######## block 1 ########
==> block_1/clock_wires.png <==
Scale: 1 px per µm.
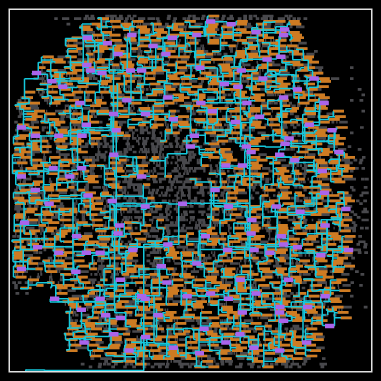

$ cat src/rtl/gemm_pkg.sv
// Shared types and constants for the GEMM result collector.
package gemm_pkg;
  localparam int DATA_WIDTH     = 32;
  localparam int LATENCY        = 5;
  localparam int K_TILES        = 4;
  localparam int COLS           = 8;
  localparam int FIFO_DEPTH     = 4;
  localparam int ISSUES_PER_ROW = COLS * K_TILES;

  typedef logic [DATA_WIDTH-1:0] data_t;
  typedef data_t [COLS-1:0]      row_t;

  function automatic int clog2_min1(input int n);
    return (n > 1) ? $clog2(n) : 1;
  endfunction
endpackage

$ cat src/rtl/gemm_result_collector_fifo.sv
// Synchronous row FIFO; pointers carry an extra wrap bit to tell full from empty.
module result_row_fifo
  import gemm_pkg::*;
#(
  parameter int W     = $bits(row_t),
  parameter int DEPTH = gemm_pkg::FIFO_DEPTH
) (
  input  logic         clk,
  input  logic         rst,
  input  logic         push,
  input  logic         pop,
  input  logic [W-1:0] din,
  output logic         full,
  output logic         empty,
  output logic [W-1:0] head
);
  localparam int AW = clog2_min1(DEPTH);

  logic [W-1:0] mem [DEPTH];
  logic [AW:0]  wr_ptr, rd_ptr;

  assign empty = (wr_ptr == rd_ptr);
  assign full  = (wr_ptr[AW] != rd_ptr[AW]) && (wr_ptr[AW-1:0] == rd_ptr[AW-1:0]);
  assign head  = mem[rd_ptr[AW-1:0]];

  always_ff @(posedge clk) begin
    if (rst) begin
      wr_ptr <= '0;
      rd_ptr <= '0;
      for (int i = 0; i < DEPTH; i++) mem[i] <= '0;
    end else begin
      if (push) begin
        mem[wr_ptr[AW-1:0]] <= din;
        wr_ptr              <= wr_ptr + 1'b1;
      end
      if (pop && !empty) rd_ptr <= rd_ptr + 1'b1;
    end
  end
endmodule

$ cat src/rtl/gemm_result_collector.sv
// Collects IPU dot products: K_TILES-deep accumulation per element, COLS elements per row,
// rows buffered in a FIFO with credit-throttled issue so no in-flight result is lost.
module gemm_result_collector
  import gemm_pkg::*;
#(
  parameter int DATA_WIDTH = gemm_pkg::DATA_WIDTH,
  parameter int LATENCY    = gemm_pkg::LATENCY,
  parameter int K_TILES    = gemm_pkg::K_TILES,
  parameter int COLS       = gemm_pkg::COLS,
  parameter int FIFO_DEPTH = gemm_pkg::FIFO_DEPTH
) (
  input  logic                       clk,
  input  logic                       rst,
  input  logic                       issue_valid,
  output logic                       issue_ready,
  input  logic [DATA_WIDTH-1:0]      ipu_data_in,
  output logic                       row_valid,
  input  logic                       row_ready,
  output logic [COLS*DATA_WIDTH-1:0] row_data
);
  localparam int ROW_ISSUES = COLS * K_TILES;
  localparam int IW  = clog2_min1(ROW_ISSUES);
  localparam int KW  = clog2_min1(K_TILES);
  localparam int CW  = clog2_min1(COLS);
  localparam int CRW = $clog2(FIFO_DEPTH + 1);

  typedef logic [DATA_WIDTH-1:0] elem_t;
  typedef elem_t [COLS-1:0]      rowbuf_t;

  logic [LATENCY-1:0] vld_pipe;
  logic [IW-1:0]      issue_cnt;
  logic [CRW-1:0]     credits;
  logic [KW-1:0]      k;
  logic [CW-1:0]      col;
  elem_t              acc, elem;
  rowbuf_t            rowbuf, row_push;
  logic               fire, reserve, tail, elem_done, push, pop, full, empty;

  // A row's FIFO slot is reserved when its first operand issues, so every
  // result already in the IPU pipe is guaranteed somewhere to land.
  assign issue_ready = !rst && (credits != '0 || issue_cnt != '0);
  assign fire        = issue_valid && issue_ready;
  assign reserve     = fire && (issue_cnt == '0);
  assign tail        = vld_pipe[LATENCY-1];
  assign elem        = (k == '0) ? ipu_data_in : acc + ipu_data_in;
  assign elem_done   = tail && (k == KW'(K_TILES-1));
  assign push        = elem_done && (col == CW'(COLS-1));
  assign row_valid   = !empty;
  assign pop         = row_valid && row_ready;

  always_comb begin
    row_push      = rowbuf;
    row_push[col] = elem;
  end

  always_ff @(posedge clk) begin
    if (rst) begin
      vld_pipe  <= '0;
      issue_cnt <= '0;
      credits   <= CRW'(FIFO_DEPTH);
      k         <= '0;
      col       <= '0;
      acc       <= '0;
      rowbuf    <= '0;
    end else begin
      vld_pipe <= LATENCY'({vld_pipe, fire});
      if (fire) issue_cnt <= (issue_cnt == IW'(ROW_ISSUES-1)) ? '0 : issue_cnt + 1'b1;
      if (reserve && !pop)      credits <= credits - 1'b1;
      else if (pop && !reserve) credits <= credits + 1'b1;
      if (tail) begin
        acc <= elem;
        if (elem_done) begin
          rowbuf[col] <= elem;
          k           <= '0;
          col         <= (col == CW'(COLS-1)) ? '0 : col + 1'b1;
        end else begin
          k <= k + 1'b1;
        end
      end
    end
  end

  always_ff @(posedge clk) begin
    if (!rst) assert (!(push && full));
  end

  result_row_fifo #(.W(COLS*DATA_WIDTH), .DEPTH(FIFO_DEPTH)) u_fifo (
    .clk   (clk),
    .rst   (rst),
    .push  (push),
    .pop   (pop),
    .din   (row_push),
    .full  (full),
    .empty (empty),
    .head  (row_data)
  );
endmodule

$ cat config.mk
export PLATFORM = sky130hd
export DESIGN_NAME = gemm_result_collector
export DESIGN_NICKNAME = d
export VERILOG_FILES = /design/src/rtl/gemm_pkg.sv /design/src/rtl/gemm_result_collector_fifo.sv /design/src/rtl/gemm_result_collector.sv
export SDC_FILE = /design/constraint.sdc
export NUM_CORES = 2
export LEC_CHECK = 0
export CORE_MARGIN = 2
export CORE_UTILIZATION = 45
export DETAILED_ROUTE_END_ITERATION = 16
export GPL_TIMING_DRIVEN = 1
export REMOVE_ABC_BUFFERS = 1
export SETUP_SLACK_MARGIN = 0.15
export SLEW_MARGIN = 30
export SYNTH_ARGS = -nofsm -noshare
export SYNTH_HDL_FRONTEND = slang
export SYNTH_SLANG_ARGS = --single-unit
$ cat constraint.sdc
create_clock -name clk -period 24.6 [get_ports clk]
set_clock_uncertainty 0.1 [all_clocks]
set_input_delay 4.92 -clock clk [delete_from_list [all_inputs] [get_ports clk]]
set_output_delay 4.92 -clock clk [all_outputs]
set_load 0.01 [all_outputs]
######## block 2 ########
## config.mk

```make
export PLATFORM = sky130hd
export DESIGN_NAME = regfile_spi_streamer_flat
export DESIGN_NICKNAME = d
export VERILOG_FILES = /design/src/rtl/regfile_spi_streamer_pkg.sv /design/src/rtl/regfile_spi_streamer_if.sv /design/src/rtl/regfile_spi_streamer_spi_tx.sv /design/src/rtl/regfile_spi_streamer.sv /design/src/flat_wrapper.sv
export SDC_FILE = /design/constraint.sdc
export NUM_CORES = 1
export LEC_CHECK = 0
export ABC_AREA = 1
export CORE_MARGIN = 4
export CORE_UTILIZATION = 57
export CTS_CLUSTER_SIZE = 30
export DETAILED_ROUTE_END_ITERATION = 8
export PLACE_DENSITY = 0.85
export SLEW_MARGIN = 20
export SYNTH_ARGS = -nofsm -noshare
export SYNTH_HDL_FRONTEND = slang
export SYNTH_HIERARCHICAL = 1
export SYNTH_SLANG_ARGS = --single-unit
```

## constraint.sdc

```tcl
create_clock -name clk -period 2.9 [get_ports clk]
set_input_delay 0.435 -clock clk [delete_from_list [all_inputs] [get_ports clk]]
set_output_delay 0.435 -clock clk [all_outputs]
set_load 0.02 [all_outputs]
```

## src/rtl/regfile_spi_streamer_pkg.sv

```systemverilog
// Shared widths and FSM encoding for the register-file SPI dump path.
package regfile_spi_streamer_pkg;

  localparam int W_CPU = 32;
  localparam int W_REG = 5;

  typedef enum logic [2:0] {
    SPI_ST_IDLE  = 3'd0,
    SPI_ST_LOAD  = 3'd1,
    SPI_ST_SHIFT = 3'd2,
    SPI_ST_NEXT  = 3'd3,
    SPI_ST_FIN   = 3'd4
  } spi_state_e;

  // Counter width able to hold n-1, never narrower than one bit.
  function automatic int cnt_w(input int n);
    return (n > 1) ? $clog2(n) : 1;
  endfunction

endpackage

```

## src/rtl/regfile_spi_streamer_if.sv

```systemverilog
// Control, register-file read port and SPI pins of the streamer as one bundle.
interface regfile_spi_streamer_if #(
  parameter int W_DATA = 32,
  parameter int W_ADDR = 5
);
  logic              start;
  logic [W_ADDR-1:0] first_reg;
  logic [W_ADDR-1:0] last_reg;
  logic              busy;
  logic [W_ADDR-1:0] rf_ra;
  logic [W_DATA-1:0] rf_rd;
  logic              cs_n;
  logic              sclk;
  logic              mosi;
  logic              dv_spi;
  logic              done;

  modport master (
    input  start, first_reg, last_reg, rf_rd,
    output busy, rf_ra, cs_n, sclk, mosi, dv_spi, done
  );

  modport slave (
    output start, first_reg, last_reg, rf_rd,
    input  busy, rf_ra, cs_n, sclk, mosi, dv_spi, done
  );
endinterface

```

## src/rtl/regfile_spi_streamer_spi_tx.sv

```systemverilog
// SPI mode-0 word transmitter: SCLK divider, MSB-first shift register, bit counter.
module regfile_spi_streamer_spi_tx
  import regfile_spi_streamer_pkg::*;
#(
  parameter int W_DATA  = W_CPU,
  parameter int CLK_DIV = 4
) (
  input  logic              clk,
  input  logic              rst,
  input  logic              load,
  input  logic [W_DATA-1:0] data_in,
  output logic              busy,
  output logic              word_done,
  output logic              sclk,
  output logic              mosi
);
  localparam int W_DIV = cnt_w(CLK_DIV);
  localparam int W_BIT = cnt_w(W_DATA);
  localparam logic [W_DIV-1:0] DIV_MAX = W_DIV'(CLK_DIV - 1);
  localparam logic [W_BIT-1:0] BIT_MAX = W_BIT'(W_DATA - 1);

  logic [W_DIV-1:0]  div;
  logic [W_BIT-1:0]  bit_cnt;
  logic [W_DATA-1:0] sh;
  logic              tick;

  // The MSB of the shift register is the bit on the wire, so mosi is a flop output.
  assign mosi      = sh[W_DATA-1];
  assign tick      = busy && (div == '0);
  assign word_done = tick && sclk && (bit_cnt == '0);

  always_ff @(posedge clk) begin
    if (rst) begin
      busy    <= 1'b0;
      div     <= '0;
      bit_cnt <= '0;
      sh      <= '0;
      sclk    <= 1'b0;
    end else if (load) begin
      busy    <= 1'b1;
      div     <= DIV_MAX;
      bit_cnt <= BIT_MAX;
      sh      <= data_in;
      sclk    <= 1'b0;
    end else if (tick) begin
      div  <= DIV_MAX;
      sclk <= ~sclk;
      // Data only moves on the falling toggle; the slave samples on the rise.
      if (sclk) begin
        if (bit_cnt == '0) begin
          busy <= 1'b0;
        end else begin
          bit_cnt <= bit_cnt - 1'b1;
          sh      <= {sh[W_DATA-2:0], 1'b0};
        end
      end
    end else if (busy) begin
      div <= div - 1'b1;
    end
  end

endmodule

```

## src/rtl/regfile_spi_streamer.sv

```systemverilog
// Walks a wrapping register range through read port 1 and streams each word out over SPI.
module regfile_spi_streamer
  import regfile_spi_streamer_pkg::*;
#(
  parameter int W_DATA  = W_CPU,
  parameter int W_ADDR  = W_REG,
  parameter int CLK_DIV = 4
) (
  input  logic                   clk,
  input  logic                   rst,
  regfile_spi_streamer_if.master bus
);
  spi_state_e        state, state_nx;
  logic [W_ADDR-1:0] ptr;
  logic [W_ADDR-1:0] last;
  logic              load;
  logic              advance;
  logic              tx_busy;
  logic              word_done;
  logic [W_DATA-1:0] word;

  // Register 0 is architecturally zero regardless of what the array returns.
  assign word = (ptr == '0) ? '0 : bus.rf_rd;

  regfile_spi_streamer_spi_tx #(
    .W_DATA  (W_DATA),
    .CLK_DIV (CLK_DIV)
  ) u_tx (
    .clk       (clk),
    .rst       (rst),
    .load      (load),
    .data_in   (word),
    .busy      (tx_busy),
    .word_done (word_done),
    .sclk      (bus.sclk),
    .mosi      (bus.mosi)
  );

  always_ff @(posedge clk) begin
    if (rst) state <= SPI_ST_IDLE;
    else     state <= state_nx;
  end

  always_comb begin
    state_nx = state;
    load     = 1'b0;
    advance  = 1'b0;
    case (state)
      SPI_ST_IDLE:  if (bus.start) state_nx = SPI_ST_LOAD;
      SPI_ST_LOAD: begin
        load     = 1'b1;
        state_nx = SPI_ST_SHIFT;
      end
      SPI_ST_SHIFT: if (word_done || !tx_busy) state_nx = SPI_ST_NEXT;
      SPI_ST_NEXT: begin
        if (ptr == last) begin
          state_nx = SPI_ST_FIN;
        end else begin
          advance  = 1'b1;
          state_nx = SPI_ST_LOAD;
        end
      end
      SPI_ST_FIN:   state_nx = SPI_ST_IDLE;
      default:      state_nx = SPI_ST_IDLE;
    endcase
  end

  // rf_ra is loaded one cycle ahead so the array output is settled during LOAD.
  always_ff @(posedge clk) begin
    if (rst) begin
      ptr        <= '0;
      last       <= '0;
      bus.rf_ra  <= '0;
      bus.busy   <= 1'b0;
      bus.cs_n   <= 1'b1;
      bus.dv_spi <= 1'b0;
      bus.done   <= 1'b0;
    end else begin
      bus.dv_spi <= (state == SPI_ST_SHIFT) && (state_nx == SPI_ST_NEXT);
      bus.done   <= (state == SPI_ST_FIN);
      case (state)
        SPI_ST_IDLE: begin
          if (bus.start) begin
            ptr       <= bus.first_reg;
            last      <= bus.last_reg;
            bus.rf_ra <= bus.first_reg;
            bus.busy  <= 1'b1;
          end
        end
        SPI_ST_LOAD: bus.cs_n <= 1'b0;
        SPI_ST_NEXT: begin
          if (advance) begin
            ptr       <= ptr + 1'b1;
            bus.rf_ra <= ptr + 1'b1;
          end
        end
        SPI_ST_FIN: begin
          bus.cs_n <= 1'b1;
          bus.busy <= 1'b0;
        end
        default: ;
      endcase
    end
  end

endmodule
```

## src/flat_wrapper.sv

```systemverilog
// flat-port wrapper written by rule: the top's interface ports become plain ports
module regfile_spi_streamer_flat import regfile_spi_streamer_pkg::*;
#(
  parameter int W_DATA  = W_CPU,
  parameter int W_ADDR  = W_REG,
  parameter int CLK_DIV = 4
)
  (clk, rst, bus_start, bus_first_reg, bus_last_reg, bus_rf_rd, bus_busy, bus_rf_ra, bus_cs_n, bus_sclk, bus_mosi, bus_dv_spi, bus_done);
  regfile_spi_streamer_if #(.W_DATA(W_DATA), .W_ADDR(W_ADDR)) bus_i ();
  input  logic clk;
  input  logic rst;
  input wire logic [$bits(bus_i.start)-1:0] bus_start;
  input wire logic [$bits(bus_i.first_reg)-1:0] bus_first_reg;
  input wire logic [$bits(bus_i.last_reg)-1:0] bus_last_reg;
  input wire logic [$bits(bus_i.rf_rd)-1:0] bus_rf_rd;
  output wire logic [$bits(bus_i.busy)-1:0] bus_busy;
  output wire logic [$bits(bus_i.rf_ra)-1:0] bus_rf_ra;
  output wire logic [$bits(bus_i.cs_n)-1:0] bus_cs_n;
  output wire logic [$bits(bus_i.sclk)-1:0] bus_sclk;
  output wire logic [$bits(bus_i.mosi)-1:0] bus_mosi;
  output wire logic [$bits(bus_i.dv_spi)-1:0] bus_dv_spi;
  output wire logic [$bits(bus_i.done)-1:0] bus_done;
  assign bus_i.start = bus_start;
  assign bus_i.first_reg = bus_first_reg;
  assign bus_i.last_reg = bus_last_reg;
  assign bus_i.rf_rd = bus_rf_rd;
  assign bus_busy = bus_i.busy;
  assign bus_rf_ra = bus_i.rf_ra;
  assign bus_cs_n = bus_i.cs_n;
  assign bus_sclk = bus_i.sclk;
  assign bus_mosi = bus_i.mosi;
  assign bus_dv_spi = bus_i.dv_spi;
  assign bus_done = bus_i.done;
  regfile_spi_streamer #(.W_DATA(W_DATA), .W_ADDR(W_ADDR), .CLK_DIV(CLK_DIV)) u_core (.clk(clk), .rst(rst), .bus(bus_i));
endmodule
```

==> block_1/class_map.png <==
Scale: 1 px per µm. Fill, decap, tap and diode cells in gray.
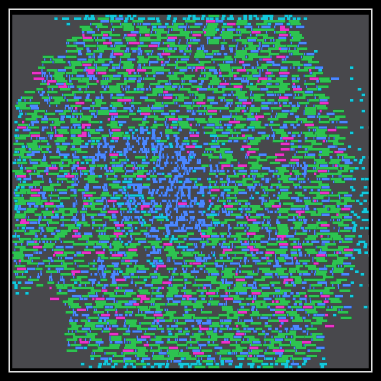
| color | class | cells |
|---|---|---|
| cyan | remaining buffers and delay cells | 365 |
| green | sequential cells | 1338 |
| blue | remaining logic cells | 2795 |
| magenta | clock drivers and dummy loads | 263 |

Notes on block_1/clock_wires.png above:
[orange] flip-flops | count: 1338
[cyan] clock wires | length: 15900 µm
[purple] clock-net drivers | count: 142
routed clock nets: 143
clock share of power: 43.5%
clock latency on the worst-skew pair: 0.76 ns
Power Clock: 2.08 mW

==> flow_summary.toml, block 1 <==
# implementation run metrics
[outcome]
outcome = "complete, no violations"

[placed_design]
dp_slack_ns = 13.32
dpl_cell_area_mm2 = 0.06203
gp_congestion = 0.8546

[layout]
top_register = "u_fifo.mem"
comb_area_share_pct = 28.83
post-route-util_pct = 52.84
largest_reg_flops = 1024
seq_area_mm2 = 0.03704
final-instance-count-excl-fill = 6413
num-clock-buffers = 202

[sta]
fmax_mhz = 88.47
hold_viol = 0

[synthesis]
syn-instance-count = 4480
syn_area_mm2 = 0.05734
synth_flops = 1338

[global_routing]
grt_usage_pct = 25.07

[detailed_routing]
highest_layer = "met5"
drt-initial-drc-count = 3616
dr_total_vias = 37200

[floorplan]
core_area_mm2 = 0.1261

[clocking]
cts_buffer_depth = 3
htree_levels = 4
clock_sinks = 1338

[setup_path]
worst_setup_path_end_kind = "output port"
block 1: path summary, 6_finish.rpt:
kind | startpoint | end | slack [ns] | depth (start not counted)
worst max register to register | vld_pipe[4] | u_fifo.mem[1][66] | 18.84 | 10
worst min-delay path | vld_pipe[3] | vld_pipe[4] | 0.34 | 1
worst max-delay path | rst | issue_ready | 13.30 | 3
worst min register to register | vld_pipe[3] | vld_pipe[4] | 0.34 | 1
block 1: where the power goes:
| part | internal [mW] | switching, mW |
|---|---|---|
| sequential | 2.48 | 0.0154 |
| clock | 1.18 | 0.891 |
| combinational | 0.0683 | 0.126 |
block 1: cell families (layout without fill, tap and decap cells):
logic type      Yosys count  after routing  share of synthesized area [%]
buf+inv                 367            648                          2.455
fa+ha+maj                43             43                         0.9645
compound gates          600            600                          6.889
other cells               0              2                              0
mux                     391            391                          12.59
simple gates           1715           1715                          12.08
xor+xnor                 26             26                         0.4299
flops                  1338           1338                          64.59
block 1: worst max-delay path: cells and delay by family:
kind            cells  cell delay (ns)
compound gates      1             0.33
buf+inv             2             0.93
==> block_2/class_map.png <==
Scale: 6 px per µm. Fill, decap, tap and diode cells in gray.
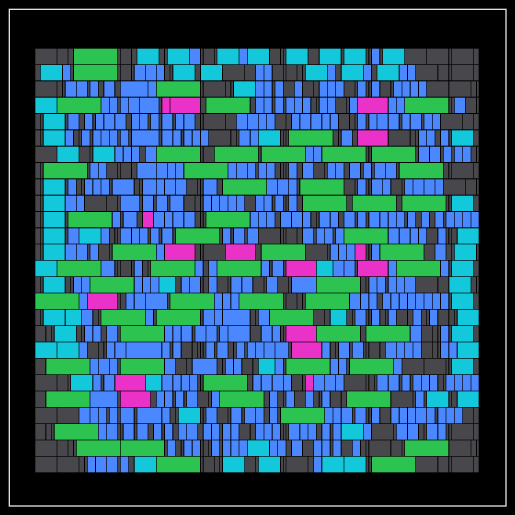
| color | class | cells |
|---|---|---|
| blue | remaining logic cells | 421 |
| magenta | clock drivers and dummy loads | 16 |
| green | sequential cells | 58 |
| cyan | remaining buffers and delay cells | 61 |

==> flow_summary.toml, block 2 <==
# implementation run metrics
[layout]
fin_nets = 600

[detailed_routing]
wl_per_cell_um = 11.46
dr.pass1.iters = 5

[placed_design]
dpl_cell_area_mm2 = 0.003691

[setup_path]
worstSetupPathType = "reg -> out"
timing.critical_path.max_delay_family = "buffers and inverters"

[synthesis]
ys_seq_share_pct = 36.67
synthTopLogicFamily = "simple AND/OR/NAND/NOR gates"
top_cell = "nand2_1"

[power]
peakVddDrop_mv = 0.4801
power_density_mw_per_mm2 = 563.9
p_switching_uw = 715.3

[clocking]
clk_pin_slew_ns = 0.06
cts_tree = "yes"

[sta]
fin_skew_ns = 0.006123

[global_routing]
grt_max_degree = 38

[outcome]
outcome = "complete, no violations"

[worst_hold_path]
hp-class = "reg -> reg"
## block 2: path summary, 6_finish.rpt
kind / from / endpoint / depth (start not counted) / slack (ns)
setup / recovery: u_core/ptr[2] / bus_rf_ra[2] / 1 / 0.99
hold reg to reg: u_core/u_tx/div[1] / u_core/u_tx/div[1] / 2 / 0.46
setup reg to reg: u_core/ptr[0] / u_core/u_tx/sh[21] / 10 / 1.00
hold / removal: u_core/u_tx/div[1] / u_core/u_tx/div[1] / 2 / 0.46
## block 2: worst register-to-register path, stage by stage (launching register included)
cell and delay [ns]:
dfxtp_1 0.38, inv_1 0.10, ha_1 0.16, nand3_1 0.09, nor2_2 0.35, buf_4 0.35, nor2_1 0.08, nand2_1 0.08
nand2_1 0.05, nand2_1 0.06, a21oi_1 0.07
## block 2: layer usage
metal	track usage [%]	vias up	routed length, µm
met5	0	-	0
met1	24.82	1408	3194
met3	5.315	11	381
met2	38.94	79	3512
met4	9.967	0	84
li1	-	1649	-
## block 2: area by class of cell
cell class	instances	share of cell area [%]
timing repair buffer	61	15.37
tap	70	2.261
sequential	58	29.97
multi-input combinational	354	41.18
clock inverter	2	0.2584
inverter	67	6.492
clock buffer	14	4.457

######## block 3 ########
==> block_3/class_map.png <==
Scale: 4 px per µm. Fill, decap, tap and diode cells in gray.
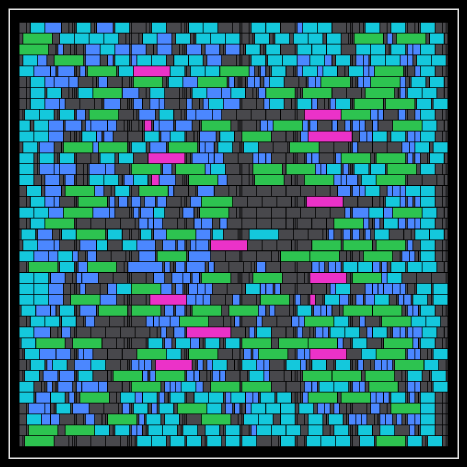

`src/rtl/mem_ctrl_pkg.sv`:
```
// Shared types and default constants for the data-memory access controller.
// Contents:
//   state_e        - controller state encoding
//   DEF_INT_BASE   - first byte address of the internal data-memory window
//   DEF_INT_LIMIT  - last byte address of the internal window (inclusive)
//   DEF_TIMEOUT    - external-bus cycles allowed without an acknowledge
package mem_ctrl_pkg;

  typedef enum logic [2:0] {
    IDLE,
    INT,
    INT_RD,
    EXT,
    DONE
  } state_e;

  localparam logic [31:0] DEF_INT_BASE  = 32'h0000_0500;
  localparam logic [31:0] DEF_INT_LIMIT = 32'h0000_08FF;
  localparam int          DEF_TIMEOUT   = 16;

endpackage

```
`src/rtl/addr_range_decode.sv`:
```
// Combinational address classifier for the access controller.
// Ports:
//   address_i    - byte address of the CPU request
//   hit_o        - address lies inside [INT_BASE, INT_LIMIT]
//   misaligned_o - address is not word aligned
module addr_range_decode
  import mem_ctrl_pkg::*;
#(
  parameter logic [31:0] INT_BASE  = DEF_INT_BASE,
  parameter logic [31:0] INT_LIMIT = DEF_INT_LIMIT
) (
  input  logic [31:0] address_i,
  output logic        hit_o,
  output logic        misaligned_o
);

  // Both bounds are inclusive so the last word of the window still hits.
  assign hit_o        = (address_i >= INT_BASE) && (address_i <= INT_LIMIT);
  assign misaligned_o = (address_i[1:0] != 2'b00);

endmodule

```
`src/rtl/mem_access_ctrl.sv`:
```
// Data-memory access controller between the CPU load/store port and two
// targets: the internal data memory (active-low chip select) and an external
// req/ack bus. One request is latched, routed, sequenced, and completed with
// a one-cycle Done pulse; the CPU is stalled until then.
// Ports:
//   clk_i, reset_i            - clock, synchronous active-high reset
//   req_i, we_i, address_i,
//   wrData_i                  - CPU request (held until done_o)
//   stall_o, done_o,
//   busErr_o, rdData_o        - CPU response
//   intCs_o, intWe_o,
//   intAddr_o, intWrData_o,
//   intRdData_i               - internal memory port
//   extReq_o, extWe_o,
//   extAddr_o, extWrData_o,
//   extAck_i, extRdData_i     - external bus port
module mem_access_ctrl
  import mem_ctrl_pkg::*;
#(
  parameter logic [31:0] INT_BASE  = DEF_INT_BASE,
  parameter logic [31:0] INT_LIMIT = DEF_INT_LIMIT,
  parameter int          TIMEOUT   = DEF_TIMEOUT
) (
  input  logic        clk_i,
  input  logic        reset_i,
  input  logic        req_i,
  input  logic        we_i,
  input  logic [31:0] address_i,
  input  logic [31:0] wrData_i,
  output logic        stall_o,
  output logic        done_o,
  output logic        busErr_o,
  output logic [31:0] rdData_o,
  output logic        intCs_o,
  output logic        intWe_o,
  output logic [9:0]  intAddr_o,
  output logic [31:0] intWrData_o,
  input  logic [31:0] intRdData_i,
  output logic        extReq_o,
  output logic        extWe_o,
  output logic [31:0] extAddr_o,
  output logic [31:0] extWrData_o,
  input  logic        extAck_i,
  input  logic [31:0] extRdData_i
);

  localparam int CntW = $clog2(TIMEOUT);

  state_e            state_q, state_d;
  logic [31:0]       addr_q, addr_d;
  logic              we_q, we_d;
  logic [31:0]       wrData_q, wrData_d;
  logic              err_q, err_d;
  logic [CntW-1:0]   cnt_q, cnt_d;
  logic [31:0]       rdData_q, rdData_d;
  logic              hit, misaligned;

  // The decode looks at the live CPU address because it is only consulted in
  // IDLE, on the same edge that latches the request.
  addr_range_decode #(
    .INT_BASE  (INT_BASE),
    .INT_LIMIT (INT_LIMIT)
  ) u_decode (
    .address_i    (address_i),
    .hit_o        (hit),
    .misaligned_o (misaligned)
  );

  // All controller state lives here; reset releases any pending bus activity
  // because the strobes are decoded from the state.
  always_ff @(posedge clk_i) begin
    if (reset_i) begin
      state_q  <= IDLE;
      addr_q   <= '0;
      we_q     <= 1'b0;
      wrData_q <= '0;
      err_q    <= 1'b0;
      cnt_q    <= '0;
      rdData_q <= '0;
    end else begin
      state_q  <= state_d;
      addr_q   <= addr_d;
      we_q     <= we_d;
      wrData_q <= wrData_d;
      err_q    <= err_d;
      cnt_q    <= cnt_d;
      rdData_q <= rdData_d;
    end
  end

  // Next-state and strobe logic. The external counter holds the number of
  // EXT cycles already spent, so reaching TIMEOUT-1 without an ack means the
  // TIMEOUT-th request cycle has just passed. Ack is tested first so an ack
  // on that final cycle still completes cleanly.
  always_comb begin
    state_d  = state_q;
    addr_d   = addr_q;
    we_d     = we_q;
    wrData_d = wrData_q;
    err_d    = err_q;
    cnt_d    = cnt_q;
    rdData_d = rdData_q;
    intCs_o  = 1'b1;
    intWe_o  = 1'b0;
    extReq_o = 1'b0;
    extWe_o  = 1'b0;

    case (state_q)
      IDLE: begin
        cnt_d = '0;
        err_d = 1'b0;
        if (req_i) begin
          addr_d   = address_i;
          we_d     = we_i;
          wrData_d = wrData_i;
          if (misaligned) begin
            err_d   = 1'b1;
            state_d = DONE;
          end else if (hit) begin
            state_d = INT;
          end else begin
            state_d = EXT;
          end
        end
      end
      INT: begin
        intCs_o = 1'b0;
        intWe_o = we_q;
        state_d = we_q ? DONE : INT_RD;
      end
      INT_RD: begin
        rdData_d = intRdData_i;
        state_d  = DONE;
      end
      EXT: begin
        extReq_o = 1'b1;
        extWe_o  = we_q;
        if (extAck_i) begin
          if (!we_q) begin
            rdData_d = extRdData_i;
          end
          state_d = DONE;
        end else if (cnt_q == CntW'(TIMEOUT - 1)) begin
          err_d   = 1'b1;
          state_d = DONE;
        end else begin
          cnt_d = cnt_q + CntW'(1);
        end
      end
      DONE: begin
        err_d   = 1'b0;
        cnt_d   = '0;
        state_d = IDLE;
      end
      default: begin
        state_d = IDLE;
      end
    endcase
  end

  // Only the low ten bits of the offset are needed, and they are unaffected
  // by the upper address bits, so the subtraction is done at that width.
  assign intAddr_o   = addr_q[9:0] - INT_BASE[9:0];
  assign intWrData_o = wrData_q;
  assign extAddr_o   = addr_q;
  assign extWrData_o = wrData_q;

  assign done_o   = (state_q == DONE);
  assign busErr_o = done_o & err_q;
  assign rdData_o = rdData_q;
  assign stall_o  = req_i & ~done_o;

endmodule

```
`config.mk`:
```
export PLATFORM = sky130hd
export DESIGN_NAME = mem_access_ctrl
export DESIGN_NICKNAME = d
export VERILOG_FILES = /design/src/rtl/mem_ctrl_pkg.sv /design/src/rtl/addr_range_decode.sv /design/src/rtl/mem_access_ctrl.sv
export SDC_FILE = /design/constraint.sdc
export NUM_CORES = 1
export LEC_CHECK = 0
export CAP_MARGIN = 20
export CORE_MARGIN = 2
export CORE_UTILIZATION = 42
export CTS_CLUSTER_SIZE = 28
export DETAILED_ROUTE_END_ITERATION = 10
export PLACE_DENSITY_LB_ADDON = 0.1
export SLEW_MARGIN = 20
export SYNTH_ARGS = -nofsm -noshare
export SYNTH_HDL_FRONTEND = slang
export SYNTH_HIERARCHICAL = 1
export SYNTH_SLANG_ARGS = --single-unit
```
`constraint.sdc`:
```
create_clock -name clk_i -period 3.25 [get_ports clk_i]
set_input_delay 0.325 -clock clk_i [delete_from_list [all_inputs] [get_ports clk_i]]
set_output_delay 0.325 -clock clk_i [all_outputs]
set_load 0.02 [all_outputs]
```
######## block 4 ########
**src/rtl/aes_pkg.sv**
```systemverilog
// -----------------------------------------------------------------------------
// aes_pkg
// Shared definitions for the AES-128 inverse-cipher sequencing controller.
//   NR           : number of datapath passes per block
//   LAST_KEY_IDX : round-key index used by the initial AddRoundKey
//   BLOCK_W      : state / block width in bits
//   aes_state_e  : controller FSM states
// -----------------------------------------------------------------------------
package aes_pkg;
  localparam int         NR           = 10;
  localparam logic [3:0] LAST_KEY_IDX = 4'd10;
  localparam int         BLOCK_W      = 128;

  typedef enum logic [1:0] {
    IDLE,
    INIT,
    RUN,
    DONE
  } aes_state_e;
endpackage

```
**src/rtl/aes_dec_round_ctrl_if.sv**
```systemverilog
// -----------------------------------------------------------------------------
// aes_dec_round_ctrl_if
// Block-level handshakes of the inverse-cipher controller.
//   in_valid/in_ready/in_block    : ciphertext input, byte 0 at [127:120]
//   out_valid/out_ready/out_block : plaintext output
// Modports:
//   master : producer of ciphertext and consumer of plaintext
//   slave  : the controller
// -----------------------------------------------------------------------------
interface aes_dec_round_ctrl_if;
  import aes_pkg::*;

  logic               in_valid;
  logic               in_ready;
  logic [BLOCK_W-1:0] in_block;
  logic               out_valid;
  logic               out_ready;
  logic [BLOCK_W-1:0] out_block;

  modport master (
    output in_valid, in_block, out_ready,
    input  in_ready, out_valid, out_block
  );

  modport slave (
    input  in_valid, in_block, out_ready,
    output in_ready, out_valid, out_block
  );
endinterface

```
**src/rtl/aes_dec_round_timer.sv**
```systemverilog
// -----------------------------------------------------------------------------
// aes_dec_round_timer
// Waits out the fixed latency of one external datapath pass.
//   clk   : system clock
//   rst   : synchronous active-high reset, clears the count
//   start : one-cycle launch pulse (same cycle as dp_go)
//   done  : high in the cycle DP_LAT cycles after start, when dp_out is valid
// -----------------------------------------------------------------------------
module aes_dec_round_timer #(
  parameter int DP_LAT = 3
) (
  input  logic clk,
  input  logic rst,
  input  logic start,
  output logic done
);
  localparam logic [3:0] LAT = 4'(DP_LAT);

  // Zero means idle; otherwise the count is the number of cycles since start.
  logic [3:0] cnt_q;

  always_ff @(posedge clk) begin
    if (rst) begin
      cnt_q <= 4'd0;
    end else if (start) begin
      cnt_q <= 4'd1;
    end else if (done) begin
      cnt_q <= 4'd0;
    end else if (cnt_q != 4'd0) begin
      cnt_q <= cnt_q + 4'd1;
    end
  end

  assign done = (cnt_q == LAT);
endmodule

```
**src/rtl/aes_dec_round_ctrl.sv**
```systemverilog
// -----------------------------------------------------------------------------
// aes_dec_round_ctrl
// Sequencing controller for the AES-128 inverse cipher. Accepts a ciphertext
// block, applies the initial AddRoundKey (key 10), then drives ten passes
// through an external inverse-round datapath (keys 9..0, InvMixColumns
// bypassed on the last pass) and returns the plaintext.
// Ports:
//   clk, rst  : clock, synchronous active-high reset
//   bus       : in/out valid-ready block handshakes (slave side)
//   rk_idx    : round-key index to the key store (10 down to 0)
//   rk        : round key for rk_idx, same cycle
//   dp_go     : one-cycle pass launch pulse
//   dp_in     : state to the datapath, stable for a whole pass
//   dp_key    : round key to the datapath (= rk)
//   dp_last   : final pass, datapath skips InvMixColumns
//   dp_out    : datapath result, valid DP_LAT cycles after dp_go
//   busy      : high in every state except IDLE
// Optional (macro AES_DEC_PERF_CNT_EN):
//   blk_cnt   : output transfers, wrapping
//   stall_cnt : DONE cycles with out_ready low, saturating
// -----------------------------------------------------------------------------
module aes_dec_round_ctrl
  import aes_pkg::*;
#(
  parameter int DP_LAT = 3
) (
  input  logic               clk,
  input  logic               rst,
  aes_dec_round_ctrl_if.slave bus,
  output logic [3:0]         rk_idx,
  input  logic [BLOCK_W-1:0] rk,
  output logic               dp_go,
  output logic [BLOCK_W-1:0] dp_in,
  output logic [BLOCK_W-1:0] dp_key,
  output logic               dp_last,
  input  logic [BLOCK_W-1:0] dp_out,
  output logic               busy
`ifdef AES_DEC_PERF_CNT_EN
  ,
  output logic [31:0]        blk_cnt,
  output logic [31:0]        stall_cnt
`endif
);

  aes_state_e         fsm_q, fsm_d;
  logic [BLOCK_W-1:0] state_q;
  logic               launch_q;
  logic               pass_done;

  aes_dec_round_timer #(.DP_LAT(DP_LAT)) u_timer (
    .clk   (clk),
    .rst   (rst),
    .start (launch_q),
    .done  (pass_done)
  );

  always_ff @(posedge clk) begin
    if (rst) fsm_q <= IDLE;
    else     fsm_q <= fsm_d;
  end

  always_comb begin
    fsm_d = fsm_q;
    unique case (fsm_q)
      IDLE: if (bus.in_valid) fsm_d = INIT;
      INIT: fsm_d = RUN;
      RUN:  if (pass_done && rk_idx == 4'd0) fsm_d = DONE;
      DONE: if (bus.out_ready) fsm_d = IDLE;
    endcase
  end

  // launch_q is the first cycle of a pass; state_q only changes at pass end,
  // so dp_in stays stable while the datapath works on it.
  always_ff @(posedge clk) begin
    if (rst) begin
      state_q  <= '0;
      rk_idx   <= LAST_KEY_IDX;
      launch_q <= 1'b0;
    end else begin
      launch_q <= 1'b0;
      unique case (fsm_q)
        IDLE: if (bus.in_valid) state_q <= bus.in_block;
        INIT: begin
          state_q  <= state_q ^ rk;
          rk_idx   <= 4'(NR - 1);
          launch_q <= 1'b1;
        end
        RUN: if (pass_done) begin
          state_q <= dp_out;
          if (rk_idx != 4'd0) begin
            rk_idx   <= rk_idx - 4'd1;
            launch_q <= 1'b1;
          end
        end
        DONE: if (bus.out_ready) rk_idx <= LAST_KEY_IDX;
      endcase
    end
  end

  assign bus.in_ready  = (fsm_q == IDLE);
  assign bus.out_valid = (fsm_q == DONE);
  assign bus.out_block = (fsm_q == DONE) ? state_q : '0;
  assign busy          = (fsm_q != IDLE);
  assign dp_go         = launch_q;
  assign dp_in         = state_q;
  assign dp_key        = rk;
  assign dp_last       = (fsm_q == RUN) && (rk_idx == 4'd0);

`ifdef AES_DEC_PERF_CNT_EN
  function automatic logic [31:0] sat_inc(input logic [31:0] v);
    return (v == 32'hFFFF_FFFF) ? v : v + 32'd1;
  endfunction

  always_ff @(posedge clk) begin
    if (rst) begin
      blk_cnt   <= 32'd0;
      stall_cnt <= 32'd0;
    end else begin
      if (fsm_q == DONE && bus.out_ready)  blk_cnt   <= blk_cnt + 32'd1;
      if (fsm_q == DONE && !bus.out_ready) stall_cnt <= sat_inc(stall_cnt);
    end
  end
`endif

endmodule

```
**src/flat_wrapper.sv**
```systemverilog
// flat-port wrapper written by rule: the top's interface ports become plain ports
module aes_dec_round_ctrl_flat import aes_pkg::*;
#(
  parameter int DP_LAT = 3
)
  (clk, rst, rk_idx, rk, dp_go, dp_in, dp_key, dp_last, dp_out, busy, bus_in_valid, bus_in_block, bus_out_ready, bus_in_ready, bus_out_valid, bus_out_block);
  aes_dec_round_ctrl_if bus_i ();
  input  logic clk;
  input  logic rst;
  output logic [3:0] rk_idx;
  input  logic [BLOCK_W-1:0] rk;
  output logic dp_go;
  output logic [BLOCK_W-1:0] dp_in;
  output logic [BLOCK_W-1:0] dp_key;
  output logic dp_last;
  input  logic [BLOCK_W-1:0] dp_out;
  output logic busy;
  input wire logic [$bits(bus_i.in_valid)-1:0] bus_in_valid;
  input wire logic [$bits(bus_i.in_block)-1:0] bus_in_block;
  input wire logic [$bits(bus_i.out_ready)-1:0] bus_out_ready;
  output wire logic [$bits(bus_i.in_ready)-1:0] bus_in_ready;
  output wire logic [$bits(bus_i.out_valid)-1:0] bus_out_valid;
  output wire logic [$bits(bus_i.out_block)-1:0] bus_out_block;
  assign bus_i.in_valid = bus_in_valid;
  assign bus_i.in_block = bus_in_block;
  assign bus_i.out_ready = bus_out_ready;
  assign bus_in_ready = bus_i.in_ready;
  assign bus_out_valid = bus_i.out_valid;
  assign bus_out_block = bus_i.out_block;
  aes_dec_round_ctrl #(.DP_LAT(DP_LAT)) u_core (.clk(clk), .rst(rst), .bus(bus_i), .rk_idx(rk_idx), .rk(rk), .dp_go(dp_go), .dp_in(dp_in), .dp_key(dp_key), .dp_last(dp_last), .dp_out(dp_out), .busy(busy));
endmodule
```
**config.mk**
```make
export PLATFORM = sky130hd
export DESIGN_NAME = aes_dec_round_ctrl_flat
export DESIGN_NICKNAME = d
export VERILOG_FILES = /design/src/rtl/aes_pkg.sv /design/src/rtl/aes_dec_round_ctrl_if.sv /design/src/rtl/aes_dec_round_timer.sv /design/src/rtl/aes_dec_round_ctrl.sv /design/src/flat_wrapper.sv
export SDC_FILE = /design/constraint.sdc
export NUM_CORES = 1
export LEC_CHECK = 0
export ABC_CLOCK_PERIOD_IN_PS = 1850
export CORE_AREA = 8 8 295 297
export CTS_BUF_LIST = sky130_fd_sc_hd__clkbuf_16
export DETAILED_ROUTE_END_ITERATION = 10
export DIE_AREA = 0 0 303 305
export GPL_TIMING_DRIVEN = 0
export PLACE_DENSITY = 0.46
export SYNTH_ARGS = -nofsm -noshare
export SYNTH_HDL_FRONTEND = slang
export SYNTH_SLANG_ARGS = --single-unit
```
**constraint.sdc**
```tcl
create_clock -name clk -period 1.85 [get_ports clk]
set_input_delay 0.555 -clock clk [delete_from_list [all_inputs] [get_ports clk]]
set_output_delay 0.555 -clock clk [all_outputs]
set_load 0.02 [all_outputs]
```
######## block 5 ########
### config.mk
export PLATFORM = sky130hd
export DESIGN_NAME = hex_result_formatter_flat
export DESIGN_NICKNAME = d
export VERILOG_FILES = /design/src/rtl/hex_result_formatter_if.sv /design/src/rtl/hex_result_formatter.sv /design/src/flat_wrapper.sv
export SDC_FILE = /design/constraint.sdc
export NUM_CORES = 1
export LEC_CHECK = 0
export CAP_MARGIN = 20
export CORE_MARGIN = 3
export CORE_UTILIZATION = 27
export DETAILED_ROUTE_END_ITERATION = 10
export GPL_TIMING_DRIVEN = 0
export PLACE_DENSITY = 0.46
export SLEW_MARGIN = 0
export SYNTH_ARGS = -nofsm -noshare
export SYNTH_HDL_FRONTEND = slang
export SYNTH_SLANG_ARGS = --single-unit
export TNS_END_PERCENT = 30
### constraint.sdc
create_clock -name clk -period 8.38 [get_ports clk]
set_input_delay 1.257 -clock clk [delete_from_list [all_inputs] [get_ports clk]]
set_output_delay 1.257 -clock clk [all_outputs]
set_load 0.01 [all_outputs]
### src/rtl/hex_result_formatter_if.sv
// Word-in / character-out handshake bundle for hex_result_formatter.
// The slave modport is the formatter's view; master is the driver/sink side.
interface hex_result_formatter_if #(
    parameter int W = 128
);
    logic         in_valid;
    logic         in_ready;
    logic [W-1:0] in_data;
    logic         out_valid;
    logic         out_ready;
    logic [7:0]   out_char;
    logic         out_last;

    modport slave (
        input  in_valid, in_data, out_ready,
        output in_ready, out_valid, out_char, out_last
    );

    modport master (
        output in_valid, in_data, out_ready,
        input  in_ready, out_valid, out_char, out_last
    );
endinterface

### src/rtl/hex_result_formatter.sv
// Streams one captured W-bit word as lowercase ASCII hex, MSB nibble first,
// one character per cycle, with an optional trailing newline.
module hex_result_formatter #(
    parameter int W            = 128,
    parameter int EMIT_NEWLINE = 1
) (
    input  logic                   clk,
    input  logic                   rst,
    hex_result_formatter_if.slave  bus,
    output logic                   busy
);
    localparam int NIBBLES = W / 4;
    localparam int CW      = (NIBBLES > 1) ? $clog2(NIBBLES) : 1;

    typedef enum logic [1:0] {
        S_IDLE,
        S_EMIT,
        S_NL
    } state_t;

    state_t         r_state;
    logic [W-1:0]   r_sr;
    logic [CW-1:0]  r_cnt;
    logic [3:0]     w_nib;
    logic [7:0]     w_char;
    logic           w_last;

    always_ff @(posedge clk or posedge rst) begin
        // NOTE: sequential state uses non-blocking assignments so every
        // register samples the pre-edge values of the others.
        if (rst) begin
            r_state <= S_IDLE;
            r_sr    <= '0;
            r_cnt   <= '0;
        end else begin
            case (r_state)
                S_IDLE: begin
                    if (bus.in_valid) begin
                        r_sr    <= bus.in_data;
                        r_cnt   <= CW'(NIBBLES - 1);
                        r_state <= S_EMIT;
                    end
                end
                S_EMIT: begin
                    if (bus.out_ready) begin
                        r_sr <= r_sr << 4;
                        if (r_cnt == '0) begin
                            r_state <= (EMIT_NEWLINE != 0) ? S_NL : S_IDLE;
                        end else begin
                            r_cnt <= r_cnt - 1'b1;
                        end
                    end
                end
                S_NL: begin
                    if (bus.out_ready) begin
                        r_state <= S_IDLE;
                    end
                end
                default: r_state <= S_IDLE;
            endcase
        end
    end

    assign w_nib = r_sr[W-1 -: 4];

    // Outputs decode registered state only, so out_ready/in_* never reach them.
    always_comb begin
        // NOTE: every combinational output gets a default first so no path
        // through the case can infer a latch.
        w_char = 8'h00;
        w_last = 1'b0;
        case (r_state)
            S_EMIT: begin
                w_char = (w_nib < 4'd10) ? (8'h30 + {4'h0, w_nib})
                                         : (8'h57 + {4'h0, w_nib});
                w_last = (EMIT_NEWLINE == 0) && (r_cnt == '0);
            end
            S_NL: begin
                w_char = 8'h0A;
                w_last = 1'b1;
            end
            default: begin
                w_char = 8'h00;
                w_last = 1'b0;
            end
        endcase
    end

    assign bus.out_char  = w_char;
    assign bus.out_last  = w_last;
    assign bus.out_valid = (r_state != S_IDLE);
    assign bus.in_ready  = (r_state == S_IDLE) && !rst;
    assign busy          = (r_state != S_IDLE);
endmodule

### src/flat_wrapper.sv
// flat-port wrapper written by rule: the top's interface ports become plain ports
module hex_result_formatter_flat 
#(
    parameter int W            = 128,
    parameter int EMIT_NEWLINE = 1
)
  (clk, rst, busy, bus_in_valid, bus_in_data, bus_out_ready, bus_in_ready, bus_out_valid, bus_out_char, bus_out_last);
  hex_result_formatter_if #(.W(W)) bus_i ();
  input  logic clk;
  input  logic rst;
  output logic busy;
  input wire logic [$bits(bus_i.in_valid)-1:0] bus_in_valid;
  input wire logic [$bits(bus_i.in_data)-1:0] bus_in_data;
  input wire logic [$bits(bus_i.out_ready)-1:0] bus_out_ready;
  output wire logic [$bits(bus_i.in_ready)-1:0] bus_in_ready;
  output wire logic [$bits(bus_i.out_valid)-1:0] bus_out_valid;
  output wire logic [$bits(bus_i.out_char)-1:0] bus_out_char;
  output wire logic [$bits(bus_i.out_last)-1:0] bus_out_last;
  assign bus_i.in_valid = bus_in_valid;
  assign bus_i.in_data = bus_in_data;
  assign bus_i.out_ready = bus_out_ready;
  assign bus_in_ready = bus_i.in_ready;
  assign bus_out_valid = bus_i.out_valid;
  assign bus_out_char = bus_i.out_char;
  assign bus_out_last = bus_i.out_last;
  hex_result_formatter #(.W(W), .EMIT_NEWLINE(EMIT_NEWLINE)) u_core (.clk(clk), .rst(rst), .bus(bus_i), .busy(busy));
endmodule
######## block 6 ########
==> src/rtl/mem_bus_ctrl.sv <==
// rtl/mem_bus_ctrl.sv - ROM/RAM/IO memory bus controller with per-region wait states
// Optional feature macro: WRITE_PROTECT_EN (drop ROM-region writes and flag bus_err)
module mem_bus_ctrl #(
    parameter int unsigned ROM_WAIT = 1,
    parameter int unsigned RAM_WAIT = 0,
    parameter int unsigned IO_WAIT  = 0,
    parameter logic [15:0] ROM_TOP  = 16'h00FF,
    parameter logic [15:0] IO_BASE  = 16'hFF00
) (
    input  logic        clk,
    input  logic        reset,
    input  logic [15:0] addr_bus,
    input  logic        mem_read,
    input  logic        mem_write,
    input  logic [7:0]  wdata,
    output logic [7:0]  rdata,
    output logic        ready,
    output logic        bus_err,
    output logic [7:0]  rom_addr,
    input  logic [7:0]  rom_rdata,
    output logic [15:0] ram_addr,
    output logic        ram_we,
    output logic [7:0]  ram_wdata,
    input  logic [7:0]  ram_rdata,
    output logic [7:0]  io_out
);

`ifdef WRITE_PROTECT_EN
    localparam bit WP = 1'b1;
`else
    localparam bit WP = 1'b0;
`endif

    localparam logic [3:0] ROM_W = 4'(ROM_WAIT);
    localparam logic [3:0] RAM_W = 4'(RAM_WAIT);
    localparam logic [3:0] IO_W  = 4'(IO_WAIT);

    typedef enum logic [1:0] {S_IDLE, S_WAIT, S_ACCESS, S_DONE} state_t;
    typedef enum logic [1:0] {R_ROM, R_RAM, R_IO} region_t;

    state_t      state_q;
    region_t     region_q, region_d, acc_region;
    logic [15:0] addr_q, acc_addr, ram_addr_q, io_off;
    logic [7:0]  wdata_q, acc_wdata, rdata_q, rom_addr_q, ram_wdata_q, io_out_q, txn_cnt_q, rd_sel;
    logic [3:0]  wait_cnt_q, wait_d;
    logic        write_q, conflict_q, acc_write, acc_ram_wr;
    logic        ready_q, bus_err_q, ram_we_q, req, go_access;

    assign req = mem_read | mem_write;

    always_comb begin
        region_d = R_RAM;
        if (addr_bus <= ROM_TOP)
            region_d = R_ROM;
        else if (addr_bus >= IO_BASE)
            region_d = R_IO;
        case (region_d)
            R_ROM:   wait_d = ROM_W;
            R_IO:    wait_d = IO_W;
            default: wait_d = RAM_W;
        endcase
    end

    // Zero-wait requests enter ACCESS straight from IDLE, so the access
    // fields come from the live bus there and from the latches otherwise.
    always_comb begin
        acc_addr   = (state_q == S_IDLE) ? addr_bus  : addr_q;
        acc_region = (state_q == S_IDLE) ? region_d  : region_q;
        acc_write  = (state_q == S_IDLE) ? mem_write : write_q;
        acc_wdata  = (state_q == S_IDLE) ? wdata     : wdata_q;
        acc_ram_wr = acc_write && (acc_region == R_RAM || (acc_region == R_ROM && !WP));
        go_access  = (state_q == S_IDLE && req && wait_d == 4'd0) ||
                     (state_q == S_WAIT && wait_cnt_q == 4'd1);
    end

    always_comb begin
        io_off = addr_q - IO_BASE;
        case (region_q)
            R_ROM:   rd_sel = rom_rdata;
            R_RAM:   rd_sel = ram_rdata;
            default: rd_sel = (io_off == 16'd0) ? io_out_q :
                              (io_off == 16'd1) ? txn_cnt_q : 8'h00;
        endcase
    end

    always_ff @(posedge clk or negedge reset) begin
        if (!reset) begin
            state_q     <= S_IDLE;
            region_q    <= R_ROM;
            addr_q      <= '0;
            wdata_q     <= '0;
            write_q     <= 1'b0;
            conflict_q  <= 1'b0;
            wait_cnt_q  <= '0;
            rdata_q     <= '0;
            ready_q     <= 1'b0;
            bus_err_q   <= 1'b0;
            rom_addr_q  <= '0;
            ram_addr_q  <= '0;
            ram_we_q    <= 1'b0;
            ram_wdata_q <= '0;
            io_out_q    <= '0;
            txn_cnt_q   <= '0;
        end else begin
            ready_q   <= 1'b0;
            bus_err_q <= 1'b0;
            case (state_q)
                S_IDLE: begin
                    if (req) begin
                        addr_q     <= addr_bus;
                        wdata_q    <= wdata;
                        write_q    <= mem_write;
                        conflict_q <= mem_read & mem_write;
                        region_q   <= region_d;
                        wait_cnt_q <= wait_d;
                        state_q    <= (wait_d == 4'd0) ? S_ACCESS : S_WAIT;
                    end
                end
                S_WAIT: begin
                    if (wait_cnt_q == 4'd1)
                        state_q <= S_ACCESS;
                    else
                        wait_cnt_q <= wait_cnt_q - 4'd1;
                end
                S_ACCESS: begin
                    ram_we_q  <= 1'b0;
                    ready_q   <= 1'b1;
                    bus_err_q <= conflict_q | (WP && write_q && region_q == R_ROM);
                    if (write_q && region_q == R_IO && io_off == 16'd0)
                        io_out_q <= wdata_q;
                    state_q <= S_DONE;
                end
                default: begin
                    txn_cnt_q <= txn_cnt_q + 8'd1;
                    if (!write_q)
                        rdata_q <= rd_sel;
                    state_q <= S_IDLE;
                end
            endcase
            if (go_access) begin
                rom_addr_q <= acc_addr[7:0];
                ram_addr_q <= acc_addr;
                ram_we_q   <= acc_ram_wr;
                if (acc_ram_wr)
                    ram_wdata_q <= acc_wdata;
            end
        end
    end

    // Synchronous memories return data during DONE, so read data is
    // forwarded in that cycle and held in rdata_q afterwards.
    assign rdata     = (state_q == S_DONE && !write_q) ? rd_sel : rdata_q;
    assign ready     = ready_q;
    assign bus_err   = bus_err_q;
    assign rom_addr  = rom_addr_q;
    assign ram_addr  = ram_addr_q;
    assign ram_we    = ram_we_q;
    assign ram_wdata = ram_wdata_q;
    assign io_out    = io_out_q;

endmodule

==> config.mk <==
export PLATFORM = sky130hd
export DESIGN_NAME = mem_bus_ctrl
export DESIGN_NICKNAME = d
export VERILOG_FILES = /design/src/rtl/mem_bus_ctrl.sv
export SDC_FILE = /design/constraint.sdc
export NUM_CORES = 1
export LEC_CHECK = 0
export CAP_MARGIN = 30
export CORE_AREA = 2 2 76 115
export CTS_BUF_LIST = sky130_fd_sc_hd__clkbuf_4
export DETAILED_ROUTE_END_ITERATION = 10
export DIE_AREA = 0 0 78 117
export GPL_TIMING_DRIVEN = 0
export PLACE_DENSITY = 0.78
export SYNTH_ARGS = -nofsm -noshare
export SYNTH_HDL_FRONTEND = slang
export SYNTH_SLANG_ARGS = --single-unit
==> constraint.sdc <==
create_clock -name clk -period 2.4 [get_ports clk]
set_input_delay 0.48 -clock clk [delete_from_list [all_inputs] [get_ports clk]]
set_output_delay 0.48 -clock clk [all_outputs]
set_load 0.01 [all_outputs]

## Gallery

Floorplan with the power grid.
shot_01.png
Scale: 3 px per µm. Pins as bars on the die edge. Tap cells in gray.
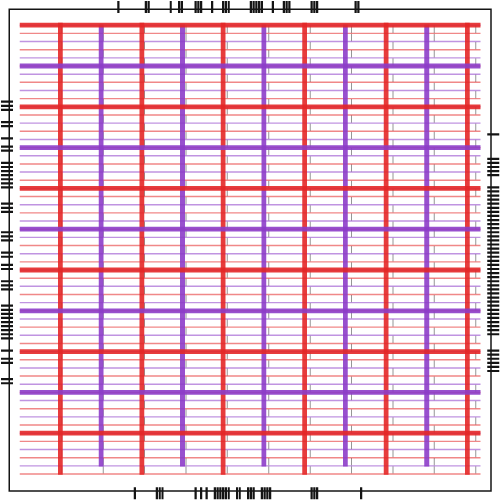
shot_02.png
Scale: 4 px per µm. Pins as bars on the die edge. Tap cells in gray.
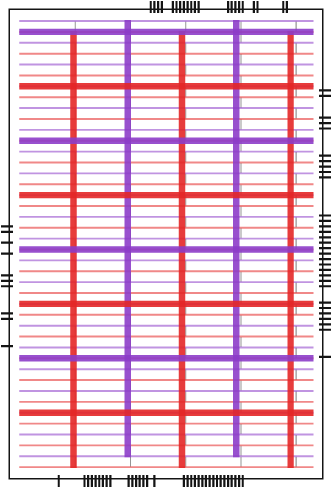
shot_03.png
Scale: 4 px per µm. Pins as bars on the die edge. Tap cells in gray.
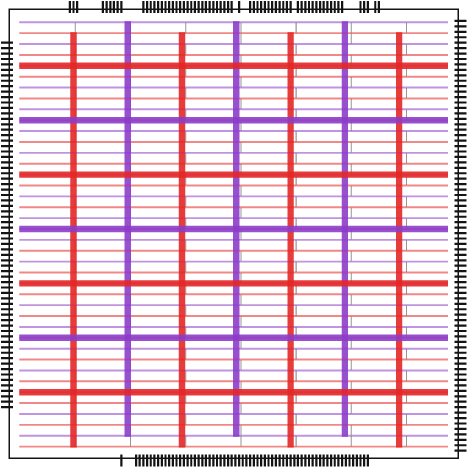
shot_04.png
Scale: 1.5 px per µm. Pins as bars on the die edge. Tap cells in gray.
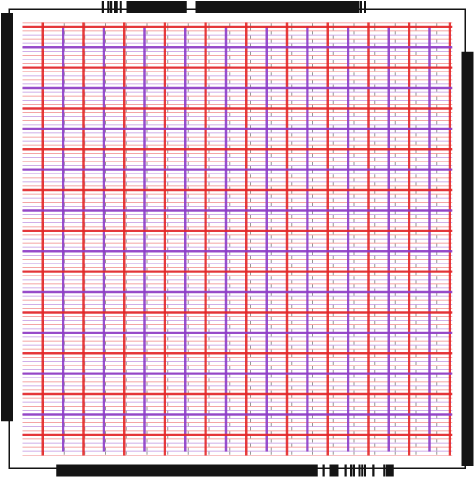
- smallest die: shot_02.png
shot_03.png comes from block 3.
shot_04.png comes from block 4.
shot_02.png comes from block 6.
shot_01.png comes from block 5.

==> block_5/congestion_map.png <==
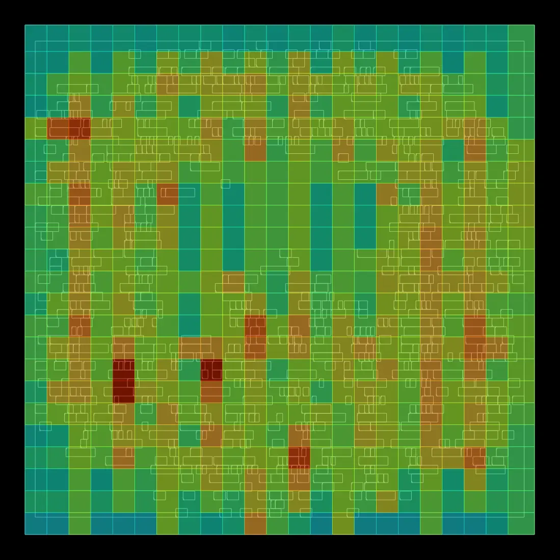
gr busiest metal: met2
DR WL/cell: 15.49 µm
met3 Use GR: 4.280%
gr usage total: 14.12%

==> block_5/layers.png <==
Scale: 3 px per µm.
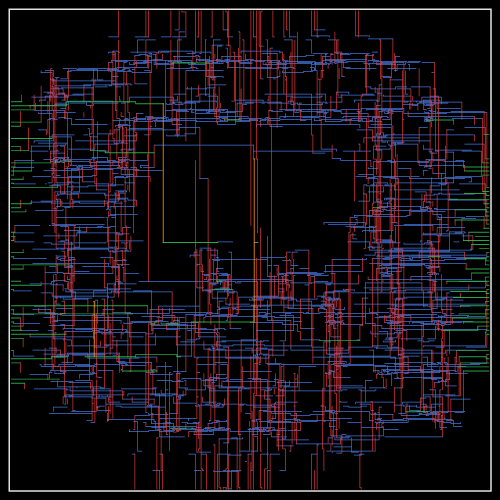
| color | layer | wire length |
|---|---|---|
| orange | M4 | 119 µm |
| blue | M1 | 8470 µm |
| green | M3 | 836 µm |
| red | M2 | 7920 µm |

==> flow_summary.toml, block 5 <==
# implementation run metrics
[layout]
fillers = 2311
diodes = 0
drive_gt1_share_pct = 8.426
lay_top_count = "clkdlybuf4s50_1"
logic_gates = 440
seq_share_pct = 38.32

[global_routing]
use_met1_pct = 19.26
grt_pass1_wl_um = 29020

[power]
peakVddDrop_mv = 0.1101
p_int_mw = 1.952

[clocking]
cts_setup_buffers = 0

[detailed_routing]
dr_total_vias = 5028

[setup_path]
timing.critical_path.max_delay_family = "buffers and inverters"

[sta]
slew_violations = 0

[synthesis]
yosys.area.top_type = "dfrtp_1"
syn_area_mm2 = 0.006412
top_cell = "nand2_1"
avgSynthCellArea_um2 = 10.15

[floorplan]
core_area_mm2 = 0.02298

[outcome]
outcome = "complete, no violations"
[block 5: per-stage QoR]
step | utilization (%) | cells | area (µm²)
finish | 38.36 | 1120 | 8816
global route | 38.36 | 1120 | 8816
CTS | 38.36 | 1120 | 8816
detailed placement | 35.93 | 1088 | 8258
global placement | 35.79 | 1087 | 8225
floorplan | - | 632 | 6412
[block 5: logic make-up (layout without fill, tap and decap cells)]
| kind of cell | after synthesis | after routing | synth area share, % |
|---|---|---|---|
| adder cells (fa/ha/maj) | 6 | 6 | 1.171 |
| other | 1 | 1 | 0.05848 |
| AND-OR/OR-AND | 145 | 145 | 11.77 |
| XOR/XNOR | 1 | 1 | 0.1366 |
| multiplexers | 126 | 126 | 19.71 |
| AND/OR/NAND/NOR | 161 | 161 | 10.15 |
| buffers and inverters | 57 | 232 | 4.332 |
| flip-flops | 135 | 135 | 52.68 |
[block 5: power groups by stage]
stage / Clock, mW / Sequential, mW / Combinational, mW
floorplan: 0 / 1.09 / 0.971
global placement: 0 / 1.13 / 1.32
detailed placement: 0 / 1.14 / 1.36
CTS: 0.731 / 1.13 / 1.36
global route: 0.764 / 1.17 / 1.52
finish: 0.706 / 1.13 / 1.34
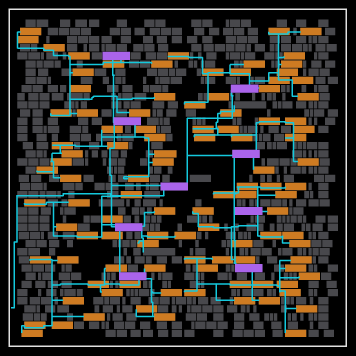
(block_3/clock_wires.png)
Scale: 3 px per µm.
[cyan] clock wires | length: 1200 µm
[orange] flip-flops | count: 105
[purple] clock-net drivers | count: 9
routed clock nets: 10

## Picture notes: block_3/class_map.png
| color | class | cells |
|---|---|---|
| cyan | remaining buffers and delay cells | 282 |
| blue | remaining logic cells | 384 |
| green | sequential cells | 105 |
| magenta | clock drivers and dummy loads | 14 |

==> flow_summary.toml, block 3 <==
# implementation run metrics
[sta]
min_period_ns = 2.685
rsz0062_at_grt = "false"
fmax_mhz = 372.4

[synthesis]
syn_nets = 702
synthArstFlopShare_pct = 0
synth_flops = 105
avgSynthCellArea_um2 = 8.604
synthSimpleGateAreaFrac_pct = 21.97

[global_routing]
grt_antenna_before_repair = 0
use_met1_pct = 23.39

[setup_path]
cp_data_arrival_time_ns = 2.36
cpMaxStageDelayCell = "dfxtp_2"
r2r_setup_slack_ns = 1.27
cp_num_cells = 4
worst_setup_path_end_kind = "output port"
startpoint = "state_q[0]"
worstSetupPathType = "reg -> out"

[clocking]
cts_tree = "yes"
ctsHoldBuffers = 0
cts_buffers = 9
cts_setup_buffers = 0
cts_buffer_depth = 2

[outcome]
outcome = "complete, no violations"

[floorplan]
fp_util_pct = 42.98
core_area_mm2 = 0.01137

[layout]
logic_gates = 382

[power]
peakVddDrop_mv = 0.2178
-- block 3: stage by stage --
| stage | utilization [%] | area (µm²) | setup slack (ns) | hold WS [ns] | std cells |
|---|---|---|---|---|---|
| after detailed placement | 64.61 | 7346 | 0.9277 | 0.4477 | 914 |
| final | 67.24 | 7645 | 0.5647 | 0.4551 | 928 |
| after global placement | 64.61 | 7346 | 0.9641 | 0.4421 | 914 |
| after global routing | 67.24 | 7645 | 0.3984 | 0.4741 | 928 |
| after floorplan | - | 4887 | 1.704 | 0.4610 | 568 |
| after CTS | 67.24 | 7645 | 0.5486 | 0.4568 | 928 |
-- block 3: power groups by stage --
| stage | clock [mW] | combinational (mW) | sequential, mW |
|---|---|---|---|
| 6_report | 1.11 | 0.761 | 1.42 |
| 5_1_grt | 1.19 | 0.812 | 1.43 |
| 4_1_cts | 1.14 | 0.769 | 1.42 |
| 3_5_place_dp | 0 | 0.767 | 1.45 |
| 3_3_place_gp | 0 | 0.755 | 1.44 |
| 2_1_floorplan | 0 | 0.339 | 1.51 |
-- block 3: per-layer routing --
metal  wire, µm  vias up  share of wire (%)
met5          0        -                  0
met2       7117      180                 52
met4        109        0               0.80
li1           -     2276                  -
met1       5231     2092                 38
met3       1155       10                8.5
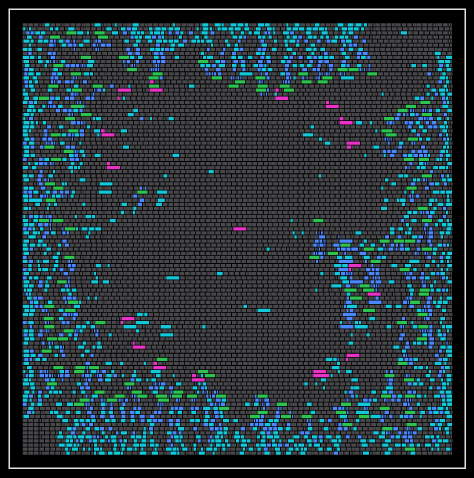
(block_4/class_map.png)
Scale: 1.5 px per µm. Fill, decap, tap and diode cells in gray.
| color | class | cells |
|---|---|---|
| blue | remaining logic cells | 835 |
| magenta | clock drivers and dummy loads | 32 |
| green | sequential cells | 139 |
| cyan | remaining buffers and delay cells | 1045 |

==> flow_summary.toml, block 4 <==
# implementation run metrics
[layout]
finalInstanceArea_mm2 = 0.02066
logic_gates = 825
diodes = 6

[placed_design]
dp_slack_ns = -2.056
portBuffers = 780

[synthesis]
syn_nets = 1613

[detailed_routing]
wl_met3_um = 6541
wl_per_cell_um = 26.75

[clocking]
cts_buffer_depth = 2

[setup_path]
cp_num_buf_inv = 4
r2r_setup_slack_ns = -0.24
cp_num_cells = 6

[sta]
setup_viol = 376
fin_ws_ns = -0.6286

[outcome]
outcome = "finished, violations left"
violations = "setup timing"

[power]
p_int_mw = 12.57
## block 4: sequential cells by signal, indices dropped and copies added, names as in the netlist
signal and count:
u_core.dp_go 1, u_core.dp_in 128, u_core.fsm_q 2, u_core.rk_idx 4
u_core.u_timer.cnt_q 4
## block 4: cells in the mapped netlist, drive strengths merged
cell | number | share of area, %
buf | 153 | 12
dfxtp | 139 | 28
a21oi | 132 | 6.6
nand2 | 130 | 4.9
xor2 | 129 | 11
a221o | 128 | 13
and2 | 128 | 8.0
o211ai | 128 | 9.6
clkbuf | 90 | 3.4
inv | 10 | 0.37
ha | 8 | 1.0
nor2 | 6 | 0.22
nor3 | 6 | 0.30
a211oi | 3 | 0.32
nor2b | 3 | 0.19
a211o | 2 | 0.17
a21o | 2 | 0.15
mux2i | 2 | 0.20
nand2b | 2 | 0.12
nand3 | 2 | 0.15
or3b | 2 | 0.20
a2111oi | 1 | 0.27
a22oi | 1 | 0.075
a2bb2oi | 1 | 0.087
a41oi | 1 | 0.087
nand4 | 1 | 0.062
nor4 | 1 | 0.062
nor4b | 1 | 0.087
nor4bb | 1 | 0.10
o211a | 1 | 0.10
o21ai | 1 | 0.050
o21bai | 1 | 0.075
o31ai | 1 | 0.075
==> block_6/layers.png <==
Scale: 4 px per µm.
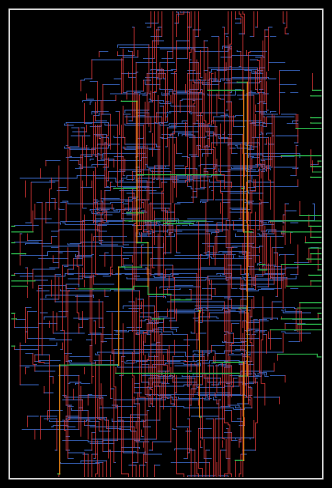
| color | layer | wire length |
|---|---|---|
| orange | M4 | 258 µm |
| green | M3 | 360 µm |
| red | M2 | 4860 µm |
| blue | M1 | 3810 µm |
DR vias: 3069
Routed Wire Length: 9285 µm
DR WL/cell: 16.18 µm
gr usage total: 21.60%

==> flow_summary.toml, block 6 <==
# implementation run metrics
[outcome]
outcome = "finished, violations left"
violations = "setup timing"

[setup_path]
crit_required_ns = 1.92
max_stage_delay_ns = 0.56

[synthesis]
yosys_warnings = 0
syn-instance-count = 352

[sta]
fin_ws_ns = -0.3656
slew_violations = 0
setup_viol = 8
rsz0062_at_grt = "true"

[global_routing]
grt_pass1_wl_um = 15280

[power]
p_switching_mw = 2.356
p_leak_nw = 2.407

[detailed_routing]
dr.pass1.iters = 4

[layout]
drive_gt1_share_pct = 27.25
[block 6: final cells by class]
class | count | share of cell area (%)
Sequential cell | 85 | 39.38
Multi-Input combinational cell | 234 | 34.91
Timing Repair Buffer | 103 | 18.40
Buffer | 23 | 2.546
Tap cell | 107 | 2.477
Clock buffer | 10 | 1.389
Inverter | 7 | 0.5324
Clock inverter | 4 | 0.3241
Antenna cell | 1 | 0.04630
[block 6: state kept, by name, summed over array words and instances (netlist names)]
register,count
write_q,1
bus_err,1
state_q,2
addr_q,16
rdata_q,8
ram_addr,16
io_out,8
ram_we,1
wdata_q,8
wait_cnt_q,4
txn_cnt_q,8
ram_wdata,8
ready,1
region_q,2
conflict_q,1
[block 6: stage by stage]
| stage | instance area, µm² | std cells | utilization (%) | hold slack [ns] |
|---|---|---|---|---|
| finish | 5405 | 574 | 65.85 | 0.02336 |
| global route | 5405 | 574 | 65.85 | 0.05544 |
| CTS | 5363 | 574 | 65.34 | 0.03052 |
| detailed placement | 5224 | 554 | 63.64 | 0.4533 |
| global placement | 5206 | 553 | 63.43 | 0.4505 |
| floorplan | 4131 | 352 | - | 0.1844 |

######## block 7 ########
### src/rtl/coproc_pkg.sv
// Shared types and constants for the coprocessor register bank.
package coproc_pkg;

  localparam int DEF_DATA_W   = 32;
  localparam int DEF_NUM_REGS = 4;

  typedef enum logic [0:0] {
    IDLE    = 1'b0,
    PENDING = 1'b1
  } cmd_state_t;

  // Index width for n registers: ceil(log2(n)), never below one bit.
  function automatic int addr_w(input int n);
    int w;
    w = 1;
    for (int i = 1; i < 31; i++) begin
      if ((32'sd1 << i) < n) begin
        w = i + 1;
      end else begin
        w = w;
      end
    end
    return w;
  endfunction

endpackage

### src/rtl/coproc_cmd_ctrl.sv
// Command handshake: a commit write raises cmd_valid until the consumer acks;
// a commit over an unacknowledged command sets the sticky overrun flag.
module coproc_cmd_ctrl
  import coproc_pkg::*;
(
  input  logic clk,
  input  logic reset,
  input  logic commit,
  input  logic cmd_ack,
  output logic cmd_valid,
  output logic cmd_overrun
);

  cmd_state_t state_r;

  // Command state machine with registered outputs; a commit always wins over an ack.
  always_ff @(posedge clk or negedge reset) begin
    if (!reset) begin
      state_r     <= IDLE;
      cmd_valid   <= 1'b0;
      cmd_overrun <= 1'b0;
    end else begin
      case (state_r)
        IDLE: begin
          if (commit) begin
            state_r   <= PENDING;
            cmd_valid <= 1'b1;
          end else begin
            state_r   <= IDLE;
            cmd_valid <= 1'b0;
          end
        end
        PENDING: begin
          if (commit) begin
            state_r   <= PENDING;
            cmd_valid <= 1'b1;
            if (!cmd_ack) begin
              cmd_overrun <= 1'b1;
            end else begin
              cmd_overrun <= cmd_overrun;
            end
          end else if (cmd_ack) begin
            state_r   <= IDLE;
            cmd_valid <= 1'b0;
          end else begin
            state_r   <= PENDING;
            cmd_valid <= 1'b1;
          end
        end
        default: begin
          state_r   <= IDLE;
          cmd_valid <= 1'b0;
        end
      endcase
    end
  end

endmodule

### src/rtl/coproc_reg_bank.sv
// Coprocessor register bank with per-register fresh tracking and a commit command.
// Define COPROC_REG_BANK_BYPASS_EN to forward same-cycle write data to a read of that register.
module coproc_reg_bank
  import coproc_pkg::*;
#(
  parameter  int DATA_W     = DEF_DATA_W,
  parameter  int NUM_REGS   = DEF_NUM_REGS,
  parameter  int COMMIT_IDX = 2,
  localparam int ADDR_W     = addr_w(NUM_REGS)
) (
  input  logic              clk,
  input  logic              reset,
  input  logic              wr_en,
  input  logic [ADDR_W-1:0] wr_addr,
  input  logic [DATA_W-1:0] wr_data,
  input  logic              rd_en,
  input  logic [ADDR_W-1:0] rd_addr,
  output logic [DATA_W-1:0] rd_data,
  output logic              rd_fresh,
  output logic              rd_valid,
  output logic              cmd_valid,
  input  logic              cmd_ack,
  output logic              cmd_overrun
);

  logic [DATA_W-1:0]   regs_r [NUM_REGS];
  logic [NUM_REGS-1:0] fresh_r;
  logic [NUM_REGS-1:0] fresh_nxt_s;
  logic [DATA_W-1:0]   rd_word_s;
  logic                rd_fresh_s;
  logic                wr_hit_s;
  logic                rd_hit_s;
  logic                same_s;
  logic                commit_s;

  assign wr_hit_s = wr_en && (32'(wr_addr) < 32'(NUM_REGS));
  assign rd_hit_s = rd_en && (32'(rd_addr) < 32'(NUM_REGS));
  assign same_s   = wr_hit_s && rd_hit_s && (wr_addr == rd_addr);
  assign commit_s = wr_hit_s && (wr_addr == ADDR_W'(COMMIT_IDX));

  // Read mux: out-of-range reads return zero; bypass forwards the incoming write.
  always_comb begin
    rd_word_s  = '0;
    rd_fresh_s = 1'b0;
    if (rd_hit_s) begin
`ifdef COPROC_REG_BANK_BYPASS_EN
      if (same_s) begin
        rd_word_s  = wr_data;
        rd_fresh_s = 1'b1;
      end else begin
        rd_word_s  = regs_r[rd_addr];
        rd_fresh_s = fresh_r[rd_addr];
      end
`else
      rd_word_s  = regs_r[rd_addr];
      rd_fresh_s = fresh_r[rd_addr];
`endif
    end else begin
      rd_word_s  = '0;
      rd_fresh_s = 1'b0;
    end
  end

  // Fresh bits: without bypass a write beats the read clear; with bypass the read consumes it.
  always_comb begin
    fresh_nxt_s = fresh_r;
    for (int i = 0; i < NUM_REGS; i++) begin
`ifdef COPROC_REG_BANK_BYPASS_EN
      fresh_nxt_s[i] = (rd_hit_s && (rd_addr == ADDR_W'(i))) ? 1'b0 :
                       ((wr_hit_s && (wr_addr == ADDR_W'(i))) | fresh_r[i]);
`else
      fresh_nxt_s[i] = (wr_hit_s && (wr_addr == ADDR_W'(i))) |
                       (fresh_r[i] & ~(rd_hit_s && (rd_addr == ADDR_W'(i))));
`endif
    end
  end

  // Storage array, fresh bits and the registered read port.
  always_ff @(posedge clk or negedge reset) begin
    if (!reset) begin
      for (int i = 0; i < NUM_REGS; i++) begin
        regs_r[i] <= '0;
      end
      fresh_r  <= '0;
      rd_data  <= '0;
      rd_fresh <= 1'b0;
      rd_valid <= 1'b0;
    end else begin
      if (wr_hit_s) begin
        regs_r[wr_addr] <= wr_data;
      end else begin
        regs_r[wr_addr] <= regs_r[wr_addr];
      end
      fresh_r  <= fresh_nxt_s;
      rd_valid <= rd_en;
      if (rd_en) begin
        rd_data  <= rd_word_s;
        rd_fresh <= rd_fresh_s;
      end else begin
        rd_data  <= rd_data;
        rd_fresh <= rd_fresh;
      end
    end
  end

  coproc_cmd_ctrl u_cmd_ctrl (
    .clk         (clk),
    .reset       (reset),
    .commit      (commit_s),
    .cmd_ack     (cmd_ack),
    .cmd_valid   (cmd_valid),
    .cmd_overrun (cmd_overrun)
  );

endmodule

### config.mk
export PLATFORM = sky130hd
export DESIGN_NAME = coproc_reg_bank
export DESIGN_NICKNAME = d
export VERILOG_FILES = /design/src/rtl/coproc_pkg.sv /design/src/rtl/coproc_cmd_ctrl.sv /design/src/rtl/coproc_reg_bank.sv
export SDC_FILE = /design/constraint.sdc
export NUM_CORES = 1
export LEC_CHECK = 0
export CAP_MARGIN = 20
export CORE_MARGIN = 2
export CORE_UTILIZATION = 56
export DETAILED_ROUTE_END_ITERATION = 6
export PLACE_DENSITY = 0.79
export SLEW_MARGIN = 0
export SYNTH_ARGS = -nofsm -noshare
export SYNTH_HDL_FRONTEND = slang
export SYNTH_SLANG_ARGS = --single-unit
### constraint.sdc
create_clock -name clk -period 1 [get_ports clk]
set_input_delay 0.3 -clock clk [delete_from_list [all_inputs] [get_ports clk]]
set_output_delay 0.3 -clock clk [all_outputs]
set_load 0.01 [all_outputs]
######## block 8 ########
### config.mk
export PLATFORM = sky130hd
export DESIGN_NAME = rs_issue_sched
export DESIGN_NICKNAME = d
export VERILOG_FILES = /design/src/rtl/rs_pkg.sv /design/src/rtl/rs_age_pick.sv /design/src/rtl/rs_issue_sched.sv
export SDC_FILE = /design/constraint.sdc
export NUM_CORES = 2
export LEC_CHECK = 0
export CAP_MARGIN = 20
export CORE_MARGIN = 3
export CORE_UTILIZATION = 31
export DETAILED_ROUTE_END_ITERATION = 10
export PLACE_DENSITY_LB_ADDON = 0.05
export SYNTH_ARGS = -nofsm -noshare
export SYNTH_HDL_FRONTEND = slang
export SYNTH_HIERARCHICAL = 1
export SYNTH_SLANG_ARGS = --single-unit
### constraint.sdc
create_clock -name clk -period 43.7 [get_ports clk]
set_input_delay 4.37 -clock clk [delete_from_list [all_inputs] [get_ports clk]]
set_output_delay 4.37 -clock clk [all_outputs]
set_load 0.05 [all_outputs]
### src/rtl/rs_pkg.sv
// Shared reservation-station definitions: payload field macros, default tag width
// and the scheduler slot record.
`ifndef RS_PKG_DEFS
`define RS_PKG_DEFS
`define RS_WIDTH  106
`define RS_OP     105:99
`define RS_FUNCT3 98:96
`define RS_DATA1  95:64
`define RS_DATA2  63:32
`define RS_IMM    31:0
`endif

package rs_pkg;

    localparam int unsigned RS_W      = `RS_WIDTH;
    localparam int unsigned TAG_W_DEF = 6;

    typedef struct packed {
        logic                 valid;
        logic [TAG_W_DEF-1:0] s1_tag;
        logic                 s1_rdy;
        logic [TAG_W_DEF-1:0] s2_tag;
        logic                 s2_rdy;
        logic [RS_W-1:0]      payload;
    } sched_slot_t;

endpackage

### src/rtl/rs_age_pick.sv
// Age-matrix selector: oldest eligible slot and the oldest of the remainder, both one-hot.
// age[i][j]=1 means slot i is older than slot j.
module rs_age_pick #(
    parameter int unsigned N = 8
) (
    input  logic [N-1:0][N-1:0] age,
    input  logic [N-1:0]        elig,
    output logic [N-1:0]        oldest,
    output logic [N-1:0]        second
);

    // A slot wins when no other candidate in the mask is older than it.
    function automatic logic [N-1:0] pick_oldest(input logic [N-1:0][N-1:0] a,
                                                 input logic [N-1:0]        m);
        logic [N-1:0] r;
        logic         beaten;
        r = '0;
        for (int unsigned i = 0; i < N; i++) begin
            beaten = 1'b0;
            for (int unsigned j = 0; j < N; j++)
                if (m[j] && a[j][i])
                    beaten = 1'b1;
            r[i] = m[i] && !beaten;
        end
        return r;
    endfunction

    assign oldest = pick_oldest(age, elig);
    assign second = pick_oldest(age, elig & ~oldest);

endmodule

### src/rtl/rs_issue_sched.sv
// Dual-ALU issue scheduler: holds RS entries, wakes sources from CDB tags, issues oldest-first.
// Optional RS_WAKEUP_BYPASS_EN lets a same-cycle CDB match feed straight into select.
module rs_issue_sched
    import rs_pkg::*;
#(
    parameter int unsigned ENTRIES   = 8,
    parameter int unsigned TAG_W     = TAG_W_DEF,
    parameter int unsigned PAYLOAD_W = `RS_WIDTH
) (
    input  logic                      clk,
    input  logic                      rst_n,
    input  logic                      flush,
    input  logic                      disp_valid,
    output logic                      disp_ready,
    input  logic [PAYLOAD_W-1:0]      disp_payload,
    input  logic [TAG_W-1:0]          disp_s1_tag,
    input  logic                      disp_s1_rdy,
    input  logic [TAG_W-1:0]          disp_s2_tag,
    input  logic                      disp_s2_rdy,
    input  logic                      cdb_valid,
    input  logic [TAG_W-1:0]          cdb_tag,
    output logic                      alu1_valid,
    input  logic                      alu1_ready,
    output logic [PAYLOAD_W-1:0]      alu1_rs,
    output logic                      alu2_valid,
    input  logic                      alu2_ready,
    output logic [PAYLOAD_W-1:0]      alu2_rs,
    output logic [$clog2(ENTRIES):0]  occupancy
);

    localparam int unsigned IDX_W = $clog2(ENTRIES);
    localparam int unsigned OCC_W = IDX_W + 1;

    logic [ENTRIES-1:0]              slot_valid, s1_rdy, s2_rdy;
    logic [TAG_W-1:0]                s1_tag  [ENTRIES];
    logic [TAG_W-1:0]                s2_tag  [ENTRIES];
    logic [PAYLOAD_W-1:0]            payload [ENTRIES];
    logic [ENTRIES-1:0][ENTRIES-1:0] age, age_nxt;

    logic [ENTRIES-1:0] hit1, hit2, elig, first_oh, second_oh, pick1, pick2, freed;
    logic [IDX_W-1:0]   free_idx;
    logic [PAYLOAD_W-1:0] sel1, sel2;
    logic load1, load2, accept;

    always_comb begin
        hit1 = '0;
        hit2 = '0;
        elig = '0;
        for (int unsigned i = 0; i < ENTRIES; i++) begin
            hit1[i] = cdb_valid && (cdb_tag == s1_tag[i]);
            hit2[i] = cdb_valid && (cdb_tag == s2_tag[i]);
`ifdef RS_WAKEUP_BYPASS_EN
            elig[i] = slot_valid[i] && (s1_rdy[i] || hit1[i]) && (s2_rdy[i] || hit2[i]);
`else
            elig[i] = slot_valid[i] && s1_rdy[i] && s2_rdy[i];
`endif
        end
    end

    always_comb begin
        free_idx = '0;
        for (int unsigned i = ENTRIES; i > 0; i--)
            if (!slot_valid[i-1])
                free_idx = IDX_W'(i - 1);
    end

    rs_age_pick #(.N(ENTRIES)) u_pick (
        .age    (age),
        .elig   (elig),
        .oldest (first_oh),
        .second (second_oh)
    );

    // When alu1 cannot take a new entry, alu2 gets the oldest instead of the runner-up.
    assign load1      = !alu1_valid || alu1_ready;
    assign load2      = !alu2_valid || alu2_ready;
    assign pick1      = load1 ? first_oh : '0;
    assign pick2      = !load2 ? '0 : (load1 ? second_oh : first_oh);
    assign freed      = pick1 | pick2;
    assign disp_ready = occupancy < OCC_W'(ENTRIES);
    assign accept     = disp_valid && disp_ready;

    always_comb begin
        sel1 = '0;
        sel2 = '0;
        for (int unsigned i = 0; i < ENTRIES; i++) begin
            if (pick1[i]) sel1 = sel1 | payload[i];
            if (pick2[i]) sel2 = sel2 | payload[i];
        end
    end

    // Freed slots drop out of the order; a new slot is younger than every survivor.
    always_comb begin
        for (int unsigned i = 0; i < ENTRIES; i++)
            for (int unsigned j = 0; j < ENTRIES; j++)
                age_nxt[i][j] = age[i][j] && !freed[i] && !freed[j];
        if (accept) begin
            for (int unsigned j = 0; j < ENTRIES; j++) begin
                age_nxt[free_idx][j] = 1'b0;
                age_nxt[j][free_idx] = slot_valid[j] && !freed[j];
            end
        end
    end

    always_ff @(posedge clk) begin
        if (!rst_n) begin
            slot_valid <= '0;
            age        <= '0;
            alu1_valid <= 1'b0;
            alu2_valid <= 1'b0;
            alu1_rs    <= '0;
            alu2_rs    <= '0;
            occupancy  <= '0;
        end else if (flush) begin
            slot_valid <= '0;
            age        <= '0;
            alu1_valid <= 1'b0;
            alu2_valid <= 1'b0;
            occupancy  <= '0;
        end else begin
            age       <= age_nxt;
            occupancy <= occupancy + OCC_W'(accept) - OCC_W'(|pick1) - OCC_W'(|pick2);
            for (int unsigned i = 0; i < ENTRIES; i++) begin
                if (hit1[i])  s1_rdy[i]     <= 1'b1;
                if (hit2[i])  s2_rdy[i]     <= 1'b1;
                if (freed[i]) slot_valid[i] <= 1'b0;
            end
            if (accept) begin
                slot_valid[free_idx] <= 1'b1;
                s1_tag[free_idx]     <= disp_s1_tag;
                s2_tag[free_idx]     <= disp_s2_tag;
                s1_rdy[free_idx]     <= disp_s1_rdy || (cdb_valid && cdb_tag == disp_s1_tag);
                s2_rdy[free_idx]     <= disp_s2_rdy || (cdb_valid && cdb_tag == disp_s2_tag);
                payload[free_idx]    <= disp_payload;
            end
            if (load1) begin
                alu1_valid <= |pick1;
                if (|pick1) alu1_rs <= sel1;
            end
            if (load2) begin
                alu2_valid <= |pick2;
                if (|pick2) alu2_rs <= sel2;
            end
        end
    end

endmodule

######## block 9 ########
## src/rtl/mmio_console_agent.sv

```systemverilog
// mmio_console_agent
// Memory-mapped console/exit agent for a CPU data bus. It decodes a 16-byte
// register window at BASE_ADDR:
//   0x0 EXIT    (W)  latch exit code, raise exit_valid
//   0x4 TXDATA  (W)  push host_to_agent[7:0] into the console FIFO
//   0x8 STATUS  (R)  {16'h0, level[7:0], 5'h0, exit_valid, full, empty}
//   0xC CYCLES  (R)  free-running cycle count, or 0 when not built in
// Optional feature: define CONSOLE_CYCLE_COUNTER_EN to build the cycle counter.
// Read data returns one cycle after the request with readdatavalid.
module mmio_console_agent #(
    parameter logic [31:0] BASE_ADDR  = 32'hF000_0000,
    parameter int          FIFO_DEPTH = 16
) (
    input  logic        clk,
    input  logic        rst,
    input  logic [31:0] address,
    input  logic        read,
    input  logic        write,
    input  logic [3:0]  byteenable,
    input  logic [31:0] host_to_agent,
    output logic [31:0] agent_to_host,
    output logic        waitrequest,
    output logic        readdatavalid,
    output logic        tx_valid,
    output logic [7:0]  tx_data,
    input  logic        tx_ready,
    output logic        exit_valid,
    output logic [31:0] exit_code
);

    localparam int AW = (FIFO_DEPTH > 1) ? $clog2(FIFO_DEPTH) : 1;
    localparam int LW = AW + 1;

    logic [7:0]    r_mem [FIFO_DEPTH];
    logic [AW-1:0] r_wptr;
    logic [AW-1:0] r_rptr;
    logic [LW-1:0] r_level;
    logic          r_exit_valid;
    logic [31:0]   r_exit_code;
    logic          r_rvalid;
    logic [31:0]   r_rdata;

    logic          w_hit;
    logic          w_wr;
    logic          w_rd;
    logic          w_sel_exit;
    logic          w_sel_tx;
    logic          w_sel_status;
    logic          w_sel_cycles;
    logic          w_empty;
    logic          w_full;
    logic          w_tx_wr;
    logic          w_push;
    logic          w_pop;
    logic [7:0]    w_level8;
    logic [31:0]   w_cycles;
    logic [31:0]   w_rdata;
    logic          w_unused_bits;

    // Only the low byte lane matters for TXDATA; EXIT ignores lanes entirely.
    assign w_unused_bits = &{1'b0, byteenable[3:1]};

    assign w_hit        = (address[31:4] == BASE_ADDR[31:4]);
    assign w_wr         = w_hit & write;
    assign w_rd         = w_hit & read & ~write;
    assign w_sel_exit   = (address[3:0] == 4'h0);
    assign w_sel_tx     = (address[3:0] == 4'h4);
    assign w_sel_status = (address[3:0] == 4'h8);
    assign w_sel_cycles = (address[3:0] == 4'hC);

    assign w_empty  = (r_level == '0);
    assign w_full   = (r_level == LW'(FIFO_DEPTH));
    assign w_level8 = 8'(r_level);

    // A full FIFO only stalls the writer when the consumer is not draining
    // the head in the same cycle; with tx_ready high pop and push overlap.
    assign w_tx_wr     = w_wr & w_sel_tx & byteenable[0];
    assign w_pop       = ~w_empty & tx_ready;
    assign w_push      = w_tx_wr & (~w_full | tx_ready);
    assign waitrequest = w_tx_wr & w_full & ~tx_ready;

    assign tx_valid      = ~w_empty;
    assign tx_data       = w_empty ? 8'h00 : r_mem[r_rptr];
    assign exit_valid    = r_exit_valid;
    assign exit_code     = r_exit_code;
    assign readdatavalid = r_rvalid;
    assign agent_to_host = r_rdata;

`ifdef CONSOLE_CYCLE_COUNTER_EN
    logic [31:0] r_cycles;

    // Free-running cycle counter, wraps naturally at 2^32.
    always_ff @(posedge clk or posedge rst) begin
        if (rst) begin
            r_cycles <= '0;
        end else begin
            r_cycles <= r_cycles + 32'd1;
        end
    end

    assign w_cycles = r_cycles;
`else
    assign w_cycles = 32'd0;
`endif

    // Read data mux; unmapped and write-only offsets read as zero.
    always_comb begin
        w_rdata = 32'd0;
        if (w_sel_status) begin
            w_rdata = {16'h0000, w_level8, 5'b00000, r_exit_valid, w_full, w_empty};
        end else if (w_sel_cycles) begin
            w_rdata = w_cycles;
        end
    end

    // FIFO storage; contents need no reset because the level gates visibility.
    always_ff @(posedge clk) begin
        if (w_push) begin
            r_mem[r_wptr] <= host_to_agent[7:0];
        end
    end

    // FIFO pointers and occupancy.
    always_ff @(posedge clk or posedge rst) begin
        if (rst) begin
            r_wptr  <= '0;
            r_rptr  <= '0;
            r_level <= '0;
        end else begin
            if (w_push) begin
                r_wptr <= r_wptr + AW'(1);
            end
            if (w_pop) begin
                r_rptr <= r_rptr + AW'(1);
            end
            case ({w_push, w_pop})
                2'b10:   r_level <= r_level + LW'(1);
                2'b01:   r_level <= r_level - LW'(1);
                default: r_level <= r_level;
            endcase
        end
    end

    // Exit latch: sticky flag, code overwritten by every EXIT write.
    always_ff @(posedge clk or posedge rst) begin
        if (rst) begin
            r_exit_valid <= 1'b0;
            r_exit_code  <= '0;
        end else if (w_wr & w_sel_exit) begin
            r_exit_valid <= 1'b1;
            r_exit_code  <= host_to_agent;
        end
    end

    // Registered read response; data is forced to zero when not valid.
    always_ff @(posedge clk or posedge rst) begin
        if (rst) begin
            r_rvalid <= 1'b0;
            r_rdata  <= '0;
        end else begin
            r_rvalid <= w_rd;
            r_rdata  <= w_rd ? w_rdata : 32'd0;
        end
    end

endmodule

```

## config.mk

```make
export PLATFORM = sky130hd
export DESIGN_NAME = mmio_console_agent
export DESIGN_NICKNAME = d
export VERILOG_FILES = /design/src/rtl/mmio_console_agent.sv
export SDC_FILE = /design/constraint.sdc
export NUM_CORES = 1
export LEC_CHECK = 0
export CAP_MARGIN = 25
export CORE_ASPECT_RATIO = 0.9
export CORE_MARGIN = 5
export CORE_UTILIZATION = 52
export CTS_CLUSTER_SIZE = 16
export DETAILED_ROUTE_END_ITERATION = 16
export PLACE_DENSITY_LB_ADDON = 0.3
export REMOVE_ABC_BUFFERS = 1
export SYNTH_ARGS = -nofsm -noshare
export SYNTH_HDL_FRONTEND = slang
export SYNTH_SLANG_ARGS = --single-unit
```

## constraint.sdc

```tcl
create_clock -name clk -period 3.1 [get_ports clk]
set_input_delay 0.31 -clock clk [delete_from_list [all_inputs] [get_ports clk]]
set_output_delay 0.31 -clock clk [all_outputs]
set_load 0.01 [all_outputs]
```

######## block 10 ########
[src/rtl/keystream_xor_serializer_pkg.sv]
// Shared cipher package: A5/1 stage constants, keystream length default,
// serializer state encoding and the nibble-to-ASCII helper.
package keystream_xor_serializer_pkg;

   // A5/1 LFSR lengths and clocking-bit positions of the keystream generator stage
   localparam int unsigned A5_R1_LEN = 19;
   localparam int unsigned A5_R2_LEN = 22;
   localparam int unsigned A5_R3_LEN = 23;
   localparam int unsigned A5_R1_CLK = 8;
   localparam int unsigned A5_R2_CLK = 10;
   localparam int unsigned A5_R3_CLK = 10;

   // Keystream / message length in bits (must be a multiple of 4)
   localparam int unsigned KS_BITS_DEFAULT = 128;

   typedef enum logic [2:0] {
      ST_IDLE    = 3'd0,
      ST_COLLECT = 3'd1,
      ST_XOR     = 3'd2,
      ST_EMIT    = 3'd3,
      ST_DONE    = 3'd4
   } state_t;

   // Upper-case hex digit for a nibble: '0'-'9' then 'A'-'F'
   function automatic logic [7:0] nibble_to_ascii(input logic [3:0] nib);
      logic [7:0] ch;
      if (nib < 4'd10) ch = 8'h30 + {4'h0, nib};
      else             ch = 8'h37 + {4'h0, nib};
      return ch;
   endfunction

endpackage

[src/rtl/keystream_xor_serializer_if.sv]
// Bus between the keystream/message source plus LCD consumer and the serializer.
// Handshake: a character transfers on a rising clk edge where out_valid and
// out_ready are both high; while out_valid is high and out_ready is low the
// character (out_nibble/out_ascii) is held stable, and out_valid never drops
// without a transfer except on start or clrn.
interface keystream_xor_serializer_if
   import keystream_xor_serializer_pkg::*;
#(
   parameter int unsigned KS_BITS = KS_BITS_DEFAULT
);
   logic               start;
   logic               ks_valid;
   logic               ks_bit;
   logic [KS_BITS-1:0] data_in;
   logic               out_ready;
   logic               out_valid;
   logic [3:0]         out_nibble;
   logic [7:0]         out_ascii;
   logic               busy;
   logic               done;
   logic [7:0]         bit_count;
   state_t             state;      // FSM state, exported for observation

   modport master (
      output start, ks_valid, ks_bit, data_in, out_ready,
      input  out_valid, out_nibble, out_ascii, busy, done, bit_count, state
   );

   modport slave (
      input  start, ks_valid, ks_bit, data_in, out_ready,
      output out_valid, out_nibble, out_ascii, busy, done, bit_count, state
   );
endinterface

[src/rtl/keystream_xor_serializer_hex_to_ascii_char.sv]
// Pure combinational nibble to ASCII hex character converter.
module hex_to_ascii_char
   import keystream_xor_serializer_pkg::*;
(
   input  logic [3:0] nibble_i,
   output logic [7:0] ascii_o
);

   // Conversion depends on the nibble only
   always_comb begin
      ascii_o = nibble_to_ascii(nibble_i);
   end

endmodule

[src/rtl/keystream_xor_serializer.sv]
// Collects KS_BITS keystream bits MSB-first, XORs them with a stored message
// and streams the result out one hex character at a time, most significant
// nibble first, under a valid/ready handshake.
module keystream_xor_serializer
   import keystream_xor_serializer_pkg::*;
#(
   parameter int unsigned KS_BITS = KS_BITS_DEFAULT
)(
   input  logic                       clk,
   input  logic                       clrn,
   keystream_xor_serializer_if.slave  bus
);

   localparam int unsigned NIBBLES = KS_BITS / 4;
   localparam int unsigned IDX_W   = (NIBBLES > 1) ? $clog2(NIBBLES) : 1;
   localparam logic [7:0]       BIT_LAST = 8'(KS_BITS - 1);
   localparam logic [IDX_W-1:0] IDX_LAST = IDX_W'(NIBBLES - 1);

   state_t             state_q;
   logic [KS_BITS-1:0] sr_q;
   logic [KS_BITS-1:0] result_q;
   logic [7:0]         bit_count_q;
   logic [IDX_W-1:0]   idx_q;
   logic [3:0]         nibble_sel;

   // Control FSM and datapath registers; start overrides every other event
   always_ff @(posedge clk or negedge clrn) begin
      if (!clrn) begin
         state_q     <= ST_IDLE;
         sr_q        <= '0;
         result_q    <= '0;
         bit_count_q <= '0;
         idx_q       <= '0;
      end else if (bus.start) begin
         // a keystream bit arriving with start is dropped on purpose
         state_q     <= ST_COLLECT;
         sr_q        <= '0;
         result_q    <= '0;
         bit_count_q <= '0;
         idx_q       <= '0;
      end else begin
         case (state_q)
            ST_COLLECT: begin
               if (bus.ks_valid) begin
                  sr_q        <= {sr_q[KS_BITS-2:0], bus.ks_bit};
                  bit_count_q <= bit_count_q + 8'd1;
                  if (bit_count_q == BIT_LAST) state_q <= ST_XOR;
               end
            end
            ST_XOR: begin
               result_q <= sr_q ^ bus.data_in;
               idx_q    <= '0;
               state_q  <= ST_EMIT;
            end
            ST_EMIT: begin
               if (bus.out_ready) begin
                  if (idx_q == IDX_LAST) state_q <= ST_DONE;
                  else                   idx_q   <= idx_q + 1'b1;
               end
            end
            default: begin
               // IDLE and DONE wait for start; stray ks_valid is ignored
               state_q <= state_q;
            end
         endcase
      end
   end

   // Select the current nibble, most significant first; zero outside EMIT
   always_comb begin
      nibble_sel = 4'h0;
      if (state_q == ST_EMIT) begin
         for (int i = 0; i < int'(NIBBLES); i++) begin
            if (idx_q == IDX_W'(i)) nibble_sel = result_q[KS_BITS-1-4*i -: 4];
         end
      end
   end

   hex_to_ascii_char u_hex_to_ascii_char (
      .nibble_i (nibble_sel),
      .ascii_o  (bus.out_ascii)
   );

   assign bus.out_nibble = nibble_sel;
   assign bus.out_valid  = (state_q == ST_EMIT);
   assign bus.busy       = (state_q == ST_COLLECT) || (state_q == ST_XOR) ||
                           (state_q == ST_EMIT);
   assign bus.done       = (state_q == ST_DONE);
   assign bus.bit_count  = bit_count_q;
   assign bus.state      = state_q;

endmodule

[src/flat_wrapper.sv]
// flat-port wrapper written by rule: the top's interface ports become plain ports
module keystream_xor_serializer_flat import keystream_xor_serializer_pkg::*;
#(
   parameter int unsigned KS_BITS = KS_BITS_DEFAULT
)
  (clk, clrn, bus_start, bus_ks_valid, bus_ks_bit, bus_data_in, bus_out_ready, bus_out_valid, bus_out_nibble, bus_out_ascii, bus_busy, bus_done, bus_bit_count, bus_state);
  keystream_xor_serializer_if #(.KS_BITS(KS_BITS)) bus_i ();
  input  logic clk;
  input  logic clrn;
  input wire logic [$bits(bus_i.start)-1:0] bus_start;
  input wire logic [$bits(bus_i.ks_valid)-1:0] bus_ks_valid;
  input wire logic [$bits(bus_i.ks_bit)-1:0] bus_ks_bit;
  input wire logic [$bits(bus_i.data_in)-1:0] bus_data_in;
  input wire logic [$bits(bus_i.out_ready)-1:0] bus_out_ready;
  output wire logic [$bits(bus_i.out_valid)-1:0] bus_out_valid;
  output wire logic [$bits(bus_i.out_nibble)-1:0] bus_out_nibble;
  output wire logic [$bits(bus_i.out_ascii)-1:0] bus_out_ascii;
  output wire logic [$bits(bus_i.busy)-1:0] bus_busy;
  output wire logic [$bits(bus_i.done)-1:0] bus_done;
  output wire logic [$bits(bus_i.bit_count)-1:0] bus_bit_count;
  output wire logic [$bits(bus_i.state)-1:0] bus_state;
  assign bus_i.start = bus_start;
  assign bus_i.ks_valid = bus_ks_valid;
  assign bus_i.ks_bit = bus_ks_bit;
  assign bus_i.data_in = bus_data_in;
  assign bus_i.out_ready = bus_out_ready;
  assign bus_out_valid = bus_i.out_valid;
  assign bus_out_nibble = bus_i.out_nibble;
  assign bus_out_ascii = bus_i.out_ascii;
  assign bus_busy = bus_i.busy;
  assign bus_done = bus_i.done;
  assign bus_bit_count = bus_i.bit_count;
  assign bus_state = bus_i.state;
  keystream_xor_serializer #(.KS_BITS(KS_BITS)) u_core (.clk(clk), .clrn(clrn), .bus(bus_i));
endmodule
[config.mk]
export PLATFORM = sky130hd
export DESIGN_NAME = keystream_xor_serializer_flat
export DESIGN_NICKNAME = d
export VERILOG_FILES = /design/src/rtl/keystream_xor_serializer_pkg.sv /design/src/rtl/keystream_xor_serializer_if.sv /design/src/rtl/keystream_xor_serializer_hex_to_ascii_char.sv /design/src/rtl/keystream_xor_serializer.sv /design/src/flat_wrapper.sv
export SDC_FILE = /design/constraint.sdc
export NUM_CORES = 1
export LEC_CHECK = 0
export CORE_MARGIN = 2
export CORE_UTILIZATION = 45
export DETAILED_ROUTE_END_ITERATION = 8
export DONT_BUFFER_PORTS = 1
export HOLD_SLACK_MARGIN = 0.03
export MAX_ROUTING_LAYER = met4
export PLACE_DENSITY = 0.57
export SYNTH_ARGS = -nofsm -noshare
export SYNTH_HDL_FRONTEND = slang
export SYNTH_SLANG_ARGS = --single-unit
[constraint.sdc]
create_clock -name clk -period 4.55 [get_ports clk]
set_input_delay 0.91 -clock clk [delete_from_list [all_inputs] [get_ports clk]]
set_output_delay 0.91 -clock clk [all_outputs]
set_load 0.01 [all_outputs]
==> block_9/floorplan.png <==
Scale: 3 px per µm. Pins as bars on the die edge. Tap cells in gray.
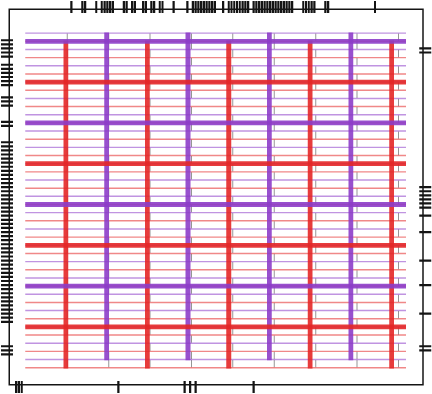
| color | net |
|---|---|
| purple | VDD |
| red | VSS |
met4 straps: 9
rows: 41
Die Ht: 124.7 µm
highest ir drop seen on vdd: 0.4080 mV
Die W: 137.4 µm
core area: 0.01416 mm²

==> flow_summary.toml, block 9 <==
# implementation run metrics
[outcome]
outcome = "complete, no violations"

[layout]
area_growth_pct = 26.38
finalInstanceArea_mm2 = 0.009602
diodes = 0
lay_top_count = "edfxtp_1"

[sta]
worstMarginPinSlew_ns = 0.6370
fin_skew_ns = 0.01161
fin_ws_ns = 0.2472

[clocking]
clock_sinks = 183
insertion_delay_ns = 0.43
cts_root_buffer = "clkbuf_16"
cts_buffer_depth = 2

[global_routing]
grt_pass1_wl_um = 24290
grt_pass1_vias = 4498
grt_max_degree = 34

[setup_path]
max_stage_delay_ns = 0.66
cp_num_buf_inv = 2
timing.critical_path.max_delay_family = "buffers and inverters"
crit_chain = "buf_12 -> mux4_2 -> mux2i_1 -> o22ai_1 -> clkdlybuf4s50_1"

[power]
clk-power_mw = 2.09
clkPwrFrac_pct = 31.6

[synthesis]
yosys_warnings = 0
synth_flops = 183

[placed_design]
dpl_cell_area_mm2 = 0.008989

[detailed_routing]
wl_um = 15170

[floorplan]
chipArea_mm2 = 0.01713
block 9: path summary, 6_finish.rpt:
check / start / endpoint / slack [ns] / cells after the start
max in group asynchronous: rst / exit_code[8] / 2.13 / 3
min reg2reg: exit_code[6] / exit_code[6] / 0.49 / 1
max reg2reg: r_level[2] / r_level[2] / 0.50 / 11
max: r_rptr[1] / tx_data[4] / 0.25 / 5
min in group clk: host_to_agent[17] / exit_code[17] / 0.48 / 2
min: rst / exit_code[9] / 0.29 / 2
block 9: layer usage:
layer	GRT usage, %	vias up	share of wire [%]
li1	-	1857	-
met2	30.86	142	52
met5	0	-	0
met4	4.577	0	0.65
met3	6.341	12	7.2
met1	24.73	2044	40
block 9: repair_timing:
action	CTS	global route
endpoints found under the setup margin	3	8
endpoints found under the hold margin	0	0
setup buffers	0	3
resized	1	3
block 9: final cells by class:
type                            count  area share [%]
Clock inverter                     14           1.551
Inverter                            8          0.3127
Timing Repair Buffer              136           14.18
Sequential cell                   183           54.40
Clock buffer                       17           4.431
Multi-Input combinational cell    210           22.61
Tap cell                          193           2.515
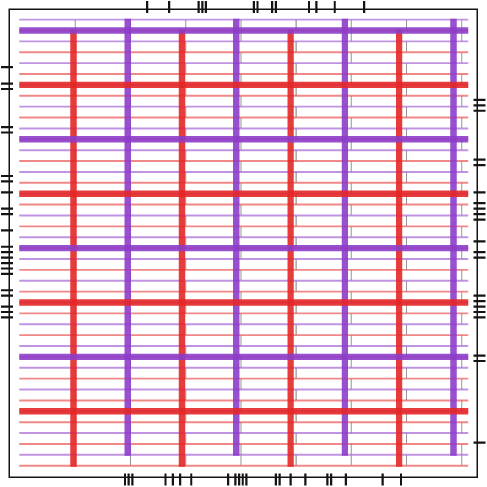
(block_7/floorplan.png)
Scale: 4 px per µm. Pins as bars on the die edge. Tap cells in gray.
| color | net |
|---|---|
| purple | VDD |
| red | VSS |
tap cells: 172
met5 straps: 8
rows: 41
met1 rails: 42
Die Ht: 116.6 µm
highest ir drop seen on vdd: 1.614 mV

==> flow_summary.toml, block 7 <==
# implementation run metrics
[outcome]
outcome = "finished, violations left"
violations = "setup timing"

[clocking]
htree_levels = 4

[layout]
area_growth_pct = 33.00
finalInstanceArea_mm2 = 0.009450

[power]
p_seq_share_pct = 44.9
netSwitchingFraction_pct = 25.18

[setup_path]
cp_data_arrival_time_ns = 0.99
worstSetupPathType = "reg -> out"

[synthesis]
edf_count = 0
synthTopLogicFamily = "multiplexers"

[global_routing]
grt_antenna_before_repair = 0
grt_usage_pct = 25.76
grt-busiest-layer = "met2"

[sta]
setup_viol = 39
fin_ws_ns = -0.2910

[flow_run]
tool_warnings = 29
[block 7: area by class of cell]
| class | instances | area (µm²) |
|---|---|---|
| clock buffers | 17 | 425.4 |
| clock inverters | 15 | 225.2 |
| fillers | 795 | 3067 |
| inverters | 3 | 11.26 |
| multi-input cells | 277 | 2885 |
| flip-flops and latches | 168 | 4204 |
| well taps | 172 | 215.2 |
| repair buffers | 148 | 1484 |
[block 7: what timing repair did]
item / CTS / global route
endpoints found under the hold margin: 16 / 0
pin swaps: 1 / 2
resized: 183 / 30
cloned: 2 / 4
hold buffers: 1 / 0
endpoints found under the setup margin: 203 / 115
setup buffers: 11 / 8
[block 7: power groups by stage]
| stage | registers, mW | clock network [mW] | logic [mW] |
|---|---|---|---|
| 6_report | 8.83 | 7.17 | 3.66 |
| 5_1_grt | 8.95 | 7.53 | 3.98 |
| 4_1_cts | 8.79 | 7.25 | 3.46 |
| 3_5_place_dp | 8.90 | 0 | 3.49 |
| 3_3_place_gp | 8.81 | 0 | 3.35 |
| 2_1_floorplan | 8.83 | 0 | 1.84 |
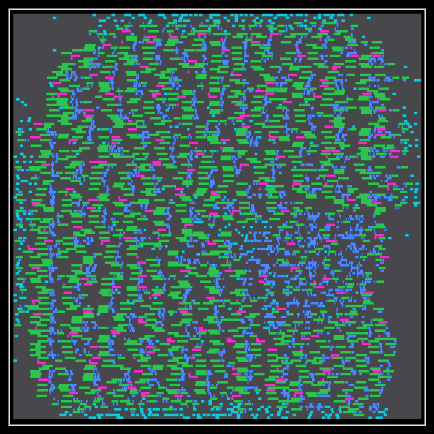
(block_8/class_map.png)
Scale: 1 px per µm. Fill, decap, tap and diode cells in gray.
| color | class | cells |
|---|---|---|
| cyan | remaining buffers and delay cells | 446 |
| magenta | clock drivers and dummy loads | 269 |
| blue | remaining logic cells | 2461 |
| green | sequential cells | 1250 |

==> flow_summary.toml, block 8 <==
# implementation run metrics
[synthesis]
flop_cell = "edfxtp_1"
yosys.area.top_type = "edfxtp_1"

[setup_path]
crit_chain = "clkdlybuf4s50_1 -> and4b_1 -> nand3_2 -> nor3b_2 -> nand3_1 -> inv_6 -> buf_4 -> buf_4"
cp_num_cells = 8
r2r_setup_slack_ns = 37.30

[clocking]
cts_setup_buffers = 0
cts_resized = 0

[placed_design]
dp_slack_ns = 34.63
dp.cells = 6346

[worst_hold_path]
holdPathEnd = "age[63]"
hp-class = "reg -> reg"

[layout]
fillers = 15740
seq_area_mm2 = 0.03463
mi_logic_area_mm2 = 0.01552

[floorplan]
pin_count = 352

[global_routing]
grt_pass1_vias = 38670
gr-total-overflow = 0

[outcome]
outcome = "complete, no violations"

[power]
p_seq_share_pct = 49.8
netSwitchingFraction_pct = 21.52

[detailed_routing]
drt-initial-drc-count = 4283

[sta]
relSlewSlack_pct = 18.92
fmax_mhz = 120.5
## block 8: placed cells by master (no fill, tap or decap), types with 26 or more instances in the layout
master,netlist,routed
edfxtp_1,960,960
nand2_1,527,527
clkdlybuf4s50_1,0,350
a221oi_1,318,318
dfxtp_1,290,290
a21oi_1,274,274
o22ai_1,236,236
a22oi_1,226,226
o21ai_0,188,188
clkbuf_16,0,154
a31oi_1,111,111
a221o_1,105,105
buf_4,11,91
xnor2_1,56,56
xor2_1,54,54
nor2_1,48,39
nand3_1,36,36
clkbuf_1,211,35
o21ai_1,32,32
nand4_1,29,29
clkinv_1,1,28
clkinv_2,0,26
## block 8: per-layer routing
| metal | GRT usage [%] | vias up | wire length, µm |
|---|---|---|---|
| met2 | 41.87 | 1843 | 106900 |
| li1 | - | 16830 | - |
| met4 | 9.115 | 6 | 7846 |
| met3 | 4.111 | 417 | 14090 |
| met5 | 0 | - | 41 |
| met1 | 33.11 | 20260 | 94470 |
## block 8: logic make-up after synthesis
group	Yosys count	share of synthesized area [%]
mux	10	0.2976
compound gates	1550	20.81
simple gates	760	6.511
xor+xnor	110	1.863
buf+inv	393	3.402
fa+ha+maj	5	0.1500
flops	1250	66.97
==> block_10/congestion_map.png <==
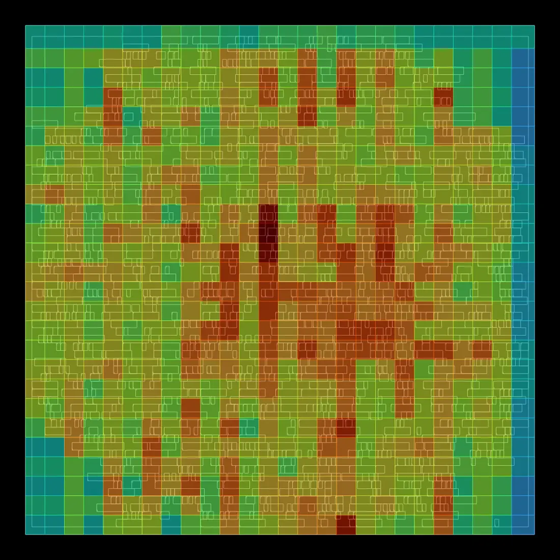
met2 GRT Util: 35.74%
met3 Use GR: 3.416%
gr busiest metal: met2
GR Layer Usage met1: 33.17%
DR WL/cell: 19.52 µm

==> block_10/floorplan.png <==
Scale: 2 px per µm. Pins as bars on the die edge. Tap cells in gray.
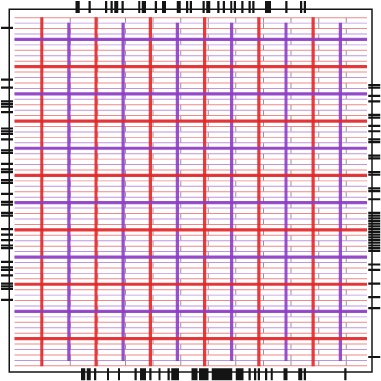
| color | net |
|---|---|
| purple | VDD |
| red | VSS |
met4 straps: 12
tap cells: 396

==> flow_summary.toml, block 10 <==
# implementation run metrics
[setup_path]
cp_num_buf_inv = 4
r2r_start = "u_core.idx_q[0]"
critPathMostFrequentCell = "ha_4"
worstSetupPathType = "reg -> out"
startpoint = "u_core.idx_q[0]"

[detailed_routing]
wl_um = 38120
vias_per_cell = 5.722

[sta]
relSlewSlack_pct = 22.00
fin_ws_ns = -0.06321
fmax_mhz = 216.8
setup_viol = 3

[synthesis]
synthArstFlopShare_pct = 100.0
ys_types = 74
netlist_top_cells_count = "nand2_1 (295), dfrtp_1 (272), a21oi_1 (175)"
ys_cells = 1577
ys_seq_share_pct = 48.48
topCellsByArea = "dfrtp_1 (48%), xnor2_1 (8.0%), nand2_1 (7.9%), a211oi_1 (7.2%), a21oi_1 (6.2%)"

[layout]
comb_area_share_pct = 43.42
largest_class = "logic gates"
final-instance-count-excl-fill = 1953

[power]
totalPowerFinal_mw = 6.710

[placed_design]
dpl_cell_area_mm2 = 0.01429
portBuffers = 0

[clocking]
cts_buffer_depth = 3

[outcome]
outcome = "finished, violations left"
violations = "setup timing"

[floorplan]
die_w_um = 180.6
-- block 10: how the worst min path moves through the flow --
stage,end,startpoint
after global routing,u_core.sr_q[12],clrn
after detailed placement,u_core.sr_q[127],u_core.sr_q[127]
after CTS,u_core.sr_q[14],clrn
after floorplan,u_core.sr_q[127],u_core.sr_q[127]
after global placement,u_core.sr_q[127],u_core.sr_q[127]
final,u_core.sr_q[15],clrn
-- block 10: metal layers --
| layer | GRT usage (%) | share of wire (%) | wire length [µm] | vias up |
|---|---|---|---|---|
| li1 | - | - | - | 5399 |
| met3 | 3.416 | 5.3 | 2005 | 62 |
| met1 | 33.17 | 46 | 17590 | 5403 |
| met4 | 6.000 | 2.0 | 773 | 0 |
| met2 | 35.74 | 47 | 17750 | 311 |
| met5 | - | 0 | 0 | - |
-- block 10: cell families after synthesis --
group,synth area share (%)
adders and majority gates,0.7129
other,0.02671
muxes,0.1426
AOI/OAI and AO/OA,18.97
DFF,48.48
xor gates and xnor gates,8.359
and+or+nand+nor,19.23
buffers and inverters,4.081
-- block 10: timing repair --
action,4_1_cts,5_1_grt
setup endpoints to repair,5,5
setup buffers,8,7
hold buffers,1,0
hold endpoints to repair,15,0
cloned,3,0
resized,49,19
pin swaps,12,10

==> notes/layouts.md <==
Pictures saved along the way, in no particular order.

Signal wires by layer.
picture 1
Scale: 4 px per µm.
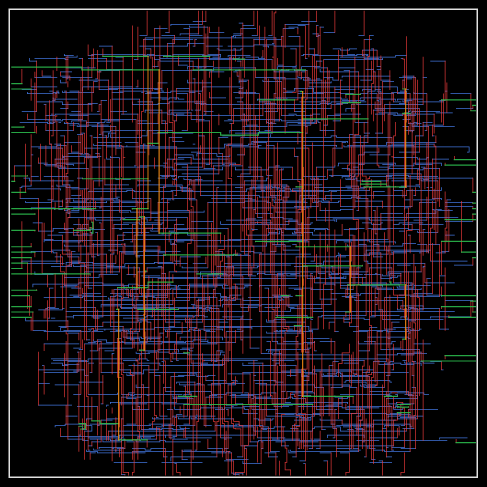
picture 2
Scale: 2 px per µm.
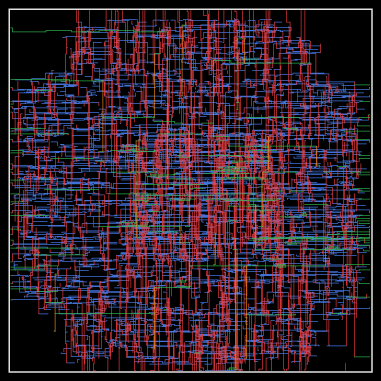
picture 3
Scale: 3 px per µm.
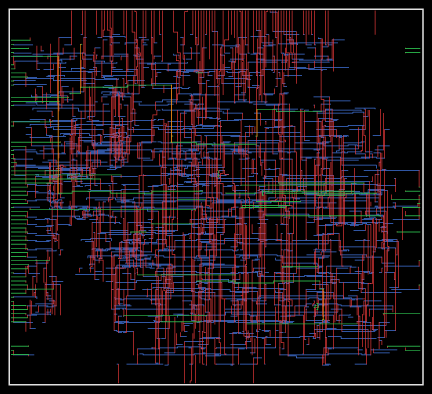
picture 4
Scale: 1 px per µm.
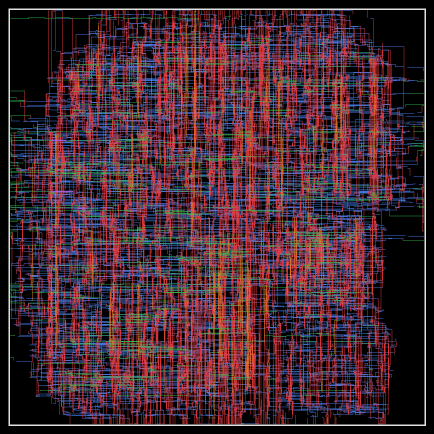
- smallest die: picture 1
- largest die: picture 4
Picture 2 is block 10.
Picture 4 is block 8.
Picture 1 is block 7.
Picture 3 is block 9.

Key to picture 1:
| color | layer | wire length |
|---|---|---|
| orange | M4 | 295 µm |
| red | M2 | 8410 µm |
| green | M3 | 667 µm |
| blue | M1 | 7560 µm |


######## block 11 ########
==> block_11/floorplan.png <==
Scale: 8 px per µm. Pins as bars on the die edge. Tap cells in gray.
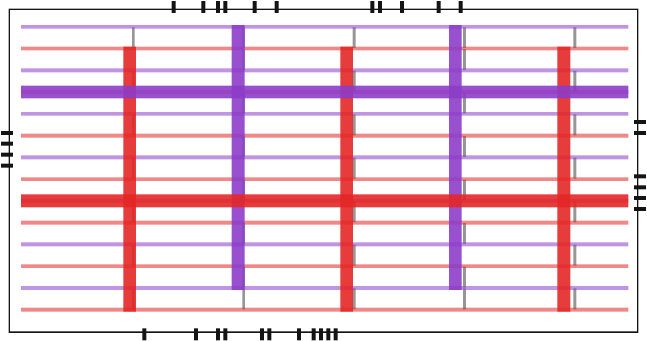
==> block_11/class_map.png <==
Scale: 8 px per µm. Fill, decap, tap and diode cells in gray.
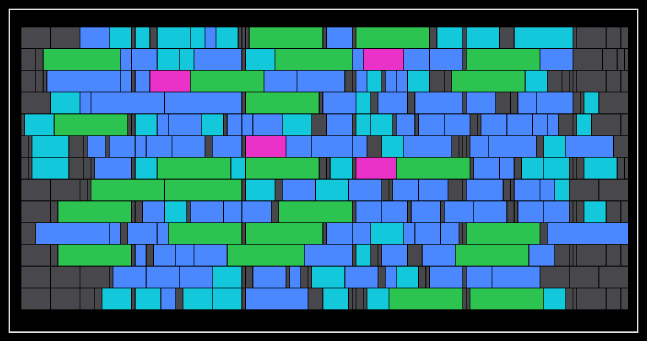
**config.mk**
```make
export PLATFORM = sky130hd
export DESIGN_NAME = hazard_ctrl
export DESIGN_NICKNAME = d
export VERILOG_FILES = /design/src/rtl/hazard_ctrl_pkg.sv /design/src/rtl/hazard_ctrl_port_cmp.sv /design/src/rtl/hazard_ctrl.sv
export SDC_FILE = /design/constraint.sdc
export NUM_CORES = 1
export LEC_CHECK = 0
export CORE_ASPECT_RATIO = 0.5
export CORE_UTILIZATION = 50
export CTS_CLUSTER_SIZE = 30
export DETAILED_ROUTE_END_ITERATION = 7
export GPL_TIMING_DRIVEN = 0
export PLACE_DENSITY = 0.87
export REMOVE_ABC_BUFFERS = 1
export SLEW_MARGIN = 20
export SYNTH_ARGS = -nofsm -noshare
export SYNTH_HDL_FRONTEND = slang
export SYNTH_SLANG_ARGS = --single-unit
```
**constraint.sdc**
```tcl
create_clock -name clk -period 2.05 [get_ports clk]
set_clock_uncertainty 0.1 [all_clocks]
set_input_delay 0.41 -clock clk [delete_from_list [all_inputs] [get_ports clk]]
set_output_delay 0.41 -clock clk [all_outputs]
set_load 0.01 [all_outputs]
```
**src/rtl/hazard_ctrl_pkg.sv**
```systemverilog
// Shared encodings for the pipeline hazard controller: forwarding selects,
// halt FSM states and the scoreboard entry layout.
package hazard_ctrl_pkg;

   // Forwarding select per read port
   localparam logic [1:0] NO_FWD       = 2'd0;
   localparam logic [1:0] FWD_FROM_EX  = 2'd1;
   localparam logic [1:0] FWD_FROM_MEM = 2'd2;
   localparam logic [1:0] FWD_FROM_WB  = 2'd3;

   // Scoreboard register field is sized for the widest supported core;
   // narrower register addresses are zero-extended into it.
   localparam int SB_REG_W = 8;

   typedef enum logic [1:0] {
      ST_RUN    = 2'd0,
      ST_DRAIN  = 2'd1,
      ST_HALTED = 2'd2
   } hz_state_e;

   typedef struct packed {
      logic                valid;
      logic                wr_en;
      logic [SB_REG_W-1:0] wr_reg;
      logic                is_load;
      logic                is_hlt;
   } sb_entry_t;

   // Entry holds a real instruction that will write the register file
   function automatic logic sb_writes(input sb_entry_t e);
      return e.valid & e.wr_en;
   endfunction

endpackage

```
**src/rtl/hazard_ctrl_port_cmp.sv**
```systemverilog
// One ID read port checked against the EX/MEM/WB scoreboard entries;
// reports raw hits and the youngest-producer forwarding select.
module hzd_port_cmp
   import hazard_ctrl_pkg::*;
#(
   parameter int REG_ADDR_W  = 4,
   parameter int ZERO_REG_HW = 1
) (
   input  logic                  rd_en,
   input  logic [REG_ADDR_W-1:0] rd_reg,
   input  sb_entry_t             ex,
   input  sb_entry_t             mem,
   input  sb_entry_t             wb,
   output logic                  hit_ex,
   output logic                  hit_mem,
   output logic [1:0]            sel
);

   logic [SB_REG_W-1:0] reg_x;
   logic                chk;
   logic                hit_wb;

   assign reg_x   = SB_REG_W'(rd_reg);
   // Register 0 is hardwired, so reading it never depends on a producer
   assign chk     = rd_en & ((ZERO_REG_HW == 0) || (rd_reg != '0));
   assign hit_ex  = chk & sb_writes(ex)  & (ex.wr_reg  == reg_x);
   assign hit_mem = chk & sb_writes(mem) & (mem.wr_reg == reg_x);
   assign hit_wb  = chk & sb_writes(wb)  & (wb.wr_reg  == reg_x);

   // Youngest producer wins: EX over MEM over WB
   always_comb begin
      sel = NO_FWD;
      if (hit_ex)       sel = FWD_FROM_EX;
      else if (hit_mem) sel = FWD_FROM_MEM;
      else if (hit_wb)  sel = FWD_FROM_WB;
   end

endmodule

```
**src/rtl/hazard_ctrl.sv**
```systemverilog
// Pipeline hazard controller: in-flight destination scoreboard, forwarding
// selects, load-use / interlock stalls, branch squash and halt drain.
module hazard_ctrl
   import hazard_ctrl_pkg::*;
#(
   parameter int NUM_RD_PORTS = 2,
   parameter int REG_ADDR_W   = 4,
   parameter int FWD_EN       = 1,
   parameter int ZERO_REG_HW  = 1
) (
   input  logic                             clk,
   input  logic                             rst,
   input  logic                             id_valid,
   input  logic [NUM_RD_PORTS-1:0]          id_rd_en,
   input  logic [NUM_RD_PORTS*REG_ADDR_W-1:0] id_rd_reg,
   input  logic                             id_wr_en,
   input  logic [REG_ADDR_W-1:0]            id_wr_reg,
   input  logic                             id_is_load,
   input  logic                             id_is_hlt,
   input  logic                             br_taken,
   output logic [2*NUM_RD_PORTS-1:0]        fwd_sel,
   output logic                             stall_if,
   output logic                             bubble_ex,
   output logic                             flush_if_id,
   output logic                             flush_id_ex,
   output logic                             en_ex_mem,
   output logic                             en_mem_wb,
   output logic                             halted
);

   sb_entry_t sb_ex, sb_mem, sb_wb, id_ent;
   hz_state_e state, state_nxt;

   logic [NUM_RD_PORTS-1:0]      hit_ex, hit_mem;
   logic [NUM_RD_PORTS-1:0][1:0] port_sel;
   logic                         load_use, raw_stall, br_eff, accept;

   for (genvar p = 0; p < NUM_RD_PORTS; p++) begin : g_port
      hzd_port_cmp #(
         .REG_ADDR_W  (REG_ADDR_W),
         .ZERO_REG_HW (ZERO_REG_HW)
      ) u_cmp (
         .rd_en   (id_rd_en[p]),
         .rd_reg  (id_rd_reg[p*REG_ADDR_W +: REG_ADDR_W]),
         .ex      (sb_ex),
         .mem     (sb_mem),
         .wb      (sb_wb),
         .hit_ex  (hit_ex[p]),
         .hit_mem (hit_mem[p]),
         .sel     (port_sel[p])
      );
   end

   assign load_use  = (|hit_ex) & sb_ex.is_load;
   // With forwarding only a load in EX is unresolvable; without it any
   // producer ahead of WB blocks (WB is covered by regfile write-through).
   assign raw_stall = (FWD_EN != 0) ? load_use : ((|hit_ex) | (|hit_mem));
   // Redirects are meaningless once halted; gated by rst so outputs read
   // as idle while reset is held.
   assign br_eff    = br_taken & ~rst & (state != ST_HALTED);
   assign accept    = id_valid & ~raw_stall & ~br_eff & (state == ST_RUN);

   assign id_ent = '{valid:   1'b1,
                     wr_en:   id_wr_en,
                     wr_reg:  SB_REG_W'(id_wr_reg),
                     is_load: id_is_load,
                     is_hlt:  id_is_hlt};

   // Scoreboard advance; a taken branch squashes the wrong-path EX entry
   always_ff @(posedge clk or posedge rst) begin
      if (rst) begin
         sb_ex  <= '0;
         sb_mem <= '0;
         sb_wb  <= '0;
      end else if (state != ST_HALTED) begin
         sb_wb  <= sb_mem;
         sb_mem <= br_eff ? '0 : sb_ex;
         sb_ex  <= accept ? id_ent : '0;
      end
   end

   // Halt FSM state register
   always_ff @(posedge clk or posedge rst) begin
      if (rst) state <= ST_RUN;
      else     state <= state_nxt;
   end

   // Next state and all control outputs
   always_comb begin
      state_nxt   = state;
      fwd_sel     = '0;
      stall_if    = 1'b0;
      bubble_ex   = 1'b0;
      flush_if_id = 1'b0;
      flush_id_ex = 1'b0;
      en_ex_mem   = 1'b1;
      en_mem_wb   = 1'b1;
      halted      = 1'b0;
      case (state)
         ST_RUN: begin
            if (FWD_EN != 0) fwd_sel = port_sel;
            if (br_eff) begin
               flush_if_id = 1'b1;
               flush_id_ex = 1'b1;
            end else begin
               stall_if  = raw_stall;
               bubble_ex = raw_stall;
            end
            // HLT in MEM is past the last redirect point
            if (sb_mem.valid & sb_mem.is_hlt) state_nxt = ST_DRAIN;
         end
         ST_DRAIN: begin
            if (FWD_EN != 0) fwd_sel = port_sel;
            stall_if    = 1'b1;
            bubble_ex   = 1'b1;
            flush_if_id = br_eff;
            flush_id_ex = br_eff;
            if (sb_wb.valid & sb_wb.is_hlt) state_nxt = ST_HALTED;
         end
         ST_HALTED: begin
            halted    = 1'b1;
            stall_if  = 1'b1;
            en_ex_mem = 1'b0;
            en_mem_wb = 1'b0;
         end
         default: state_nxt = ST_RUN;
      endcase
   end

endmodule
```
==> flow_summary.toml <==
# implementation run metrics
[setup_path]
crit_chain = "xnor2_2 -> nand4_1 -> nor4_4 -> buf_4 -> buf_6 -> nor3_4 -> buf_2"
startpoint = "sb_ex[2]"
cp_data_arrival_time_ns = 1.92
r2r_setup_slack_ns = -0.11

[sta]
relSlewSlack_pct = 56.80
worstMarginPinSlew_ns = 0.6444
fin_ws_ns = -0.3830
slew_violations = 0
rsz0062_at_grt = "true"
setup_viol = 14
tns_ns = -2.463

[layout]
buffer_area_share_pct = 20.00
logic_gates = 98
inv_count = 6

[synthesis]
top_area_share_pct = 41.20
synthArstFlopShare_pct = 100.0
avgSynthCellArea_um2 = 10.88
flop_cell = "dfrtp_1"

[detailed_routing]
drc = 0
wl_met2_um = 2257

[clocking]
ctsHoldBuffers = 0
cts_root_buffer = "clkbuf_8"

[placed_design]
portBuffers = 31
gp_congestion = 0.8071

[floorplan]
die_y_um = 40.18

[outcome]
outcome = "finished, violations left"
violations = "setup timing"

[global_routing]
grt_antenna_before_repair = 0
## Picture notes: block_11/floorplan.png
| color | net |
|---|---|
| purple | VDD |
| red | VSS |
met5 straps: 2
signal pins: 32
tap cells: 37

## Picture notes: block_11/class_map.png
| color | class | cells |
|---|---|---|
| blue | remaining logic cells | 104 |
| green | sequential cells | 24 |
| cyan | remaining buffers and delay cells | 51 |
| magenta | clock drivers and dummy loads | 4 |

worst max-delay path: cells and delay by family, from the launching register on:
| kind | cells | cell delay [ns] |
|---|---|---|
| flip-flops | 1 | 0.47 |
| XOR/XNOR | 1 | 0.20 |
| AND/OR/NAND/NOR | 3 | 0.53 |
| buffers and inverters | 3 | 0.45 |
metrics by stage:
stage          utilization, %  instances
2_1_floorplan               -        127
3_3_place_gp            66.29        195
3_5_place_dp            66.29        195
4_1_cts                 75.76        216
5_1_grt                 79.72        220
6_report                79.72        220
timing repair:
item,CTS,global route
buffers inserted,16,4
pin swaps,18,16
endpoints found under the setup margin,26,18
resized,88,34
gates cloned,1,0
report_power, final:
group | leakage, nW | internal [mW] | switching (mW)
Combinational | 0.718 | 0.0650 | 0.0612
Clock | 0.0288 | 0.172 | 0.160
Sequential | 0.319 | 0.480 | 0.0116
Total | 1.07 | 0.717 | 0.233
registers in the layout, summed over array words and instances, names as in the netlist:
register	flops
sb_wb	7
sb_ex	8
state	2
sb_mem	7
kinds of logic after synthesis:
kind of cell,synth area share (%)
buffers and inverters,3.690
muxes,10.22
xor gates and xnor gates,14.42
adders and majority gates,3.434
and+or+nand+nor,13.99
DFF,41.20
AOI/OAI and AO/OA,13.05


==> notes/layouts.md <==
Pictures saved along the way, in no particular order.

Clock wires, drivers and flops.
image #1
Scale: 3 px per µm.
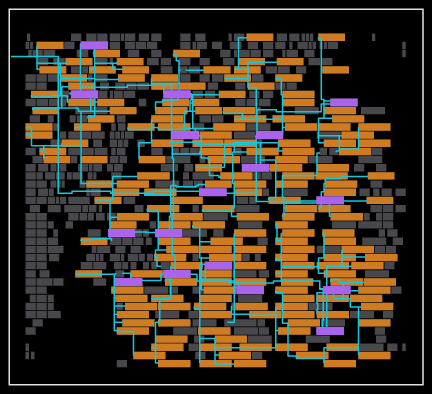
image #2
Scale: 4 px per µm.
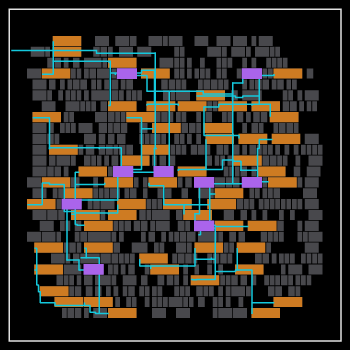
image #3
Scale: 1 px per µm.
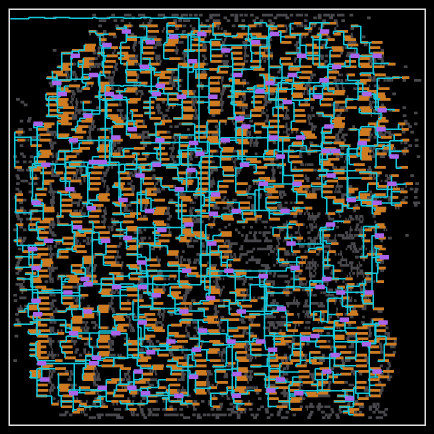
image #4
Scale: 2 px per µm.
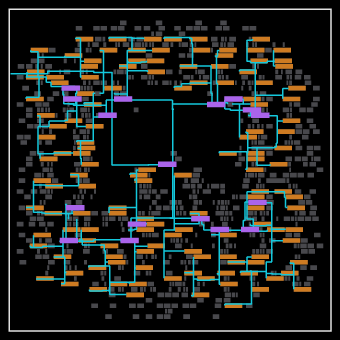
image #5
Scale: 3 px per µm.
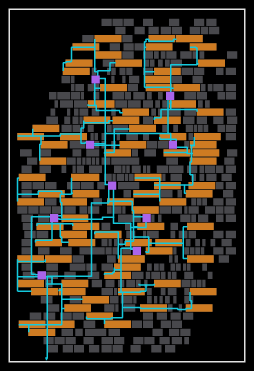
image #6
Scale: 2 px per µm.
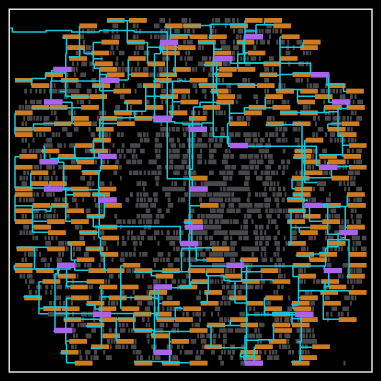
block 8: image #3
block 9: image #1
block 6: image #5
block 10: image #6
block 2: image #2
block 5: image #4

Key to image #2:
[orange] flip-flops | count: 58
[cyan] clock wires | length: 719 µm
[purple] clock-net drivers | count: 9
routed clock nets: 10


==> screenshots <==
Clock wires, drivers and flops.
Plate I
Scale: 6 px per µm.
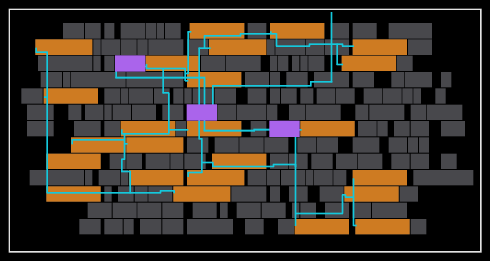
Plate II
Scale: 3 px per µm.
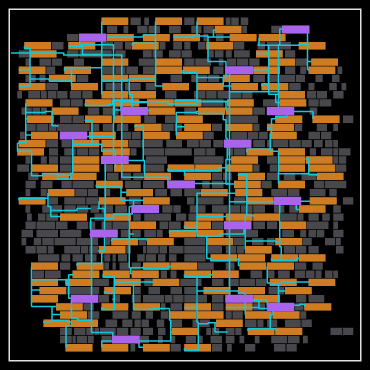
Plate III
Scale: 1 px per µm.
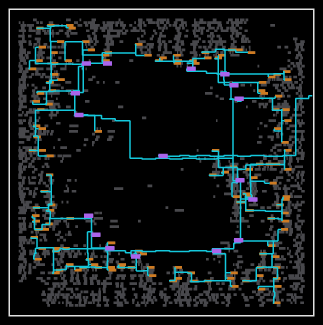
| from | picture |
|---|---|
| block 4 | Plate III |
| block 7 | Plate II |
| block 11 | Plate I |

Key to Plate III:
[orange] flip-flops | count: 139
[purple] clock-net drivers | count: 17
[cyan] clock wires | length: 3300 µm
routed clock nets: 18
flops lie: widely spread

Power is estimated from default activity; no workload was simulated.
